# ---- block 1 ----
==> block_1/clocks.png <==
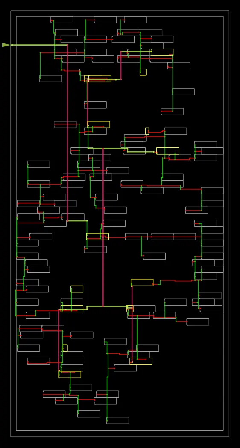

**src/rtl/sweep_acq_controller.sv**
```systemverilog
// Sweep-acquisition sequencer for the Microroc mode switcher (SWEEP_ACQ_MODE).
// Each DAC point runs this sequence: header word, SC reload, SC settle wait,
// acquisition of PackageNumber words, late-word flush window, then a per-point
// done pulse. The sweep ends with a trailer word and a held done level.
// Optional feature macro: SWEEP_ACQ_TIMEOUT_EN enables a per-point no-data timeout.
// SC_WAIT_CYCLES and FLUSH_CYCLES must both be at least 1.
module sweep_acq_controller #(
    parameter int unsigned SC_WAIT_CYCLES = 2000,
    parameter int unsigned FLUSH_CYCLES   = 64,
    parameter logic [23:0] TIMEOUT_CYCLES = 24'd10_000_000
) (
    input  logic        Clk,
    input  logic        reset_n,
    input  logic        SweepAcqStartStop,
    input  logic [9:0]  StartDac,
    input  logic [9:0]  EndDac,
    input  logic [9:0]  DacStep,
    input  logic [15:0] PackageNumber,
    input  logic [15:0] ParallelData,
    input  logic        ParallelData_en,
    output logic [9:0]  SweepAcq10BitDac,
    output logic        SweepAcqMicrorocSCParameterLoad,
    output logic        SweepAcqMicrorocAcqStartStop,
    output logic        SweepAcqSingleDacDone,
    output logic        SweepTestUsbStartStop,
    output logic [15:0] SweepAcqData,
    output logic        SweepAcqData_en,
    output logic        SweepAcqDone
);

    localparam int unsigned DAC_W   = 10;
    localparam int unsigned WORD_W  = 16;
    localparam int unsigned CNT_MAX = (SC_WAIT_CYCLES > FLUSH_CYCLES) ? SC_WAIT_CYCLES : FLUSH_CYCLES;
    localparam int unsigned CNT_W   = $clog2(CNT_MAX + 1);

    localparam logic [5:0]        HEADER_TAG   = 6'b110000;
    localparam logic [WORD_W-1:0] TRAILER_WORD = 16'hFFFF;
`ifdef SWEEP_ACQ_TIMEOUT_EN
    localparam logic [WORD_W-1:0] TIMEOUT_WORD = 16'hEEEE;
`endif

    typedef enum logic [3:0] {
        IDLE,
        HEADER,
        LOAD_SC,
        WAIT_SC,
        ACQ,
        FLUSH,
        POINT_DONE,
        TRAILER,
        DONE
    } stateT;

    stateT             state;
    logic [DAC_W-1:0]  startDacR;
    logic [DAC_W-1:0]  endDacR;
    logic [DAC_W-1:0]  stepR;
    logic [WORD_W-1:0] pkgTarget;
    logic [WORD_W-1:0] wordCnt;
    logic [CNT_W-1:0]  phaseCnt;
`ifdef SWEEP_ACQ_TIMEOUT_EN
    logic [23:0]       toCnt;
`endif

    logic [DAC_W:0]    nextDac;
    logic              sweepEnd;

    // Next DAC code (11-bit so overflow past 1023 is visible) and end-of-sweep decision
    always_comb begin
        nextDac  = {1'b0, SweepAcq10BitDac} + {1'b0, stepR};
        sweepEnd = (nextDac > {1'b0, endDacR}) || nextDac[DAC_W] || (startDacR > endDacR);
    end

    // Sequencer: outputs are registered alongside the state they belong to
    always_ff @(posedge Clk or negedge reset_n) begin
        if (!reset_n) begin
            state                           <= IDLE;
            startDacR                       <= '0;
            endDacR                         <= '0;
            stepR                           <= '0;
            pkgTarget                       <= '0;
            wordCnt                         <= '0;
            phaseCnt                        <= '0;
`ifdef SWEEP_ACQ_TIMEOUT_EN
            toCnt                           <= '0;
`endif
            SweepAcq10BitDac                <= '0;
            SweepAcqMicrorocSCParameterLoad <= 1'b0;
            SweepAcqMicrorocAcqStartStop    <= 1'b0;
            SweepAcqSingleDacDone           <= 1'b0;
            SweepTestUsbStartStop           <= 1'b0;
            SweepAcqData                    <= '0;
            SweepAcqData_en                 <= 1'b0;
            SweepAcqDone                    <= 1'b0;
        end else begin
            SweepAcqMicrorocSCParameterLoad <= 1'b0;
            SweepAcqSingleDacDone           <= 1'b0;
            SweepAcqData_en                 <= 1'b0;

            if ((state != IDLE) && !SweepAcqStartStop) begin
                // Abort (or normal exit from DONE): drop every level, no trailer
                state                        <= IDLE;
                SweepAcqMicrorocAcqStartStop <= 1'b0;
                SweepTestUsbStartStop        <= 1'b0;
                SweepAcqDone                 <= 1'b0;
            end else begin
                case (state)
                    IDLE: begin
                        if (SweepAcqStartStop) begin
                            startDacR             <= StartDac;
                            endDacR               <= EndDac;
                            stepR                 <= (DacStep == '0) ? DAC_W'(1) : DacStep;
                            pkgTarget             <= (PackageNumber == '0) ? WORD_W'(1) : PackageNumber;
                            SweepAcq10BitDac      <= StartDac;
                            SweepAcqData          <= {HEADER_TAG, StartDac};
                            SweepAcqData_en       <= 1'b1;
                            SweepTestUsbStartStop <= 1'b1;
                            state                 <= HEADER;
                        end
                    end
                    HEADER: begin
                        SweepAcqMicrorocSCParameterLoad <= 1'b1;
                        state                           <= LOAD_SC;
                    end
                    LOAD_SC: begin
                        phaseCnt <= '0;
                        state    <= WAIT_SC;
                    end
                    WAIT_SC: begin
                        if (phaseCnt == CNT_W'(SC_WAIT_CYCLES - 1)) begin
                            phaseCnt                     <= '0;
                            wordCnt                      <= '0;
`ifdef SWEEP_ACQ_TIMEOUT_EN
                            toCnt                        <= '0;
`endif
                            SweepAcqMicrorocAcqStartStop <= 1'b1;
                            state                        <= ACQ;
                        end else begin
                            phaseCnt <= phaseCnt + CNT_W'(1);
                        end
                    end
                    ACQ: begin
                        if (ParallelData_en) begin
                            SweepAcqData    <= ParallelData;
                            SweepAcqData_en <= 1'b1;
                            wordCnt         <= wordCnt + WORD_W'(1);
                            if ((wordCnt + WORD_W'(1)) == pkgTarget) begin
                                SweepAcqMicrorocAcqStartStop <= 1'b0;
                                phaseCnt                     <= '0;
                                state                        <= FLUSH;
                            end
`ifdef SWEEP_ACQ_TIMEOUT_EN
                            toCnt <= '0;
                        end else if (toCnt == (TIMEOUT_CYCLES - 24'd1)) begin
                            SweepAcqData                 <= TIMEOUT_WORD;
                            SweepAcqData_en              <= 1'b1;
                            SweepAcqMicrorocAcqStartStop <= 1'b0;
                            phaseCnt                     <= '0;
                            state                        <= FLUSH;
                        end else begin
                            toCnt <= toCnt + 24'd1;
`endif
                        end
                    end
                    FLUSH: begin
                        // Late words are still forwarded, but no longer counted
                        if (ParallelData_en) begin
                            SweepAcqData    <= ParallelData;
                            SweepAcqData_en <= 1'b1;
                        end
                        if (phaseCnt == CNT_W'(FLUSH_CYCLES - 1)) begin
                            SweepAcqSingleDacDone <= 1'b1;
                            state                 <= POINT_DONE;
                        end else begin
                            phaseCnt <= phaseCnt + CNT_W'(1);
                        end
                    end
                    POINT_DONE: begin
                        SweepAcqData_en <= 1'b1;
                        if (sweepEnd) begin
                            SweepAcqData <= TRAILER_WORD;
                            state        <= TRAILER;
                        end else begin
                            SweepAcq10BitDac <= nextDac[DAC_W-1:0];
                            SweepAcqData     <= {HEADER_TAG, nextDac[DAC_W-1:0]};
                            state            <= HEADER;
                        end
                    end
                    TRAILER: begin
                        SweepAcqDone <= 1'b1;
                        state        <= DONE;
                    end
                    DONE: begin
                        // Held here until the run enable drops (handled above)
                        SweepAcqDone <= 1'b1;
                    end
                    default: begin
                        state <= IDLE;
                    end
                endcase
            end
        end
    end

endmodule

```
**config.mk**
```make
export PLATFORM = sky130hd
export DESIGN_NAME = sweep_acq_controller
export DESIGN_NICKNAME = d
export VERILOG_FILES = /design/src/rtl/sweep_acq_controller.sv
export SDC_FILE = /design/constraint.sdc
export NUM_CORES = 1
export LEC_CHECK = 0
export CORE_ASPECT_RATIO = 2
export CORE_MARGIN = 2
export CORE_UTILIZATION = 45
export CTS_CLUSTER_DIAMETER = 150
export CTS_CLUSTER_SIZE = 40
export DETAILED_ROUTE_END_ITERATION = 6
export DONT_BUFFER_PORTS = 1
export PLACE_DENSITY = 0.74
export RECOVER_POWER = 100
export SKIP_CTS_REPAIR_TIMING = 1
export SLEW_MARGIN = 20
export SYNTH_ARGS = -nofsm -noshare
export SYNTH_HDL_FRONTEND = slang
export SYNTH_SLANG_ARGS = --single-unit
```
**constraint.sdc**
```tcl
create_clock -name Clk -period 4.1 [get_ports Clk]
set_input_delay 0.41 -clock Clk [delete_from_list [all_inputs] [get_ports Clk]]
set_output_delay 0.41 -clock Clk [all_outputs]
set_load 0.01 [all_outputs]
```
# ---- block 2 ----
[src/rtl/div_unit_if.sv]
// Request/response bundle between the execute-stage issue logic and the iterative divider.
// The master modport is the issuer; the slave modport is the divider itself.
interface div_unit_if #(
    parameter int XLEN  = 32,
    parameter int TAG_W = 5
);
    logic             flush;
    logic             in_valid;
    logic             in_ready;
    logic [1:0]       op;
    logic [XLEN-1:0]  dividend;
    logic [XLEN-1:0]  divisor;
    logic [TAG_W-1:0] tag_in;
    logic             out_valid;
    logic [XLEN-1:0]  result;
    logic [TAG_W-1:0] tag_out;

    modport master (
        output flush, in_valid, op, dividend, divisor, tag_in,
        input  in_ready, out_valid, result, tag_out
    );

    modport slave (
        input  flush, in_valid, op, dividend, divisor, tag_in,
        output in_ready, out_valid, result, tag_out
    );
endinterface

[src/rtl/div_unit.sv]
// Iterative radix-2 restoring divider for RV32M DIV/DIVU/REM/REMU, one quotient bit per cycle.
// Divide-by-zero and signed overflow are resolved at acceptance without iterating.
module div_unit #(
    parameter int XLEN  = 32,
    parameter int TAG_W = 5
) (
    input  logic       clk,
    input  logic       rst_n,
    div_unit_if.slave  bus
);
    localparam int CNT_W = $clog2(XLEN);
    localparam logic [XLEN-1:0] INT_MIN = {1'b1, {(XLEN-1){1'b0}}};

    typedef enum logic [1:0] {
        IDLE = 2'd0,
        CALC = 2'd1,
        FIX  = 2'd2,
        DONE = 2'd3
    } state_t;

    function automatic logic [XLEN-1:0] neg2(input logic [XLEN-1:0] v);
        return (~v) + XLEN'(1);
    endfunction

    state_t           state_r;
    logic [XLEN-1:0]  rem_r;
    logic [XLEN-1:0]  quo_r;
    logic [XLEN-1:0]  dvs_r;
    logic [XLEN-1:0]  result_r;
    logic [TAG_W-1:0] tag_r;
    logic [TAG_W-1:0] tag_out_r;
    logic [1:0]       op_r;
    logic             sign_q_r;
    logic             sign_r_r;
    logic [CNT_W-1:0] cnt_r;
    logic             out_valid_r;

    logic             in_ready_s;
    logic             accept_s;
    logic             is_signed_s;
    logic             dvd_neg_s;
    logic             dvs_neg_s;
    logic [XLEN-1:0]  dvd_mag_s;
    logic [XLEN-1:0]  dvs_mag_s;
    logic             div_zero_s;
    logic             overflow_s;
    logic [XLEN-1:0]  special_res_s;
    logic [XLEN:0]    shift_s;
    logic [XLEN:0]    diff_s;
    logic [XLEN-1:0]  quo_fix_s;
    logic [XLEN-1:0]  rem_fix_s;

    assign in_ready_s    = (state_r == IDLE) && !bus.flush;
    assign accept_s      = bus.in_valid && in_ready_s;
    assign bus.in_ready  = in_ready_s;
    // The pulse is suppressed combinationally so a flush in the pulse cycle also hides it.
    assign bus.out_valid = out_valid_r && !bus.flush;
    assign bus.result    = result_r;
    assign bus.tag_out   = tag_out_r;

    // Operand decode at acceptance: magnitudes, sign flags and special-case detection.
    always_comb begin
        is_signed_s   = !bus.op[0];
        dvd_neg_s     = is_signed_s && bus.dividend[XLEN-1];
        dvs_neg_s     = is_signed_s && bus.divisor[XLEN-1];
        dvd_mag_s     = dvd_neg_s ? neg2(bus.dividend) : bus.dividend;
        dvs_mag_s     = dvs_neg_s ? neg2(bus.divisor) : bus.divisor;
        div_zero_s    = (bus.divisor == {XLEN{1'b0}});
        overflow_s    = is_signed_s && (bus.dividend == INT_MIN) && (bus.divisor == {XLEN{1'b1}});
        special_res_s = {XLEN{1'b0}};
        if (div_zero_s) begin
            special_res_s = bus.op[1] ? bus.dividend : {XLEN{1'b1}};
        end else if (overflow_s) begin
            special_res_s = bus.op[1] ? {XLEN{1'b0}} : INT_MIN;
        end else begin
            special_res_s = {XLEN{1'b0}};
        end
    end

    // One restoring step; diff_s[XLEN] set means the trial subtraction went negative.
    always_comb begin
        shift_s   = {rem_r, quo_r[XLEN-1]};
        diff_s    = shift_s - {1'b0, dvs_r};
        quo_fix_s = sign_q_r ? neg2(quo_r) : quo_r;
        rem_fix_s = sign_r_r ? neg2(rem_r) : rem_r;
    end

    // Control FSM and datapath registers.
    always_ff @(posedge clk or negedge rst_n) begin
        if (!rst_n) begin
            state_r     <= IDLE;
            rem_r       <= {XLEN{1'b0}};
            quo_r       <= {XLEN{1'b0}};
            dvs_r       <= {XLEN{1'b0}};
            result_r    <= {XLEN{1'b0}};
            tag_r       <= {TAG_W{1'b0}};
            tag_out_r   <= {TAG_W{1'b0}};
            op_r        <= 2'b00;
            sign_q_r    <= 1'b0;
            sign_r_r    <= 1'b0;
            cnt_r       <= {CNT_W{1'b0}};
            out_valid_r <= 1'b0;
        end else if (bus.flush) begin
            state_r     <= IDLE;
            out_valid_r <= 1'b0;
        end else begin
            out_valid_r <= 1'b0;
            case (state_r)
                IDLE: begin
                    if (accept_s) begin
                        op_r     <= bus.op;
                        tag_r    <= bus.tag_in;
                        sign_q_r <= dvd_neg_s ^ dvs_neg_s;
                        sign_r_r <= dvd_neg_s;
                        rem_r    <= {XLEN{1'b0}};
                        quo_r    <= dvd_mag_s;
                        dvs_r    <= dvs_mag_s;
                        cnt_r    <= CNT_W'(XLEN - 1);
                        if (div_zero_s || overflow_s) begin
                            result_r  <= special_res_s;
                            tag_out_r <= bus.tag_in;
                            state_r   <= DONE;
                        end else begin
                            state_r   <= CALC;
                        end
                    end else begin
                        state_r <= IDLE;
                    end
                end
                CALC: begin
                    rem_r <= diff_s[XLEN] ? shift_s[XLEN-1:0] : diff_s[XLEN-1:0];
                    quo_r <= {quo_r[XLEN-2:0], !diff_s[XLEN]};
                    cnt_r <= cnt_r - CNT_W'(1);
                    if (cnt_r == {CNT_W{1'b0}}) begin
                        state_r <= FIX;
                    end else begin
                        state_r <= CALC;
                    end
                end
                FIX: begin
                    result_r  <= op_r[1] ? rem_fix_s : quo_fix_s;
                    tag_out_r <= tag_r;
                    state_r   <= DONE;
                end
                DONE: begin
                    out_valid_r <= 1'b1;
                    state_r     <= IDLE;
                end
                default: begin
                    state_r <= IDLE;
                end
            endcase
        end
    end
endmodule

[src/flat_wrapper.sv]
// flat-port wrapper written by rule: the top's interface ports become plain ports
module div_unit_flat 
#(
    parameter int XLEN  = 32,
    parameter int TAG_W = 5
)
  (clk, rst_n, bus_flush, bus_in_valid, bus_op, bus_dividend, bus_divisor, bus_tag_in, bus_in_ready, bus_out_valid, bus_result, bus_tag_out);
  div_unit_if #(.XLEN(XLEN), .TAG_W(TAG_W)) bus_i ();
  input  logic clk;
  input  logic rst_n;
  input wire logic [$bits(bus_i.flush)-1:0] bus_flush;
  input wire logic [$bits(bus_i.in_valid)-1:0] bus_in_valid;
  input wire logic [$bits(bus_i.op)-1:0] bus_op;
  input wire logic [$bits(bus_i.dividend)-1:0] bus_dividend;
  input wire logic [$bits(bus_i.divisor)-1:0] bus_divisor;
  input wire logic [$bits(bus_i.tag_in)-1:0] bus_tag_in;
  output wire logic [$bits(bus_i.in_ready)-1:0] bus_in_ready;
  output wire logic [$bits(bus_i.out_valid)-1:0] bus_out_valid;
  output wire logic [$bits(bus_i.result)-1:0] bus_result;
  output wire logic [$bits(bus_i.tag_out)-1:0] bus_tag_out;
  assign bus_i.flush = bus_flush;
  assign bus_i.in_valid = bus_in_valid;
  assign bus_i.op = bus_op;
  assign bus_i.dividend = bus_dividend;
  assign bus_i.divisor = bus_divisor;
  assign bus_i.tag_in = bus_tag_in;
  assign bus_in_ready = bus_i.in_ready;
  assign bus_out_valid = bus_i.out_valid;
  assign bus_result = bus_i.result;
  assign bus_tag_out = bus_i.tag_out;
  div_unit #(.XLEN(XLEN), .TAG_W(TAG_W)) u_core (.clk(clk), .rst_n(rst_n), .bus(bus_i));
endmodule
[config.mk]
export PLATFORM = sky130hd
export DESIGN_NAME = div_unit_flat
export DESIGN_NICKNAME = d
export VERILOG_FILES = /design/src/rtl/div_unit_if.sv /design/src/rtl/div_unit.sv /design/src/flat_wrapper.sv
export SDC_FILE = /design/constraint.sdc
export NUM_CORES = 1
export LEC_CHECK = 0
export CORE_MARGIN = 3
export CORE_UTILIZATION = 41
export DETAILED_ROUTE_END_ITERATION = 10
export SYNTH_ARGS = -nofsm -noshare
export SYNTH_HDL_FRONTEND = slang
export SYNTH_SLANG_ARGS = --single-unit
[constraint.sdc]
create_clock -name clk -period 8.5 [get_ports clk]
set_clock_uncertainty 0.2 [all_clocks]
set_input_delay 1.275 -clock clk [delete_from_list [all_inputs] [get_ports clk]]
set_output_delay 1.275 -clock clk [all_outputs]
set_load 0.02 [all_outputs]
# ---- block 3 ----
$ cat src/rtl/instruction_encoder.sv
// MIPS instruction encoder and program loader.
// Encodes field-level requests and streams the words into instruction memory.
module instruction_encoder #(
  parameter int unsigned          ADDR_W    = 32,
  parameter logic [ADDR_W-1:0]    BASE_ADDR = 32'h00400000,
  parameter int unsigned          DEPTH     = 64,
  localparam int unsigned         CW        = $clog2(DEPTH + 1)
) (
  input  logic              clk,
  input  logic              reset,
  input  logic              in_valid,
  output logic              in_ready,
  input  logic [3:0]        op_sel,
  input  logic [4:0]        rs,
  input  logic [4:0]        rt,
  input  logic [4:0]        rd,
  input  logic [4:0]        shamt,
  input  logic [15:0]       imm,
  input  logic [25:0]       target,
  input  logic              clear,
  output logic              mem_we,
  output logic [ADDR_W-1:0] mem_addr,
  output logic [31:0]       mem_wdata,
  input  logic              mem_ack,
  output logic              err_illegal,
  output logic              full,
  output logic [CW-1:0]     word_count
);

  typedef enum logic [1:0] {
    IDLE,
    WRITE,
    FULL
  } state_t;

  state_t        state;
  logic [CW-1:0] cnt;
  logic [CW-1:0] cnt_nxt;
  logic [31:0]   enc;
  logic          legal;

  assign cnt_nxt    = cnt + CW'(1);
  assign in_ready   = (state == IDLE);
  assign mem_we     = (state == WRITE);
  assign full       = (state == FULL);
  assign word_count = cnt;

  // Field packing per opcode; unused fields stay zero.
  always_comb begin
    enc   = 32'h0;
    legal = 1'b1;
    case (op_sel)
      4'd0:    enc = {6'h00, 5'd0, rt, rd, shamt, 6'h00};
      4'd1:    enc = {6'h00, rs, rt, rd, 5'd0, 6'h25};
      4'd2:    enc = {6'h00, rs, rt, rd, 5'd0, 6'h20};
      4'd3:    enc = {6'h08, rs, rt, imm};
      4'd4:    enc = {6'h0C, rs, rt, imm};
      4'd5:    enc = {6'h2B, rs, rt, imm};
      4'd6:    enc = {6'h23, rs, rt, imm};
      4'd7:    enc = {6'h04, rs, rt, imm};
      4'd8:    enc = {6'h05, rs, rt, imm};
      4'd9:    enc = {6'h02, target};
      default: legal = 1'b0;
    endcase
  end

  // Loader FSM: accept in IDLE, hold the write until acked, park in FULL.
  always_ff @(posedge clk) begin
    if (reset) begin
      state       <= IDLE;
      mem_addr    <= BASE_ADDR;
      mem_wdata   <= 32'h0;
      err_illegal <= 1'b0;
      cnt         <= '0;
    end else begin
      err_illegal <= 1'b0;
      case (state)
        IDLE: begin
          if (clear) begin
            mem_addr <= BASE_ADDR;
            cnt      <= '0;
          end else if (in_valid) begin
            if (legal) begin
              mem_wdata <= enc;
              state     <= WRITE;
            end else begin
              err_illegal <= 1'b1;
            end
          end
        end
        WRITE: begin
          if (mem_ack) begin
            mem_addr <= mem_addr + ADDR_W'(4);
            cnt      <= cnt_nxt;
            state    <= (cnt_nxt == CW'(DEPTH)) ? FULL : IDLE;
          end
        end
        FULL: begin
          if (clear) begin
            mem_addr <= BASE_ADDR;
            cnt      <= '0;
            state    <= IDLE;
          end
        end
        default: state <= IDLE;
      endcase
    end
  end

endmodule
$ cat config.mk
export PLATFORM = sky130hd
export DESIGN_NAME = instruction_encoder
export DESIGN_NICKNAME = d
export VERILOG_FILES = /design/src/rtl/instruction_encoder.sv
export SDC_FILE = /design/constraint.sdc
export NUM_CORES = 1
export LEC_CHECK = 0
export ABC_AREA = 0
export CORE_MARGIN = 3
export CORE_UTILIZATION = 44
export DETAILED_ROUTE_END_ITERATION = 16
export PLACE_DENSITY = 0.81
export SLEW_MARGIN = 20
export SYNTH_ARGS = -nofsm -noshare
export SYNTH_HDL_FRONTEND = slang
export SYNTH_SLANG_ARGS = --single-unit
$ cat constraint.sdc
create_clock -name clk -period 2.5 [get_ports clk]
set_input_delay 0.375 -clock clk [delete_from_list [all_inputs] [get_ports clk]]
set_output_delay 0.375 -clock clk [all_outputs]
set_load 0.02 [all_outputs]

==> notes/layouts.md <==
Pictures saved along the way, in no particular order.

Met2 routing.
image #1
(4 px per um)
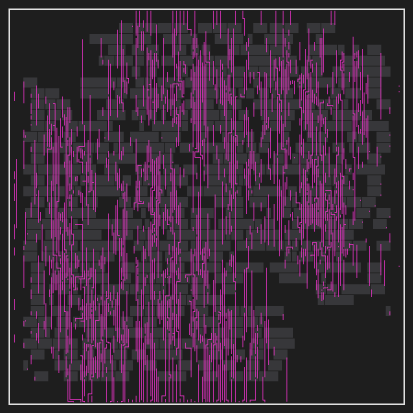
image #2
(2 px per um)
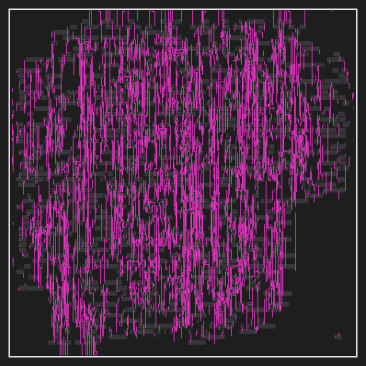
image #3
(3 px per um)
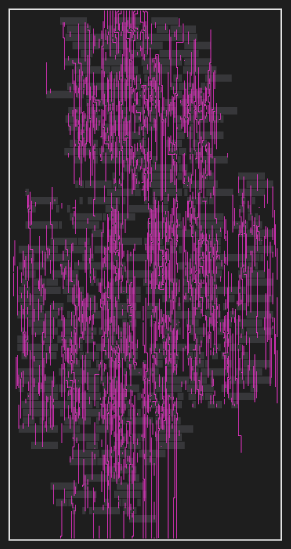
The one with the smallest die is image #1.
| from | picture |
|---|---|
| block 1 | image #3 |
| block 3 | image #1 |
| block 2 | image #2 |

Key to image #2:
The longest straight run is 51.2 um. The wires run mostly vertical.

==> block_2/placement_by_type.png <==
(2 px per um) Fill, decap, tap and diode cells in grey.
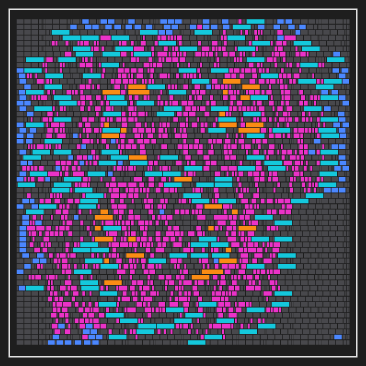
Orange marks clock drivers and dummy loads, cells 32, share of their area 4.8%. Magenta marks combinational and other logic, cells 1202, share of their area 57%. Blue marks other buffers and delay cells, cells 130, share of their area 9.7%. Cyan marks flops, cells 149, share of their area 29%.
core area: 27200 um^2
site row count: 60
Seq/total area: 0.277
final core occ: 0.496

==> flow_metrics.py, block 2 <==
# Metrics from the implementation run
metrics = {
    "detailed_routing": {
        "wl_met1_um": 17300,
        "wl_met3_um": 2080,
        "wire_per_inst_um": 18.9,
    },
    "synthesis": {
        "yosys.area_share.adder": 0.0444,
        "synthesis.area_um2": 11400,
        "ys_cells": 1442,
        "ys_sh_aoi": 0.256,
        "async_flop_share": 1.00,
        "fp_nets": 1557,
        "yosysTopAreaCellShare": 0.326,
        "ys.flop_type": "dfrtp_1",
        "yosysMostFrequentCell": "nand2_1",
        "mux_share": 0.0131,
        "common_cells": "212 x nand2_1, 152 x o21ai_0, 149 x dfrtp_1, 104 x a21oi_1, 81 x clkbuf_1",
    },
    "final_layout": {
        "mostFrequentLayoutCells": "211 x nand2_1, 151 x o21ai_0, 149 x dfrtp_1, 112 x clkdlybuf4s50_1, 104 x a21oi_1",
        "sh_comb_area": 0.532,
        "nonClockInverterCount": 59,
        "dominant_cells": "combinational gates",
        "clockBufferCount": 18,
        "ff_count": 149,
        "n_antenna_cell": 0,
    },
    "placed_design": {
        "hpwl_um": 25700,
        "gp_routability_congestion": 0.892,
    },
    "worst_setup_path": {
        "crit_start": "bus_divisor[0]",
        "crit_end": "u_core.bus.result[11]$_DFFE_PN0P_",
    },
    "global_routing": {
        "grtUsageMet2": 0.355,
        "antenna_found_initial": 0,
    },
    "job": {
        "warning_count": 28,
    },
    "clocking": {
        "cts_tree": "built",
        "cts-buffers-inserted": 17,
        "clock_tree.root_cell": "clkbuf_16",
        "post_cts_buffers": 0,
    },
    "final_timing": {
        "slew_headroom": 0.288,
        "finalHoldViolCount": 0,
        "tightest_slew_ns": 1.06,
        "setup_ws_ns": 3.60,
        "final_max_slew_viol_count": 0,
    },
    "power": {
        "comb-power_mw": 0.635,
        "peakVddDrop_uv": 129,
        "power.leakage_nw": 5.62,
        "finalPower_mw": 2.33,
    },
    "run_status": {
        "outcome": "complete, no violations",
    },
    "floorplanning": {
        "dieArea_um2": 29900,
    },
}
==> block_1/clk_routes.png <==
(4 px per um)
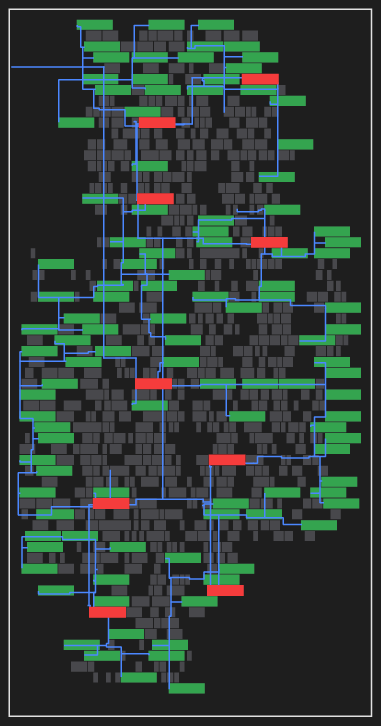
Blue marks clock wires, length 1390 um. Red marks clock drivers, count 9. Green marks flip-flops, count 109.
There are 10 routed clock nets.
clock skew: 0.00748 ns
clock power share: 0.135

==> block_1/io_placement.png <==
(2 px per um) Pins as bars across the die edge, other pins in grey.
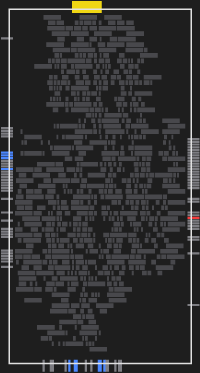
Blue marks StartDac, pins 10, direction input, edge 6 bottom, 4 left. Red marks SweepAcqSingleDacDone, pins 1, direction output, edge right. Yellow marks PackageNumber, pins 16, direction input, edge top.
DIE WIDTH: 90.2 um
die height: 176 um

Notes on block_1/clocks.png above:
layout clock buffer count: 11
CTS Buf Count: 9

==> flow_metrics.py, block 1 <==
# Metrics from the implementation run
metrics = {
    "run_status": {
        "outcome": "finished with violations",
        "violations": "max-capacitance violations, max-slew violations",
    },
    "detailed_routing": {
        "vias_per_cell": 6.14,
        "antenna_left": 0,
        "finalWirelength_um": 17100,
    },
    "final_timing": {
        "final_max_slew_viol_count": 110,
    },
    "power": {
        "p_sw_frac": 0.439,
        "power.leakage_nw": 3.00,
    },
    "floorplanning": {
        "fp_util": 0.456,
        "io_pins": 98,
    },
    "final_layout": {
        "n_antenna_cell": 0,
        "dominant_cells": "combinational gates",
        "drive_above_1_share": 0.121,
        "ff_count": 109,
        "flop_area_um2": 2730,
        "mostFrequentLayoutCells": "108 x dfrtp_1, 79 x nand2_1, 62 x o21ai_0, 44 x mux2_2, 42 x nor2_1",
    },
    "worst_setup_path": {
        "cp-start-kind": "flop",
        "crit_chain": "ha_1 > fa_2 > a211o_1 > a21o_1 > a211oi_1 > nor2_1 > ha_1 > a211o_1 > a21oi_1 > a221oi_1 > o31ai_1 > nand4b_1 > o21a_1 > nor3_4 > buf_12 > mux2_2",
    },
    "hold_path": {
        "hold_path_depth": 2,
        "holdPathEnd": "endDacR[4]$_DFFE_PN0P_",
    },
    "global_routing": {
        "antenna_found_initial": 0,
        "grt_use_met3": 0.0469,
    },
    "synthesis": {
        "ys_sh_aoi": 0.204,
        "mux_share": 0.0775,
        "synth_seq_share": 0.408,
    },
    "job": {
        "maxCapViolations": 1,
    },
}
==> block_3/placement_by_type.png <==
(4 px per um) Fill, decap, tap and diode cells in grey.
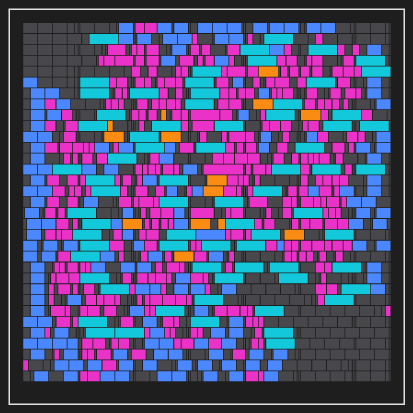
Magenta marks combinational and other logic, cells 352, share of their area 41%. Orange marks clock drivers and dummy loads, cells 14, share of their area 3.1%. Blue marks other buffers and delay cells, cells 160, share of their area 29%. Cyan marks flops, cells 71, share of their area 27%.
final core occ: 0.660
Seq/total area: 0.261

==> flow_metrics.py, block 3 <==
# Metrics from the implementation run
metrics = {
    "worst_setup_path": {
        "r2r_slack_ns": 0.50,
        "crit_end": "mem_we",
        "worstSetupPathType": "reg -> out",
    },
    "final_layout": {
        "largest_register_ffs": 31,
        "bufAreaShareNonClock": 0.287,
        "drive_above_1_share": 0.0653,
        "logic_area_um2": 2140,
    },
    "floorplanning": {
        "fp_util": 0.455,
        "die_h_um": 98.4,
        "rows": 33,
    },
    "global_routing": {
        "grt_start_max_net_pins": 30,
        "antenna_found_initial": 0,
    },
    "job": {
        "warning_count": 27,
    },
    "power": {
        "peakVddDrop_uv": 292,
        "top_power_group": "registers",
        "power.switching_mw": 0.618,
    },
    "synthesis": {
        "synthesis.area_um2": 3750,
        "common_cells": "71 x dfxtp_1, 51 x nor2_1, 42 x nand2_1, 33 x a21oi_1, 22 x o21ai_0",
    },
    "detailed_routing": {
        "antenna_left": 0,
    },
    "run_status": {
        "outcome": "complete, no violations",
    },
    "clocking": {
        "clock_sinks": 71,
    },
    "final_timing": {
        "finalClockSkew_ns": 0.0103,
    },
}

# ---- block 4 ----
==> block_4/clk_routes.png <==
(8 px per um)
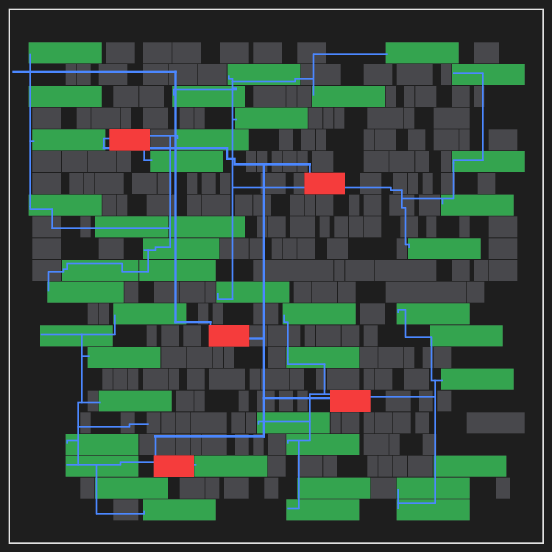

**config.mk**
```make
export PLATFORM = sky130hd
export DESIGN_NAME = ps2_host_cmd_tx
export DESIGN_NICKNAME = d
export VERILOG_FILES = /design/src/rtl/ps2_host_cmd_tx.sv
export SDC_FILE = /design/constraint.sdc
export NUM_CORES = 1
export LEC_CHECK = 0
export CAP_MARGIN = 25
export CORE_MARGIN = 2
export CORE_UTILIZATION = 62
export CTS_CLUSTER_SIZE = 24
export DETAILED_ROUTE_END_ITERATION = 6
export PLACE_DENSITY = 0.84
export SLEW_MARGIN = 20
export SYNTH_ARGS = -nofsm -noshare
export SYNTH_HDL_FRONTEND = slang
export SYNTH_SLANG_ARGS = --single-unit
export TNS_END_PERCENT = 50
```
**constraint.sdc**
```tcl
create_clock -name CLOCK_50 -period 6.6 [get_ports CLOCK_50]
set_clock_uncertainty 0.15 [all_clocks]
set_input_delay 0.66 -clock CLOCK_50 [delete_from_list [all_inputs] [get_ports CLOCK_50]]
set_output_delay 0.66 -clock CLOCK_50 [all_outputs]
set_load 0.01 [all_outputs]
```
**src/rtl/ps2_host_cmd_tx.sv**
```systemverilog
// ps2_host_cmd_tx: host-to-device PS/2 command transmitter.
// Forces the request-to-send handshake (clock inhibit, then data low), shifts
// start, D0..D7, odd parity and stop on device clock falls, then checks the
// device ACK. The oe outputs are open-drain enables: 1 = pull the line low.
// Optional feature macro: PS2_TX_RETRY_EN (adds MAX_RETRIES automatic retries
// after a missing ACK or a timeout before an error is reported).
module ps2_host_cmd_tx #(
    parameter int CLK_INHIBIT_CYCLES = 6000,
    parameter int RTS_CYCLES         = 50,
    parameter int TIMEOUT_CYCLES     = 750000
`ifdef PS2_TX_RETRY_EN
    ,
    parameter int MAX_RETRIES        = 2
`endif
) (
    input  logic       CLOCK_50,
    input  logic       resetn,
    input  logic [7:0] cmd_data,
    input  logic       cmd_valid,
    input  logic       ps2_clk_in,
    input  logic       ps2_dat_in,
    output logic       ps2_clk_oe,
    output logic       ps2_dat_oe,
    output logic       busy,
    output logic       command_was_sent,
    output logic       error_no_ack,
    output logic       error_timeout
);

    localparam int MAX_AB  = (CLK_INHIBIT_CYCLES > RTS_CYCLES) ? CLK_INHIBIT_CYCLES : RTS_CYCLES;
    localparam int MAX_CYC = (MAX_AB > TIMEOUT_CYCLES) ? MAX_AB : TIMEOUT_CYCLES;
    localparam int CNT_W   = $clog2(MAX_CYC) + 1;

    localparam logic [CNT_W-1:0] INHIBIT_LAST = CNT_W'(CLK_INHIBIT_CYCLES - 1);
    localparam logic [CNT_W-1:0] RTS_LAST     = CNT_W'(RTS_CYCLES - 1);
    localparam logic [CNT_W-1:0] TIMEOUT_HIT  = CNT_W'(TIMEOUT_CYCLES);

    typedef enum logic [2:0] {
        ST_IDLE,
        ST_INHIBIT,
        ST_RTS,
        ST_SHIFT,
        ST_ACK,
        ST_WAIT_IDLE
    } state_t;

    state_t           state_q, state_d;
    logic [CNT_W-1:0] cnt_q, cnt_d;
    logic [9:0]       frame_q, frame_d;
    logic [3:0]       bitcnt_q, bitcnt_d;

    logic clk_meta_q, clk_sync_q, clk_sync_dly_q;
    logic dat_meta_q, dat_sync_q;
    logic fall;
    logic fail_no_ack, fail_timeout;

`ifdef PS2_TX_RETRY_EN
    localparam int RETRY_W = $clog2(MAX_RETRIES + 1) + 1;
    logic [RETRY_W-1:0] retry_q, retry_d;
    logic [7:0]         cmd_q, cmd_d;
`endif

    // Frame layout sent LSB first after the start bit: {stop, odd parity, data}.
    function automatic logic [9:0] build_frame(input logic [7:0] b);
        return {1'b1, ~^b, b};
    endfunction

    // Two-flop synchronizers on the raw lines plus a delayed copy for edge detection.
    always_ff @(posedge CLOCK_50 or negedge resetn) begin
        if (!resetn) begin
            clk_meta_q     <= 1'b1;
            clk_sync_q     <= 1'b1;
            clk_sync_dly_q <= 1'b1;
            dat_meta_q     <= 1'b1;
            dat_sync_q     <= 1'b1;
        end else begin
            clk_meta_q     <= ps2_clk_in;
            clk_sync_q     <= clk_meta_q;
            clk_sync_dly_q <= clk_sync_q;
            dat_meta_q     <= ps2_dat_in;
            dat_sync_q     <= dat_meta_q;
        end
    end

    assign fall = clk_sync_dly_q & ~clk_sync_q;

    // State, cycle counter, frame shifter and bit counter registers.
    always_ff @(posedge CLOCK_50 or negedge resetn) begin
        if (!resetn) begin
            state_q  <= ST_IDLE;
            cnt_q    <= '0;
            frame_q  <= '0;
            bitcnt_q <= '0;
        end else begin
            state_q  <= state_d;
            cnt_q    <= cnt_d;
            frame_q  <= frame_d;
            bitcnt_q <= bitcnt_d;
        end
    end

`ifdef PS2_TX_RETRY_EN
    // Retry bookkeeping: attempts used so far and the byte to resend.
    always_ff @(posedge CLOCK_50 or negedge resetn) begin
        if (!resetn) begin
            retry_q <= '0;
            cmd_q   <= '0;
        end else begin
            retry_q <= retry_d;
            cmd_q   <= cmd_d;
        end
    end
`endif

    // Next-state, line enables and status pulses (pulses fire in the last busy cycle).
    always_comb begin
        state_d          = state_q;
        frame_d          = frame_q;
        bitcnt_d         = bitcnt_q;
        ps2_clk_oe       = 1'b0;
        ps2_dat_oe       = 1'b0;
        busy             = (state_q != ST_IDLE);
        command_was_sent = 1'b0;
        error_no_ack     = 1'b0;
        error_timeout    = 1'b0;
        fail_no_ack      = 1'b0;
        fail_timeout     = 1'b0;
`ifdef PS2_TX_RETRY_EN
        retry_d          = retry_q;
        cmd_d            = cmd_q;
`endif

        case (state_q)
            ST_IDLE: begin
                if (cmd_valid) begin
                    frame_d  = build_frame(cmd_data);
                    bitcnt_d = '0;
                    state_d  = ST_INHIBIT;
`ifdef PS2_TX_RETRY_EN
                    retry_d  = '0;
                    cmd_d    = cmd_data;
`endif
                end
            end
            ST_INHIBIT: begin
                ps2_clk_oe = 1'b1;
                if (cnt_q == INHIBIT_LAST) begin
                    state_d = ST_RTS;
                end
            end
            ST_RTS: begin
                ps2_clk_oe = 1'b1;
                ps2_dat_oe = 1'b1;
                if (cnt_q == RTS_LAST) begin
                    state_d = ST_SHIFT;
                end
            end
            ST_SHIFT: begin
                ps2_dat_oe = (bitcnt_q == 4'd0) ? 1'b1 : ~frame_q[0];
                if (fall) begin
                    if (bitcnt_q != 4'd0) begin
                        frame_d = {1'b0, frame_q[9:1]};
                    end
                    bitcnt_d = bitcnt_q + 4'd1;
                    if (bitcnt_q == 4'd9) begin
                        state_d = ST_ACK;
                    end
                end else if (cnt_q == TIMEOUT_HIT) begin
                    fail_timeout = 1'b1;
                end
            end
            ST_ACK: begin
                if (fall) begin
                    if (dat_sync_q) begin
                        fail_no_ack = 1'b1;
                    end else begin
                        state_d = ST_WAIT_IDLE;
                    end
                end else if (cnt_q == TIMEOUT_HIT) begin
                    fail_timeout = 1'b1;
                end
            end
            ST_WAIT_IDLE: begin
                if (clk_sync_q && dat_sync_q) begin
                    command_was_sent = 1'b1;
                    state_d          = ST_IDLE;
                end else if (cnt_q == TIMEOUT_HIT) begin
                    fail_timeout = 1'b1;
                end
            end
            default: begin
                state_d = ST_IDLE;
            end
        endcase

        if (fail_no_ack || fail_timeout) begin
            ps2_clk_oe = 1'b0;
            ps2_dat_oe = 1'b0;
`ifdef PS2_TX_RETRY_EN
            if (retry_q < RETRY_W'(MAX_RETRIES)) begin
                retry_d  = retry_q + 1'b1;
                frame_d  = build_frame(cmd_q);
                bitcnt_d = '0;
                state_d  = ST_INHIBIT;
            end else begin
                error_no_ack  = fail_no_ack;
                error_timeout = fail_timeout;
                state_d       = ST_IDLE;
            end
`else
            error_no_ack  = fail_no_ack;
            error_timeout = fail_timeout;
            state_d       = ST_IDLE;
`endif
        end
    end

    // Counter restarts on every state entry and on device clock falls while the
    // device is clocking; falls during IDLE/INHIBIT/RTS are our own inhibit and ignored.
    always_comb begin
        if (state_d != state_q || state_q == ST_IDLE) begin
            cnt_d = '0;
        end else if (fall && (state_q == ST_SHIFT || state_q == ST_ACK || state_q == ST_WAIT_IDLE)) begin
            cnt_d = '0;
        end else begin
            cnt_d = cnt_q + 1'b1;
        end
    end

endmodule

```
# ---- block 5 ----
`src/rtl/btb_sat.sv`:
```
// btb_sat: fully associative branch target buffer with saturating direction counters.
//
// Fetch side (combinational, zero latency):
//   pc_in        - fetch PC to look up
//   hit          - pc_in matches a valid entry (lowest index wins on multiple matches)
//   token        - predict taken: hit and MSB of the matching counter is set
//   next_pc_out  - matching target when token=1, otherwise pc_in
// Execute side (one resolved branch per cycle, effective at next clk edge):
//   is_req_pc      - update strobe
//   req_pc         - PC of the resolved branch
//   predict_target - resolved target
//   req_taken      - resolved direction (1 = taken)
// Control:
//   clk, reset (synchronous, active-high), flush (invalidate all entries, rr_ptr <= 0)
//
// Replacement: a taken miss fills the lowest-index invalid entry; if the table is
// full it evicts the entry at rr_ptr and advances rr_ptr.
module btb_sat #(
   parameter int ENTRIES  = 8,
   parameter int IDX_W    = 3,
   parameter int PC_W     = 32,
   parameter int CNT_W    = 2,
   parameter int CNT_INIT = 2
) (
   input  logic            clk,
   input  logic            reset,
   input  logic [PC_W-1:0] pc_in,
   output logic            hit,
   output logic            token,
   output logic [PC_W-1:0] next_pc_out,
   input  logic            is_req_pc,
   input  logic [PC_W-1:0] req_pc,
   input  logic [PC_W-1:0] predict_target,
   input  logic            req_taken,
   input  logic            flush
);

   localparam logic [CNT_W-1:0] CNT_MAX = '1;
   localparam logic [CNT_W-1:0] CNT_ALLOC = CNT_W'(CNT_INIT);

   logic             valid  [ENTRIES];
   logic [PC_W-1:0]  tag    [ENTRIES];
   logic [PC_W-1:0]  target [ENTRIES];
   logic [CNT_W-1:0] cnt    [ENTRIES];
   logic [IDX_W-1:0] rr_ptr;

   logic             f_hit;
   logic [IDX_W-1:0] f_idx;
   logic             u_hit;
   logic [IDX_W-1:0] u_idx;
   logic             free_found;
   logic [IDX_W-1:0] free_idx;
   logic [IDX_W-1:0] victim;

   function automatic logic [CNT_W-1:0] sat_inc(input logic [CNT_W-1:0] c);
      return (c == CNT_MAX) ? c : c + CNT_W'(1);
   endfunction

   function automatic logic [CNT_W-1:0] sat_dec(input logic [CNT_W-1:0] c);
      return (c == '0) ? c : c - CNT_W'(1);
   endfunction

   // Associative searches. Scanning from the top down lets the lowest
   // matching index be the last one written, so it wins.
   always_comb begin
      f_hit      = 1'b0;
      f_idx      = '0;
      u_hit      = 1'b0;
      u_idx      = '0;
      free_found = 1'b0;
      free_idx   = '0;
      for (int i = ENTRIES - 1; i >= 0; i--) begin
         if (valid[i] && (tag[i] == pc_in)) begin
            f_hit = 1'b1;
            f_idx = IDX_W'(i);
         end
         if (valid[i] && (tag[i] == req_pc)) begin
            u_hit = 1'b1;
            u_idx = IDX_W'(i);
         end
         if (!valid[i]) begin
            free_found = 1'b1;
            free_idx   = IDX_W'(i);
         end
      end
   end

   assign victim = free_found ? free_idx : rr_ptr;

   // Fetch outputs see pre-update state; there is no bypass from the update port.
   always_comb begin
      hit         = f_hit;
      token       = f_hit && cnt[f_idx][CNT_W-1];
      next_pc_out = pc_in;
      if (token) begin
         next_pc_out = target[f_idx];
      end
   end

   // State update: reset > flush > resolved-branch update.
   always_ff @(posedge clk) begin
      if (reset) begin
         for (int i = 0; i < ENTRIES; i++) begin
            valid[i]  <= 1'b0;
            tag[i]    <= '0;
            target[i] <= '0;
            cnt[i]    <= '0;
         end
         rr_ptr <= '0;
      end else if (flush) begin
         // Only validity and the pointer are cleared; entry contents are kept.
         for (int i = 0; i < ENTRIES; i++) begin
            valid[i] <= 1'b0;
         end
         rr_ptr <= '0;
      end else if (is_req_pc) begin
         if (u_hit) begin
            if (req_taken) begin
               cnt[u_idx]    <= sat_inc(cnt[u_idx]);
               target[u_idx] <= predict_target;
            end else begin
               cnt[u_idx] <= sat_dec(cnt[u_idx]);
            end
         end else if (req_taken) begin
            valid[victim]  <= 1'b1;
            tag[victim]    <= req_pc;
            target[victim] <= predict_target;
            cnt[victim]    <= CNT_ALLOC;
            // Pointer only moves when it actually chose the victim.
            if (!free_found) begin
               rr_ptr <= rr_ptr + IDX_W'(1);
            end
         end
      end
   end

endmodule

```
`config.mk`:
```
export PLATFORM = sky130hd
export DESIGN_NAME = btb_sat
export DESIGN_NICKNAME = d
export VERILOG_FILES = /design/src/rtl/btb_sat.sv
export SDC_FILE = /design/constraint.sdc
export NUM_CORES = 2
export LEC_CHECK = 0
export ABC_CLOCK_PERIOD_IN_PS = 7200
export CORE_MARGIN = 2
export CORE_UTILIZATION = 40
export DETAILED_ROUTE_END_ITERATION = 7
export GPL_TIMING_DRIVEN = 1
export HOLD_SLACK_MARGIN = 0.12
export RECOVER_POWER = 25
export REMOVE_ABC_BUFFERS = 1
export SLEW_MARGIN = 20
export SYNTH_ARGS = -nofsm -noshare
export SYNTH_HDL_FRONTEND = slang
export SYNTH_SLANG_ARGS = --single-unit
```
`constraint.sdc`:
```
create_clock -name clk -period 7.2 [get_ports clk]
set_input_delay 1.44 -clock clk [delete_from_list [all_inputs] [get_ports clk]]
set_output_delay 1.44 -clock clk [all_outputs]
set_load 0.005 [all_outputs]
```
# ---- block 6 ----
--- src/rtl/imu_poll_scheduler.sv ---
// Polls six IMU registers through an SPI command encoder on a fixed cadence.
// Host one-shot requests take priority, and each result is kept in a six-entry bank.
module imu_poll_scheduler #(
    parameter int POLL_DIV = 1000,
    parameter int TIMEOUT  = 255
) (
    input  logic        clk,
    input  logic        rst_n,
    input  logic        en,
    input  logic        host_req,
    input  logic [2:0]  host_cmd,
    output logic        host_ack,
    input  logic        enc_ready,
    output logic        enc_transmit,
    output logic [2:0]  enc_command,
    input  logic        rx_valid,
    input  logic [7:0]  rx_byte,
    input  logic [2:0]  rd_sel,
    output logic [15:0] rd_data,
    output logic        upd_valid,
    output logic [2:0]  upd_cmd,
    output logic        busy,
    input  logic        err_clr,
    output logic        timeout_err,
    output logic        overrun_err,
    output logic        cmd_err
);

    localparam int            TW        = $clog2(POLL_DIV);
    localparam logic [TW-1:0] TIMER_MAX = TW'(POLL_DIV - 1);
    localparam logic [7:0]    TMO_LOAD  = 8'(TIMEOUT);

    typedef enum logic [2:0] {IDLE, ISSUE, WAIT_LO, WAIT_HI, STORE} state_t;

    state_t        state;
    logic [TW-1:0] timer;
    logic          round_active;
    logic [2:0]    slot;
    logic [2:0]    cur_cmd;
    logic          cur_round;
    logic [7:0]    lo_byte;
    logic [7:0]    tmo_cnt;
    logic [15:0]   bank [6];

    logic tick;
    logic arb;
    logic host_grant;
    logic round_grant;
    logic expire;
    logic txn_end;

    assign tick        = en && (timer == TIMER_MAX);
    assign arb         = (state == IDLE) && enc_ready;
    assign host_grant  = arb && host_req;
    assign round_grant = arb && !host_req && round_active && en;
    // The ack is combinational so the host sees it in the arbitration cycle itself.
    assign host_ack    = rst_n && host_grant;
    // A byte arriving in the final wait cycle still counts; only silence expires.
    assign expire      = ((state == WAIT_LO) || (state == WAIT_HI)) && !rx_valid
                         && (tmo_cnt <= 8'd1);
    assign txn_end     = (state == STORE) || expire;
    assign busy        = (state != IDLE);

    always_comb begin
        rd_data = '0;
        for (int i = 0; i < 6; i++) begin
            if (rd_sel == 3'(i)) rd_data = bank[i];
        end
    end

    always_ff @(posedge clk or negedge rst_n) begin
        if (!rst_n) begin
            state        <= IDLE;
            timer        <= '0;
            round_active <= 1'b0;
            slot         <= '0;
            cur_cmd      <= '0;
            cur_round    <= 1'b0;
            lo_byte      <= '0;
            tmo_cnt      <= '0;
            enc_transmit <= 1'b0;
            enc_command  <= '0;
            upd_valid    <= 1'b0;
            upd_cmd      <= '0;
            timeout_err  <= 1'b0;
            overrun_err  <= 1'b0;
            cmd_err      <= 1'b0;
            for (int i = 0; i < 6; i++) bank[i] <= '0;
        end else begin
            enc_transmit <= 1'b0;
            upd_valid    <= 1'b0;

            if (!en || tick) timer <= '0;
            else             timer <= timer + TW'(1);

            // Clear first so that a same-cycle error event below overrides it.
            if (err_clr) begin
                timeout_err <= 1'b0;
                overrun_err <= 1'b0;
                cmd_err     <= 1'b0;
            end

            if (tick) begin
                if (round_active) begin
                    overrun_err <= 1'b1;
                end else begin
                    round_active <= 1'b1;
                    slot         <= '0;
                end
            end

            case (state)
                IDLE: begin
                    if (round_active && !en) begin
                        round_active <= 1'b0;
                        slot         <= '0;
                    end
                    if (host_grant) begin
                        if (host_cmd > 3'd5) begin
                            cmd_err <= 1'b1;
                        end else begin
                            state        <= ISSUE;
                            cur_cmd      <= host_cmd;
                            cur_round    <= 1'b0;
                            enc_transmit <= 1'b1;
                            enc_command  <= host_cmd;
                        end
                    end else if (round_grant) begin
                        state        <= ISSUE;
                        cur_cmd      <= slot;
                        cur_round    <= 1'b1;
                        enc_transmit <= 1'b1;
                        enc_command  <= slot;
                    end
                end
                ISSUE: begin
                    state   <= WAIT_LO;
                    tmo_cnt <= TMO_LOAD;
                end
                WAIT_LO: begin
                    if (rx_valid) begin
                        lo_byte <= rx_byte;
                        tmo_cnt <= TMO_LOAD;
                        state   <= WAIT_HI;
                    end else if (expire) begin
                        timeout_err <= 1'b1;
                        state       <= IDLE;
                    end else begin
                        tmo_cnt <= tmo_cnt - 8'd1;
                    end
                end
                WAIT_HI: begin
                    if (rx_valid) begin
                        for (int i = 0; i < 6; i++) begin
                            if (cur_cmd == 3'(i)) bank[i] <= {rx_byte, lo_byte};
                        end
                        upd_valid <= 1'b1;
                        upd_cmd   <= cur_cmd;
                        state     <= STORE;
                    end else if (expire) begin
                        timeout_err <= 1'b1;
                        state       <= IDLE;
                    end else begin
                        tmo_cnt <= tmo_cnt - 8'd1;
                    end
                end
                STORE: begin
                    state <= IDLE;
                end
                default: begin
                    state <= IDLE;
                end
            endcase

            // Round bookkeeping happens whether the slot completed or timed out.
            if (txn_end && cur_round) begin
                if ((slot == 3'd5) || !en) begin
                    round_active <= 1'b0;
                    slot         <= '0;
                end else begin
                    slot <= slot + 3'd1;
                end
            end
        end
    end

endmodule

--- config.mk ---
export PLATFORM = sky130hd
export DESIGN_NAME = imu_poll_scheduler
export DESIGN_NICKNAME = d
export VERILOG_FILES = /design/src/rtl/imu_poll_scheduler.sv
export SDC_FILE = /design/constraint.sdc
export NUM_CORES = 1
export LEC_CHECK = 0
export CORE_MARGIN = 2
export CORE_UTILIZATION = 37
export CTS_BUF_LIST = sky130_fd_sc_hd__clkbuf_8
export DETAILED_ROUTE_END_ITERATION = 10
export PLACE_DENSITY = 0.67
export SYNTH_ARGS = -nofsm -noshare
export SYNTH_HDL_FRONTEND = slang
export SYNTH_SLANG_ARGS = --single-unit
--- constraint.sdc ---
create_clock -name clk -period 2 [get_ports clk]
set_input_delay 0.2 -clock clk [delete_from_list [all_inputs] [get_ports clk]]
set_output_delay 0.2 -clock clk [all_outputs]
set_load 0.03 [all_outputs]
# ---- block 7 ----
### src/rtl/bmp_line_loader_if.sv
// bmp_line_loader_if
//   Groups the UART byte handshake and the line-BRAM write port of
//   bmp_line_loader, together with its frame status outputs.
//   Signals:
//     rx_ready    UART byte available        (driver -> loader)
//     rx_data     UART byte                  (driver -> loader)
//     rx_trigger  one-cycle byte acknowledge (loader -> driver)
//     line_addr   BRAM write address
//     line_data   BRAM write data (ROWSIZE cells + two guard bits)
//     bram_ce     BRAM chip enable
//     bram_we     BRAM write enable
//     busy        frame load in progress
//     frame_ready one-cycle pulse after the last guard-row write
//     error       one-cycle pulse on abort
//     err_code    cause of the last abort
//   Modports: master = loader side, slave = UART/BRAM/engine side.
interface bmp_line_loader_if #(
    parameter int ROWSIZE    = 64,
    parameter int ADDRLENGTH = 7
);
    logic                  rx_ready;
    logic [7:0]            rx_data;
    logic                  rx_trigger;
    logic [ADDRLENGTH-1:0] line_addr;
    logic [ROWSIZE+1:0]    line_data;
    logic                  bram_ce;
    logic                  bram_we;
    logic                  busy;
    logic                  frame_ready;
    logic                  error;
    logic [2:0]            err_code;

    modport master (
        input  rx_ready, rx_data,
        output rx_trigger, line_addr, line_data, bram_ce, bram_we,
               busy, frame_ready, error, err_code
    );

    modport slave (
        output rx_ready, rx_data,
        input  rx_trigger, line_addr, line_data, bram_ce, bram_we,
               busy, frame_ready, error, err_code
    );
endinterface

### src/rtl/bmp_line_loader.sv
// bmp_line_loader
//   Hunts the UART byte stream for a 24-bit BMP header, validates it,
//   thresholds every BGR pixel to one live/dead cell, packs each image row
//   (with zero guard bits at bit 0 and bit ROWSIZE+1) into one BRAM word,
//   then writes the two all-zero guard rows and pulses frame_ready.
//   Ports:
//     clk_main  clock
//     reset     synchronous active-high reset
//     bus       bmp_line_loader_if.master (UART handshake, BRAM write port,
//               busy / frame_ready / error / err_code status)
//   err_code: 1 bpp, 2 width, 3 |height|, 4 compression, 5 offset, 6 timeout.
module bmp_line_loader #(
    parameter int ROWSIZE    = 64,
    parameter int COLSIZE    = 64,
    parameter int ADDRLENGTH = 7,
    parameter int THRESH     = 128,
    parameter int TIMEOUT    = 2_500_000
) (
    input  logic               clk_main,
    input  logic               reset,
    bmp_line_loader_if.master  bus
);
    localparam int XW        = $clog2(ROWSIZE + 1);
    localparam int PAD_BYTES = (4 - ((3 * ROWSIZE) % 4)) % 4;

    localparam logic [3:0] S_HUNT_B = 4'd0;
    localparam logic [3:0] S_HUNT_M = 4'd1;
    localparam logic [3:0] S_HEADER = 4'd2;
    localparam logic [3:0] S_SKIP   = 4'd3;
    localparam logic [3:0] S_PIXEL  = 4'd4;
    localparam logic [3:0] S_PAD    = 4'd5;
    localparam logic [3:0] S_WRITE  = 4'd6;
    localparam logic [3:0] S_GUARD0 = 4'd7;
    localparam logic [3:0] S_GUARD1 = 4'd8;
    localparam logic [3:0] S_DONE   = 4'd9;

    logic [3:0]            r_state;
    logic                  r_rx_trigger;
    logic [ADDRLENGTH-1:0] r_line_addr;
    logic [ROWSIZE+1:0]    r_line_data;
    logic                  r_bram_ce;
    logic                  r_bram_we;
    logic                  r_busy;
    logic                  r_frame_ready;
    logic                  r_error;
    logic [2:0]            r_err_code;

    logic [5:0]            r_byte_idx;
    logic [31:0]           r_offset;
    logic [31:0]           r_width;
    logic [31:0]           r_height;
    logic [15:0]           r_bpp;
    logic [31:0]           r_comp;
    logic [31:0]           r_skip;
    logic [31:0]           r_idle;
    logic                  r_topdown;
    logic [ADDRLENGTH-1:0] r_row_addr;
    logic [ADDRLENGTH-1:0] r_rows;
    logic [ROWSIZE+1:0]    r_row;
    logic [XW-1:0]         r_x;
    logic [1:0]            r_phase;
    logic [1:0]            r_pad;
    logic                  r_alive;

    logic                  w_timed;
    logic                  w_consume;
    logic                  w_accept;
    logic                  w_timeout;
    logic                  w_hot;
    logic [31:0]           w_abs_height;
    logic [2:0]            w_code;
    logic [ROWSIZE+1:0]    w_onehot;
    logic [ROWSIZE+1:0]    w_row_set;

    assign w_timed   = (r_state == S_HEADER) || (r_state == S_SKIP) ||
                       (r_state == S_PIXEL)  || (r_state == S_PAD);
    assign w_consume = w_timed || (r_state == S_HUNT_B) || (r_state == S_HUNT_M);
    // The acknowledge cycle blocks acceptance, capping throughput at one byte per two cycles.
    assign w_accept  = bus.rx_ready && !r_rx_trigger && w_consume;
    assign w_timeout = w_timed && !w_accept && (r_idle == 32'(TIMEOUT));
    assign w_hot     = (bus.rx_data >= 8'(THRESH));

    assign w_abs_height = r_height[31] ? (~r_height + 32'd1) : r_height;

    // Header checks in priority order; all fields are complete once byte 53 arrives.
    always_comb begin
        w_code = 3'd0;
        if (r_bpp != 16'd24)                    w_code = 3'd1;
        else if (r_width != 32'(ROWSIZE))       w_code = 3'd2;
        else if (w_abs_height != 32'(COLSIZE))  w_code = 3'd3;
        else if (r_comp != 32'd0)               w_code = 3'd4;
        else if (r_offset < 32'd54)             w_code = 3'd5;
    end

    // Row buffer with the cell of the current pixel (bit x+1) merged in.
    assign w_onehot  = {{(ROWSIZE+1){1'b0}}, 1'b1} << (r_x + XW'(1));
    assign w_row_set = (r_alive || w_hot) ? (r_row | w_onehot) : r_row;

    always_ff @(posedge clk_main) begin
        if (reset) begin
            r_state       <= S_HUNT_B;
            r_rx_trigger  <= 1'b0;
            r_line_addr   <= '0;
            r_line_data   <= '0;
            r_bram_ce     <= 1'b0;
            r_bram_we     <= 1'b0;
            r_busy        <= 1'b0;
            r_frame_ready <= 1'b0;
            r_error       <= 1'b0;
            r_err_code    <= '0;
            r_byte_idx    <= '0;
            r_offset      <= '0;
            r_width       <= '0;
            r_height      <= '0;
            r_bpp         <= '0;
            r_comp        <= '0;
            r_skip        <= '0;
            r_idle        <= '0;
            r_topdown     <= 1'b0;
            r_row_addr    <= '0;
            r_rows        <= '0;
            r_row         <= '0;
            r_x           <= '0;
            r_phase       <= '0;
            r_pad         <= '0;
            r_alive       <= 1'b0;
        end else begin
            r_rx_trigger  <= w_accept;
            r_bram_ce     <= 1'b0;
            r_bram_we     <= 1'b0;
            r_frame_ready <= 1'b0;
            r_error       <= 1'b0;

            if (!w_timed || w_accept || w_timeout) r_idle <= '0;
            else                                   r_idle <= r_idle + 32'd1;

            if (w_timeout) begin
                r_error    <= 1'b1;
                r_err_code <= 3'd6;
                r_busy     <= 1'b0;
                r_state    <= S_HUNT_B;
            end else begin
                // Strobes are loaded on the edge that enters WRITE/GUARD*,
                // so each strobe is high during the cycle named by the state.
                case (r_state)
                    S_HUNT_B: begin
                        if (w_accept && bus.rx_data == 8'h42) r_state <= S_HUNT_M;
                    end
                    S_HUNT_M: begin
                        if (w_accept) begin
                            if (bus.rx_data == 8'h4D) begin
                                r_state    <= S_HEADER;
                                r_byte_idx <= 6'd2;
                                r_busy     <= 1'b1;
                            end else if (bus.rx_data != 8'h42) begin
                                r_state <= S_HUNT_B;
                            end
                        end
                    end
                    S_HEADER: begin
                        if (w_accept) begin
                            // Little-endian fields shift in from the top.
                            if (r_byte_idx >= 6'd10 && r_byte_idx <= 6'd13) r_offset <= {bus.rx_data, r_offset[31:8]};
                            if (r_byte_idx >= 6'd18 && r_byte_idx <= 6'd21) r_width  <= {bus.rx_data, r_width[31:8]};
                            if (r_byte_idx >= 6'd22 && r_byte_idx <= 6'd25) r_height <= {bus.rx_data, r_height[31:8]};
                            if (r_byte_idx >= 6'd28 && r_byte_idx <= 6'd29) r_bpp    <= {bus.rx_data, r_bpp[15:8]};
                            if (r_byte_idx >= 6'd30 && r_byte_idx <= 6'd33) r_comp   <= {bus.rx_data, r_comp[31:8]};
                            r_byte_idx <= r_byte_idx + 6'd1;
                            if (r_byte_idx == 6'd53) begin
                                if (w_code != 3'd0) begin
                                    r_error    <= 1'b1;
                                    r_err_code <= w_code;
                                    r_busy     <= 1'b0;
                                    r_state    <= S_HUNT_B;
                                end else begin
                                    r_topdown  <= r_height[31];
                                    r_row_addr <= r_height[31] ? ADDRLENGTH'(1) : ADDRLENGTH'(COLSIZE);
                                    r_rows     <= '0;
                                    r_row      <= '0;
                                    r_x        <= '0;
                                    r_phase    <= '0;
                                    r_pad      <= '0;
                                    r_alive    <= 1'b0;
                                    r_skip     <= r_offset - 32'd54;
                                    r_state    <= (r_offset == 32'd54) ? S_PIXEL : S_SKIP;
                                end
                            end
                        end
                    end
                    S_SKIP: begin
                        if (w_accept) begin
                            r_skip <= r_skip - 32'd1;
                            if (r_skip == 32'd1) r_state <= S_PIXEL;
                        end
                    end
                    S_PIXEL: begin
                        if (w_accept) begin
                            case (r_phase)
                                2'd0: begin
                                    r_alive <= w_hot;
                                    r_phase <= 2'd1;
                                end
                                2'd1: begin
                                    r_alive <= r_alive | w_hot;
                                    r_phase <= 2'd2;
                                end
                                default: begin
                                    r_phase <= 2'd0;
                                    r_row   <= w_row_set;
                                    if (r_x == XW'(ROWSIZE - 1)) begin
                                        if (PAD_BYTES == 0) begin
                                            r_bram_ce   <= 1'b1;
                                            r_bram_we   <= 1'b1;
                                            r_line_addr <= r_row_addr;
                                            r_line_data <= {1'b0, w_row_set[ROWSIZE:1], 1'b0};
                                            r_state     <= S_WRITE;
                                        end else begin
                                            r_pad   <= '0;
                                            r_state <= S_PAD;
                                        end
                                    end else begin
                                        r_x <= r_x + XW'(1);
                                    end
                                end
                            endcase
                        end
                    end
                    S_PAD: begin
                        if (w_accept) begin
                            if (r_pad == 2'(PAD_BYTES - 1)) begin
                                r_bram_ce   <= 1'b1;
                                r_bram_we   <= 1'b1;
                                r_line_addr <= r_row_addr;
                                r_line_data <= {1'b0, r_row[ROWSIZE:1], 1'b0};
                                r_state     <= S_WRITE;
                            end else begin
                                r_pad <= r_pad + 2'd1;
                            end
                        end
                    end
                    S_WRITE: begin
                        r_row   <= '0;
                        r_x     <= '0;
                        r_phase <= '0;
                        if (r_rows == ADDRLENGTH'(COLSIZE - 1)) begin
                            r_bram_ce   <= 1'b1;
                            r_bram_we   <= 1'b1;
                            r_line_addr <= '0;
                            r_line_data <= '0;
                            r_state     <= S_GUARD0;
                        end else begin
                            r_rows     <= r_rows + ADDRLENGTH'(1);
                            r_row_addr <= r_topdown ? (r_row_addr + ADDRLENGTH'(1))
                                                    : (r_row_addr - ADDRLENGTH'(1));
                            r_state    <= S_PIXEL;
                        end
                    end
                    S_GUARD0: begin
                        r_bram_ce   <= 1'b1;
                        r_bram_we   <= 1'b1;
                        r_line_addr <= ADDRLENGTH'(COLSIZE + 1);
                        r_line_data <= '0;
                        r_state     <= S_GUARD1;
                    end
                    S_GUARD1: begin
                        r_frame_ready <= 1'b1;
                        r_busy        <= 1'b0;
                        r_state       <= S_DONE;
                    end
                    S_DONE: begin
                        r_state <= S_HUNT_B;
                    end
                    default: begin
                        r_state <= S_HUNT_B;
                    end
                endcase
            end
        end
    end

    assign bus.rx_trigger  = r_rx_trigger;
    assign bus.line_addr   = r_line_addr;
    assign bus.line_data   = r_line_data;
    assign bus.bram_ce     = r_bram_ce;
    assign bus.bram_we     = r_bram_we;
    assign bus.busy        = r_busy;
    assign bus.frame_ready = r_frame_ready;
    assign bus.error       = r_error;
    assign bus.err_code    = r_err_code;
endmodule

### src/flat_wrapper.sv
// flat-port wrapper written by rule: the top's interface ports become plain ports
module bmp_line_loader_flat 
#(
    parameter int ROWSIZE    = 64,
    parameter int COLSIZE    = 64,
    parameter int ADDRLENGTH = 7,
    parameter int THRESH     = 128,
    parameter int TIMEOUT    = 2_500_000
)
  (clk_main, reset, bus_rx_ready, bus_rx_data, bus_rx_trigger, bus_line_addr, bus_line_data, bus_bram_ce, bus_bram_we, bus_busy, bus_frame_ready, bus_error, bus_err_code);
  bmp_line_loader_if #(.ROWSIZE(ROWSIZE), .ADDRLENGTH(ADDRLENGTH)) bus_i ();
  input  logic clk_main;
  input  logic reset;
  input wire logic [$bits(bus_i.rx_ready)-1:0] bus_rx_ready;
  input wire logic [$bits(bus_i.rx_data)-1:0] bus_rx_data;
  output wire logic [$bits(bus_i.rx_trigger)-1:0] bus_rx_trigger;
  output wire logic [$bits(bus_i.line_addr)-1:0] bus_line_addr;
  output wire logic [$bits(bus_i.line_data)-1:0] bus_line_data;
  output wire logic [$bits(bus_i.bram_ce)-1:0] bus_bram_ce;
  output wire logic [$bits(bus_i.bram_we)-1:0] bus_bram_we;
  output wire logic [$bits(bus_i.busy)-1:0] bus_busy;
  output wire logic [$bits(bus_i.frame_ready)-1:0] bus_frame_ready;
  output wire logic [$bits(bus_i.error)-1:0] bus_error;
  output wire logic [$bits(bus_i.err_code)-1:0] bus_err_code;
  assign bus_i.rx_ready = bus_rx_ready;
  assign bus_i.rx_data = bus_rx_data;
  assign bus_rx_trigger = bus_i.rx_trigger;
  assign bus_line_addr = bus_i.line_addr;
  assign bus_line_data = bus_i.line_data;
  assign bus_bram_ce = bus_i.bram_ce;
  assign bus_bram_we = bus_i.bram_we;
  assign bus_busy = bus_i.busy;
  assign bus_frame_ready = bus_i.frame_ready;
  assign bus_error = bus_i.error;
  assign bus_err_code = bus_i.err_code;
  bmp_line_loader #(.ROWSIZE(ROWSIZE), .COLSIZE(COLSIZE), .ADDRLENGTH(ADDRLENGTH), .THRESH(THRESH), .TIMEOUT(TIMEOUT)) u_core (.clk_main(clk_main), .reset(reset), .bus(bus_i));
endmodule
### config.mk
export PLATFORM = sky130hd
export DESIGN_NAME = bmp_line_loader_flat
export DESIGN_NICKNAME = d
export VERILOG_FILES = /design/src/rtl/bmp_line_loader_if.sv /design/src/rtl/bmp_line_loader.sv /design/src/flat_wrapper.sv
export SDC_FILE = /design/constraint.sdc
export NUM_CORES = 1
export LEC_CHECK = 0
export ABC_AREA = 0
export ABC_CLOCK_PERIOD_IN_PS = 4400
export CORE_UTILIZATION = 35
export CTS_CLUSTER_SIZE = 8
export DETAILED_ROUTE_END_ITERATION = 10
export HOLD_SLACK_MARGIN = 0.05
export SYNTH_ARGS = -nofsm -noshare
export SYNTH_HDL_FRONTEND = slang
export SYNTH_SLANG_ARGS = --single-unit
### constraint.sdc
create_clock -name clk_main -period 4.4 [get_ports clk_main]
set_input_delay 0.88 -clock clk_main [delete_from_list [all_inputs] [get_ports clk_main]]
set_output_delay 0.88 -clock clk_main [all_outputs]
set_load 0.05 [all_outputs]

## Gallery

Cells coloured by class.
picture 1
(1.5 px per um) Fill, decap, tap and diode cells in grey.
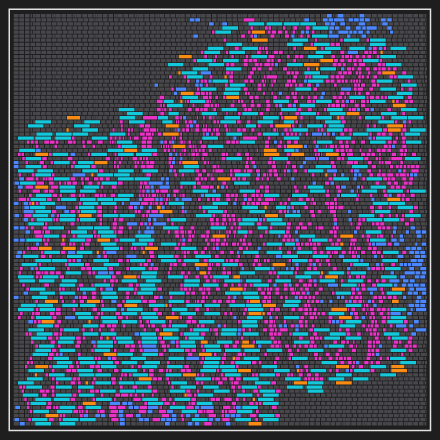
picture 2
(6 px per um) Fill, decap, tap and diode cells in grey.
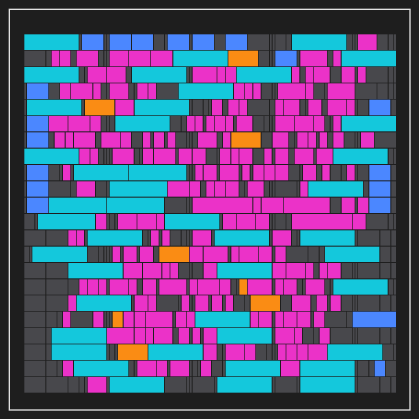
picture 3
(1.5 px per um) Fill, decap, tap and diode cells in grey.
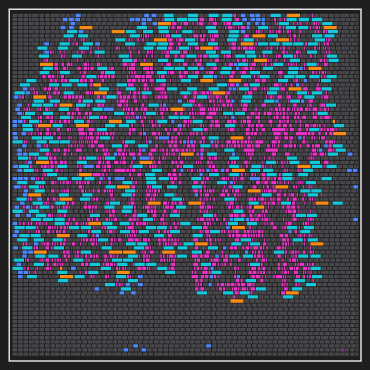
picture 4
(3 px per um) Fill, decap, tap and diode cells in grey.
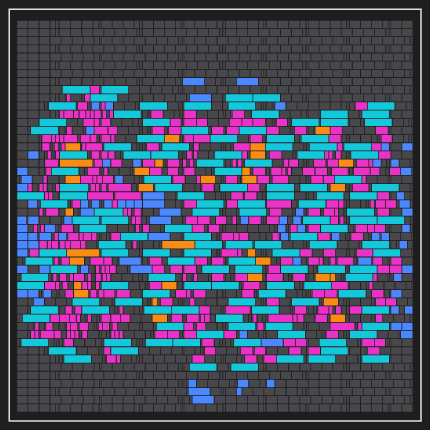
Picture 3 comes from block 7.
Picture 2 comes from block 4.
Picture 1 comes from block 5.
Picture 4 comes from block 6.
Of these, smallest die: picture 2
Of these, most sequential cells: picture 1

Key to picture 3:
Magenta marks combinational and other logic, cells 1795, share of their area 49%. Blue marks other buffers and delay cells, cells 150, share of their area 6.8%. Cyan marks flops, cells 388, share of their area 37%. Orange marks clock drivers and dummy loads, cells 58, share of their area 6.7%.

==> block_4/layer_met2.png <==
(6 px per um)
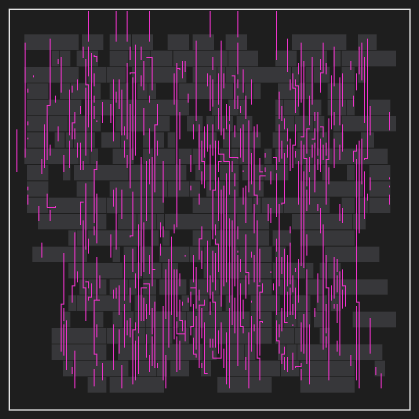
The longest straight run is 27.2 um. The wires run mostly vertical. The layer carries 2200 um of wire. 241 nets have wire on it. The layer holds 47% of the routed length.
WL final: 4700 um
Vias: 1882
met2 Usage GRT: 0.371

==> block_4/io_placement.png <==
(4 px per um) Pins as bars across the die edge, other pins in grey.
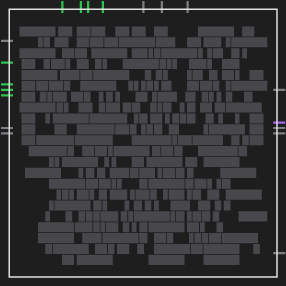
Purple marks error_timeout, pins 1, direction output, edge right. Green marks cmd_data, pins 8, direction input, edge 4 top, 4 left.
All pins by edge: 7 left, 7 top, 5 right.
port bufs: 18
die height: 66.6 um

Notes on block_4/clk_routes.png above:
Green marks flip-flops, count 43. Blue marks clock wires, length 529 um. Red marks clock drivers, count 5.
Position of the flops: spread over the die.
clock power share: 0.364
clock-net power: 0.173 mW
clk latency of the worst-skew pair: 0.30 ns

==> flow_metrics.py, block 4 <==
# Metrics from the implementation run
metrics = {
    "run_status": {
        "outcome": "complete, no violations",
    },
    "placed_design": {
        "place_area_um2": 2620,
    },
    "global_routing": {
        "top_usage_layer": "met2",
    },
    "power": {
        "p_sw_frac": 0.224,
        "comb_power_share": 0.063,
        "power.switching_mw": 0.107,
        "p_per_area_nw_per_um2": 175,
    },
    "clocking": {
        "clock_sinks": 43,
        "cts-buffers-inserted": 5,
        "post_cts_buffers": 0,
    },
    "synthesis": {
        "mux_share": 0.0376,
        "synthDominantAreaCellType": "dfrtp_1",
        "synthTopCellsByArea": "dfrtp_1 39%, xnor2_1 6.5%, dfstp_2 5.4%, nand2_1 4.8%, nor2_1 3.9%",
        "enable_flop_cells": 0,
        "async_flop_share": 1.00,
    },
    "worst_setup_path": {
        "crit_path_end_kind": "output pin",
    },
    "detailed_routing": {
        "wl_met2_um": 2200,
    },
    "final_layout": {
        "bufAreaShareNonClock": 0.0715,
        "nonClockInverterCount": 8,
        "ff_count": 43,
        "buffers": 19,
        "syn2layout_area_growth_pct": 12.5,
        "drive_above_1_share": 0.0769,
        "design_area_um2": 2730,
        "n_antenna_cell": 0,
    },
    "floorplanning": {
        "dieArea_um2": 4430,
        "tap_cells": 48,
    },
    "final_timing": {
        "setup_ws_ns": 2.65,
    },
}
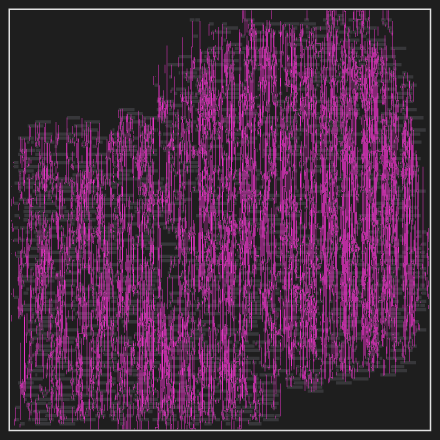
(block_5/layer_met2.png)
(1.5 px per um)
The longest straight run is 122 um. 2483 nets have wire on it.
Vias: 22309
met2 Usage GRT: 0.449
WL final: 113000 um

==> flow_metrics.py, block 5 <==
# Metrics from the implementation run
metrics = {
    "run_status": {
        "outcome": "finished with violations",
        "violations": "max-capacitance violations, max-slew violations",
    },
    "global_routing": {
        "top_usage_layer": "met2",
        "grt_use_met3": 0.0533,
        "grt_pass1_vias": 22249,
    },
    "worst_setup_path": {
        "worstReg2RegEnd": "tag[6][4]$_SDFFCE_PN0P_",
        "crit_chain": "clkdlybuf4s50_1 > buf_6 > buf_4 > xor2_1 > nor4_1 > nand4_1 > or4_4 > o21ai_1 > nand2_1 > buf_4 > a21oi_4 > mux2_4 > o21ai_2 > o311a_4 > clkbuf_16 > mux2_4 > clkdlybuf4s50_1",
        "crit_slowest_cell": "or4_4",
        "cp-start-kind": "primary input",
        "worstSetupPathType": "in -> out",
    },
    "clocking": {
        "clk_latency_ns": 0.68,
        "post_cts_buffers": 1,
        "cts-buffers-inserted": 60,
    },
    "power": {
        "pg_seq_mw": 3.63,
        "finalPower_mw": 7.73,
        "comb_power_share": 0.113,
    },
    "final_layout": {
        "design_area_um2": 36900,
        "clockBufferCount": 80,
        "nonClockInverterCount": 19,
        "final_nets": 2896,
        "sh_comb_area": 0.370,
        "buffers": 386,
    },
    "synthesis": {
        "yosysMostFrequentCell": "edfxtp_1",
        "mux_share": 0.0750,
        "netlist_instances": 2550,
    },
    "final_timing": {
        "holdWs_ns": 0.593,
        "tightest_slew_ns": 1.98,
        "finalCriticalPeriod_ns": 7.13,
        "final_max_slew_viol_count": 158,
    },
    "detailed_routing": {
        "antenna_left": 0,
        "top_layer": "met5",
    },
    "placed_design": {
        "place_inst": 3690,
        "hpwl_um": 77400,
    },
    "floorplanning": {
        "coreArea_um2": 75700,
    },
    "job": {
        "maxCapViolations": 3,
    },
}
==> block_7/clk_routes.png <==
(2 px per um)
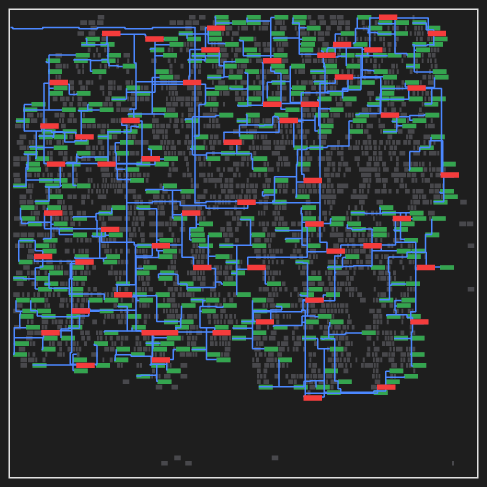
Red marks clock drivers, count 54. Green marks flip-flops, count 388. Blue marks clock wires, length 5470 um.
Position of the flops: spread over the die.
clock power share: 0.496
clock-net power: 3.64 mW
clock skew: 0.0301 ns

==> block_7/layer_met2.png <==
(1.5 px per um)
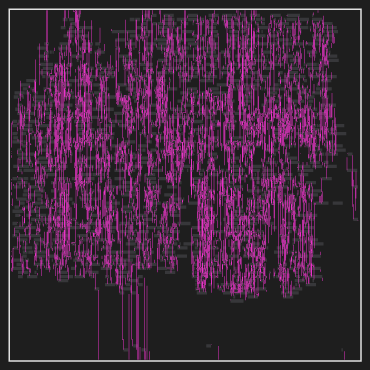
The longest straight run is 94.1 um. The layer carries 23.8 mm of wire. The layer holds 44% of the routed length. The wires run mostly vertical.
WL final: 53500 um
met2 Usage GRT: 0.301
Vias: 17384

==> flow_metrics.py, block 7 <==
# Metrics from the implementation run
metrics = {
    "run_status": {
        "outcome": "complete, no violations",
    },
    "clocking": {
        "clock_sinks": 388,
        "clk_latency_ns": 0.60,
        "cts_tree": "built",
        "clock_tree.root_cell": "clkbuf_16",
        "cts.path.max_buffers": 3,
    },
    "worst_setup_path": {
        "cp_common_cell": "o21a_1",
        "critPathTopFamily": "simple AND/OR/NAND/NOR gates",
        "reg2reg_from": "u_core.r_height[9]$_SDFFE_PP0P_",
        "path_max_fanout": 37,
    },
    "power": {
        "peakVddDrop_uv": 229,
        "comb_power_share": 0.023,
        "power.switching_mw": 1.62,
    },
    "synthesis": {
        "avgSynthCellArea_um2": 7.92,
        "netlist_instances": 2366,
        "ys_sh_aoi": 0.185,
        "yosys_warnings": 0,
        "common_cells": "388 x dfxtp_1, 344 x nor2_1, 303 x nand2_1, 177 x a21oi_1, 162 x clkbuf_1",
        "yosysMostFrequentCell": "dfxtp_1",
        "synth_cell_types": 78,
        "ys_sh_simple": 0.263,
    },
    "final_layout": {
        "ff_count": 388,
        "bufAreaShareNonClock": 0.0657,
        "syn2layout_area_growth_pct": 16.1,
        "logic_area_um2": 10200,
        "lay_top_count": "dfxtp_1",
        "utilization": 0.412,
        "dominant_cells": "combinational gates",
        "clock_area_frac": 0.0642,
        "drive_above_1_share": 0.0632,
    },
    "placed_design": {
        "place_inst": 3021,
        "io_buffers": 90,
        "hpwl_um": 35200,
    },
    "detailed_routing": {
        "wire_per_inst_um": 17.4,
        "drc": 0,
        "wl_met2_um": 23800,
    },
    "floorplanning": {
        "tap_cells": 688,
    },
    "global_routing": {
        "top_usage_layer": "met2",
    },
    "final_timing": {
        "finalCriticalPeriod_ns": 4.23,
        "fmax_mhz": 236,
    },
}
==> block_6/io_placement.png <==
(2 px per um) Pins as bars across the die edge, other pins in grey.
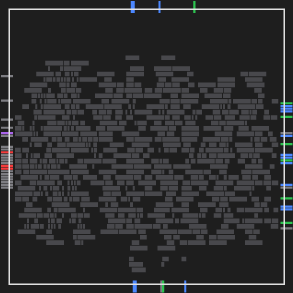
Blue marks rd_data, pins 16, direction output, edge 10 right, 3 bottom, 3 top. Green marks rx_byte, pins 8, direction input, edge 6 right, 1 top, 1 bottom. Purple marks enc_transmit, pins 1, direction output, edge left. Red marks host_cmd, pins 3, direction input, edge left.
port bufs: 49
die height: 137 um

==> flow_metrics.py, block 6 <==
# Metrics from the implementation run
metrics = {
    "run_status": {
        "outcome": "complete, no violations",
    },
    "detailed_routing": {
        "first_pass_iters": 5,
        "dr_total_vias": 4331,
        "vias_per_cell": 5.22,
    },
    "power": {
        "top_power_group": "registers",
        "p_int_mw": 6.55,
        "p_per_area_nw_per_um2": 1200,
    },
    "global_routing": {
        "overflow": 0,
        "antenna_found_initial": 0,
        "grtUsageMet2": 0.254,
        "track_usage": 0.161,
        "grt_pass1_vias": 4501,
    },
    "final_layout": {
        "sh_comb_area": 0.351,
        "design_area_um2": 8010,
        "lay_top_count": "dfrtp_1",
    },
    "synthesis": {
        "numSynthFlops": 141,
        "ys_sh_simple": 0.0964,
        "ys_sh_aoi": 0.0518,
        "synthesis.area_um2": 6520,
        "yosys_warnings": 0,
    },
    "final_timing": {
        "finalCriticalPeriod_ns": 1.93,
        "period_used_share": 0.965,
        "finalHoldViolCount": 0,
    },
    "clocking": {
        "htreeDepth": 4,
    },
    "worst_setup_path": {
        "worstReg2RegEnd": "slot[1]$_DFF_PN0_",
        "crit_start": "state[0]$_DFFE_PN0P_",
        "reg2reg_from": "tmo_cnt[0]$_DFFE_PN0P_",
        "crit_end": "host_ack",
    },
}


==> layout pictures side by side <==
Routed clock nets over the placement.
shot_01.png
(3 px per um)
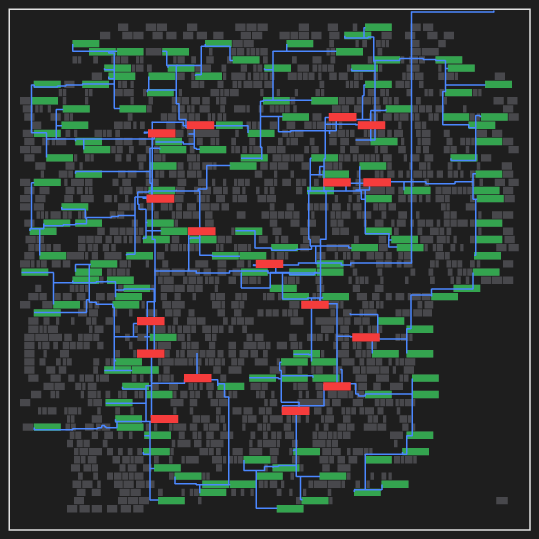
shot_02.png
(4 px per um)
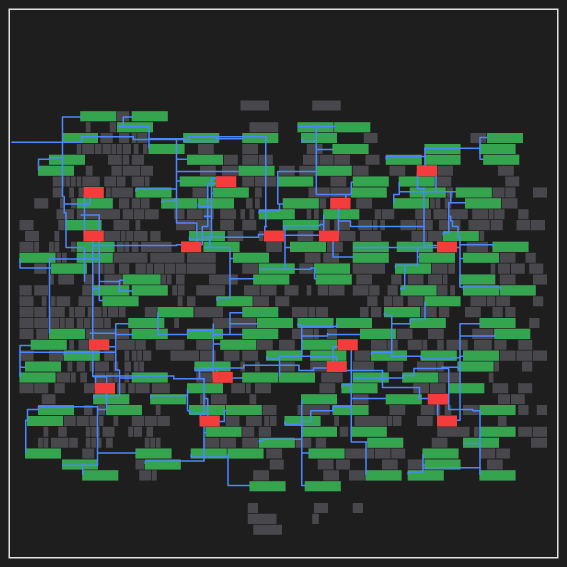
shot_03.png
(6 px per um)
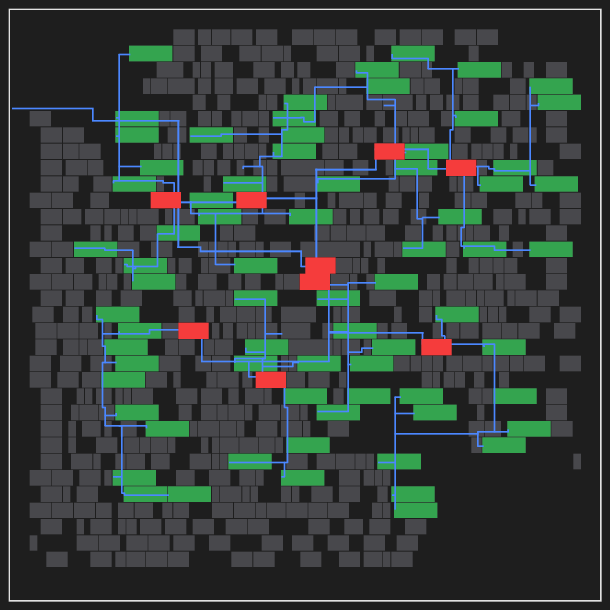
shot_04.png
(2 px per um)
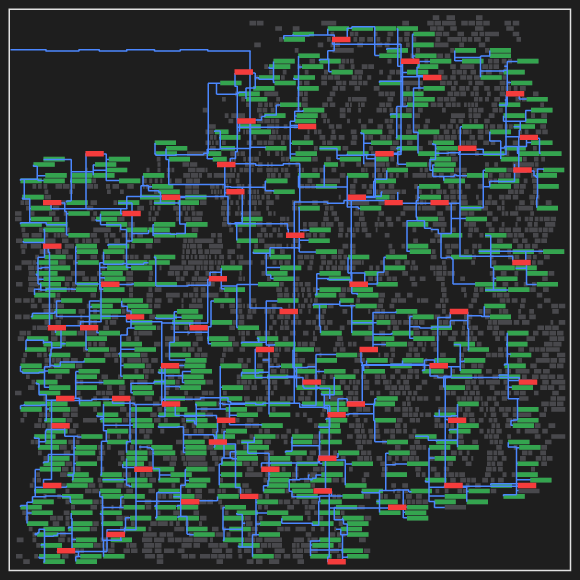
Block 5 is shot_04.png.
Block 2 is shot_01.png.
Block 6 is shot_02.png.
Block 3 is shot_03.png.

Key to shot_01.png:
Red marks clock drivers, count 17. Blue marks clock wires, length 2460 um. Green marks flip-flops, count 149.
Position of the flops: spread over the die. There are 18 routed clock nets.


==> gallery <==
Clock routing.
panel A
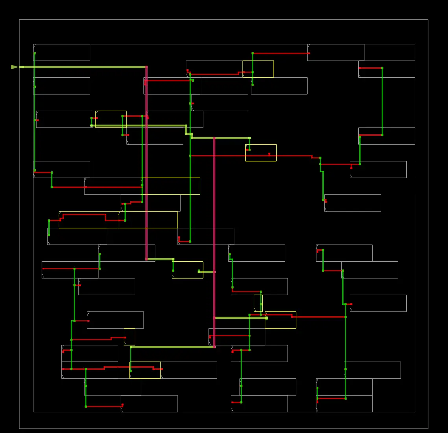
panel B
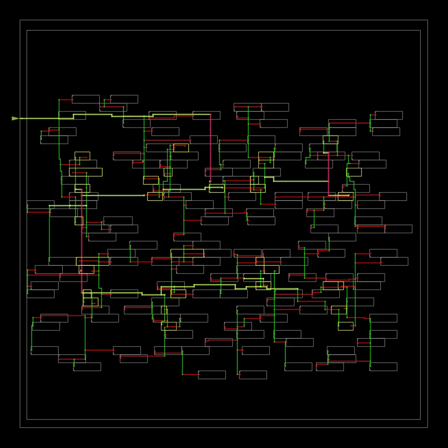
panel C
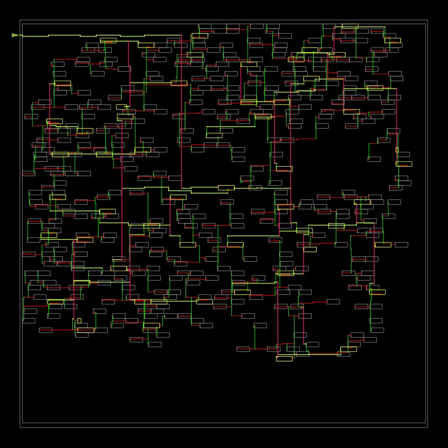
panel D
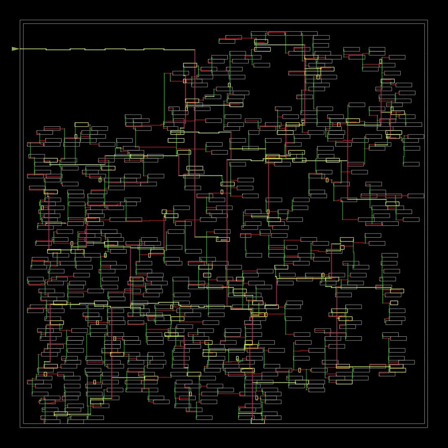
panel E
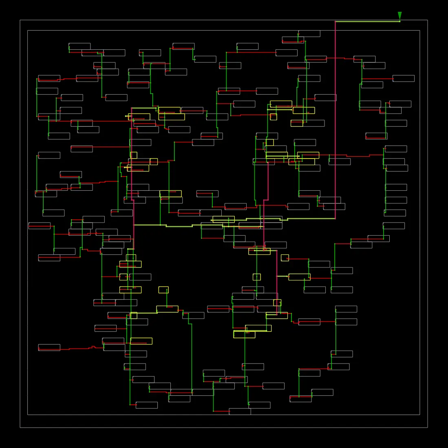
panel F
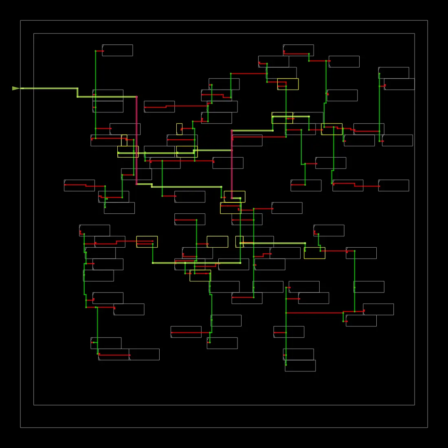
- panel F = block 3
- panel C = block 7
- panel E = block 2
- panel A = block 4
- panel B = block 6
- panel D = block 5
The one with the most clock buffers is panel D.
The one with the fewest clock buffers is panel A.

No activity file was given, so power comes from the tool's default toggle rates.
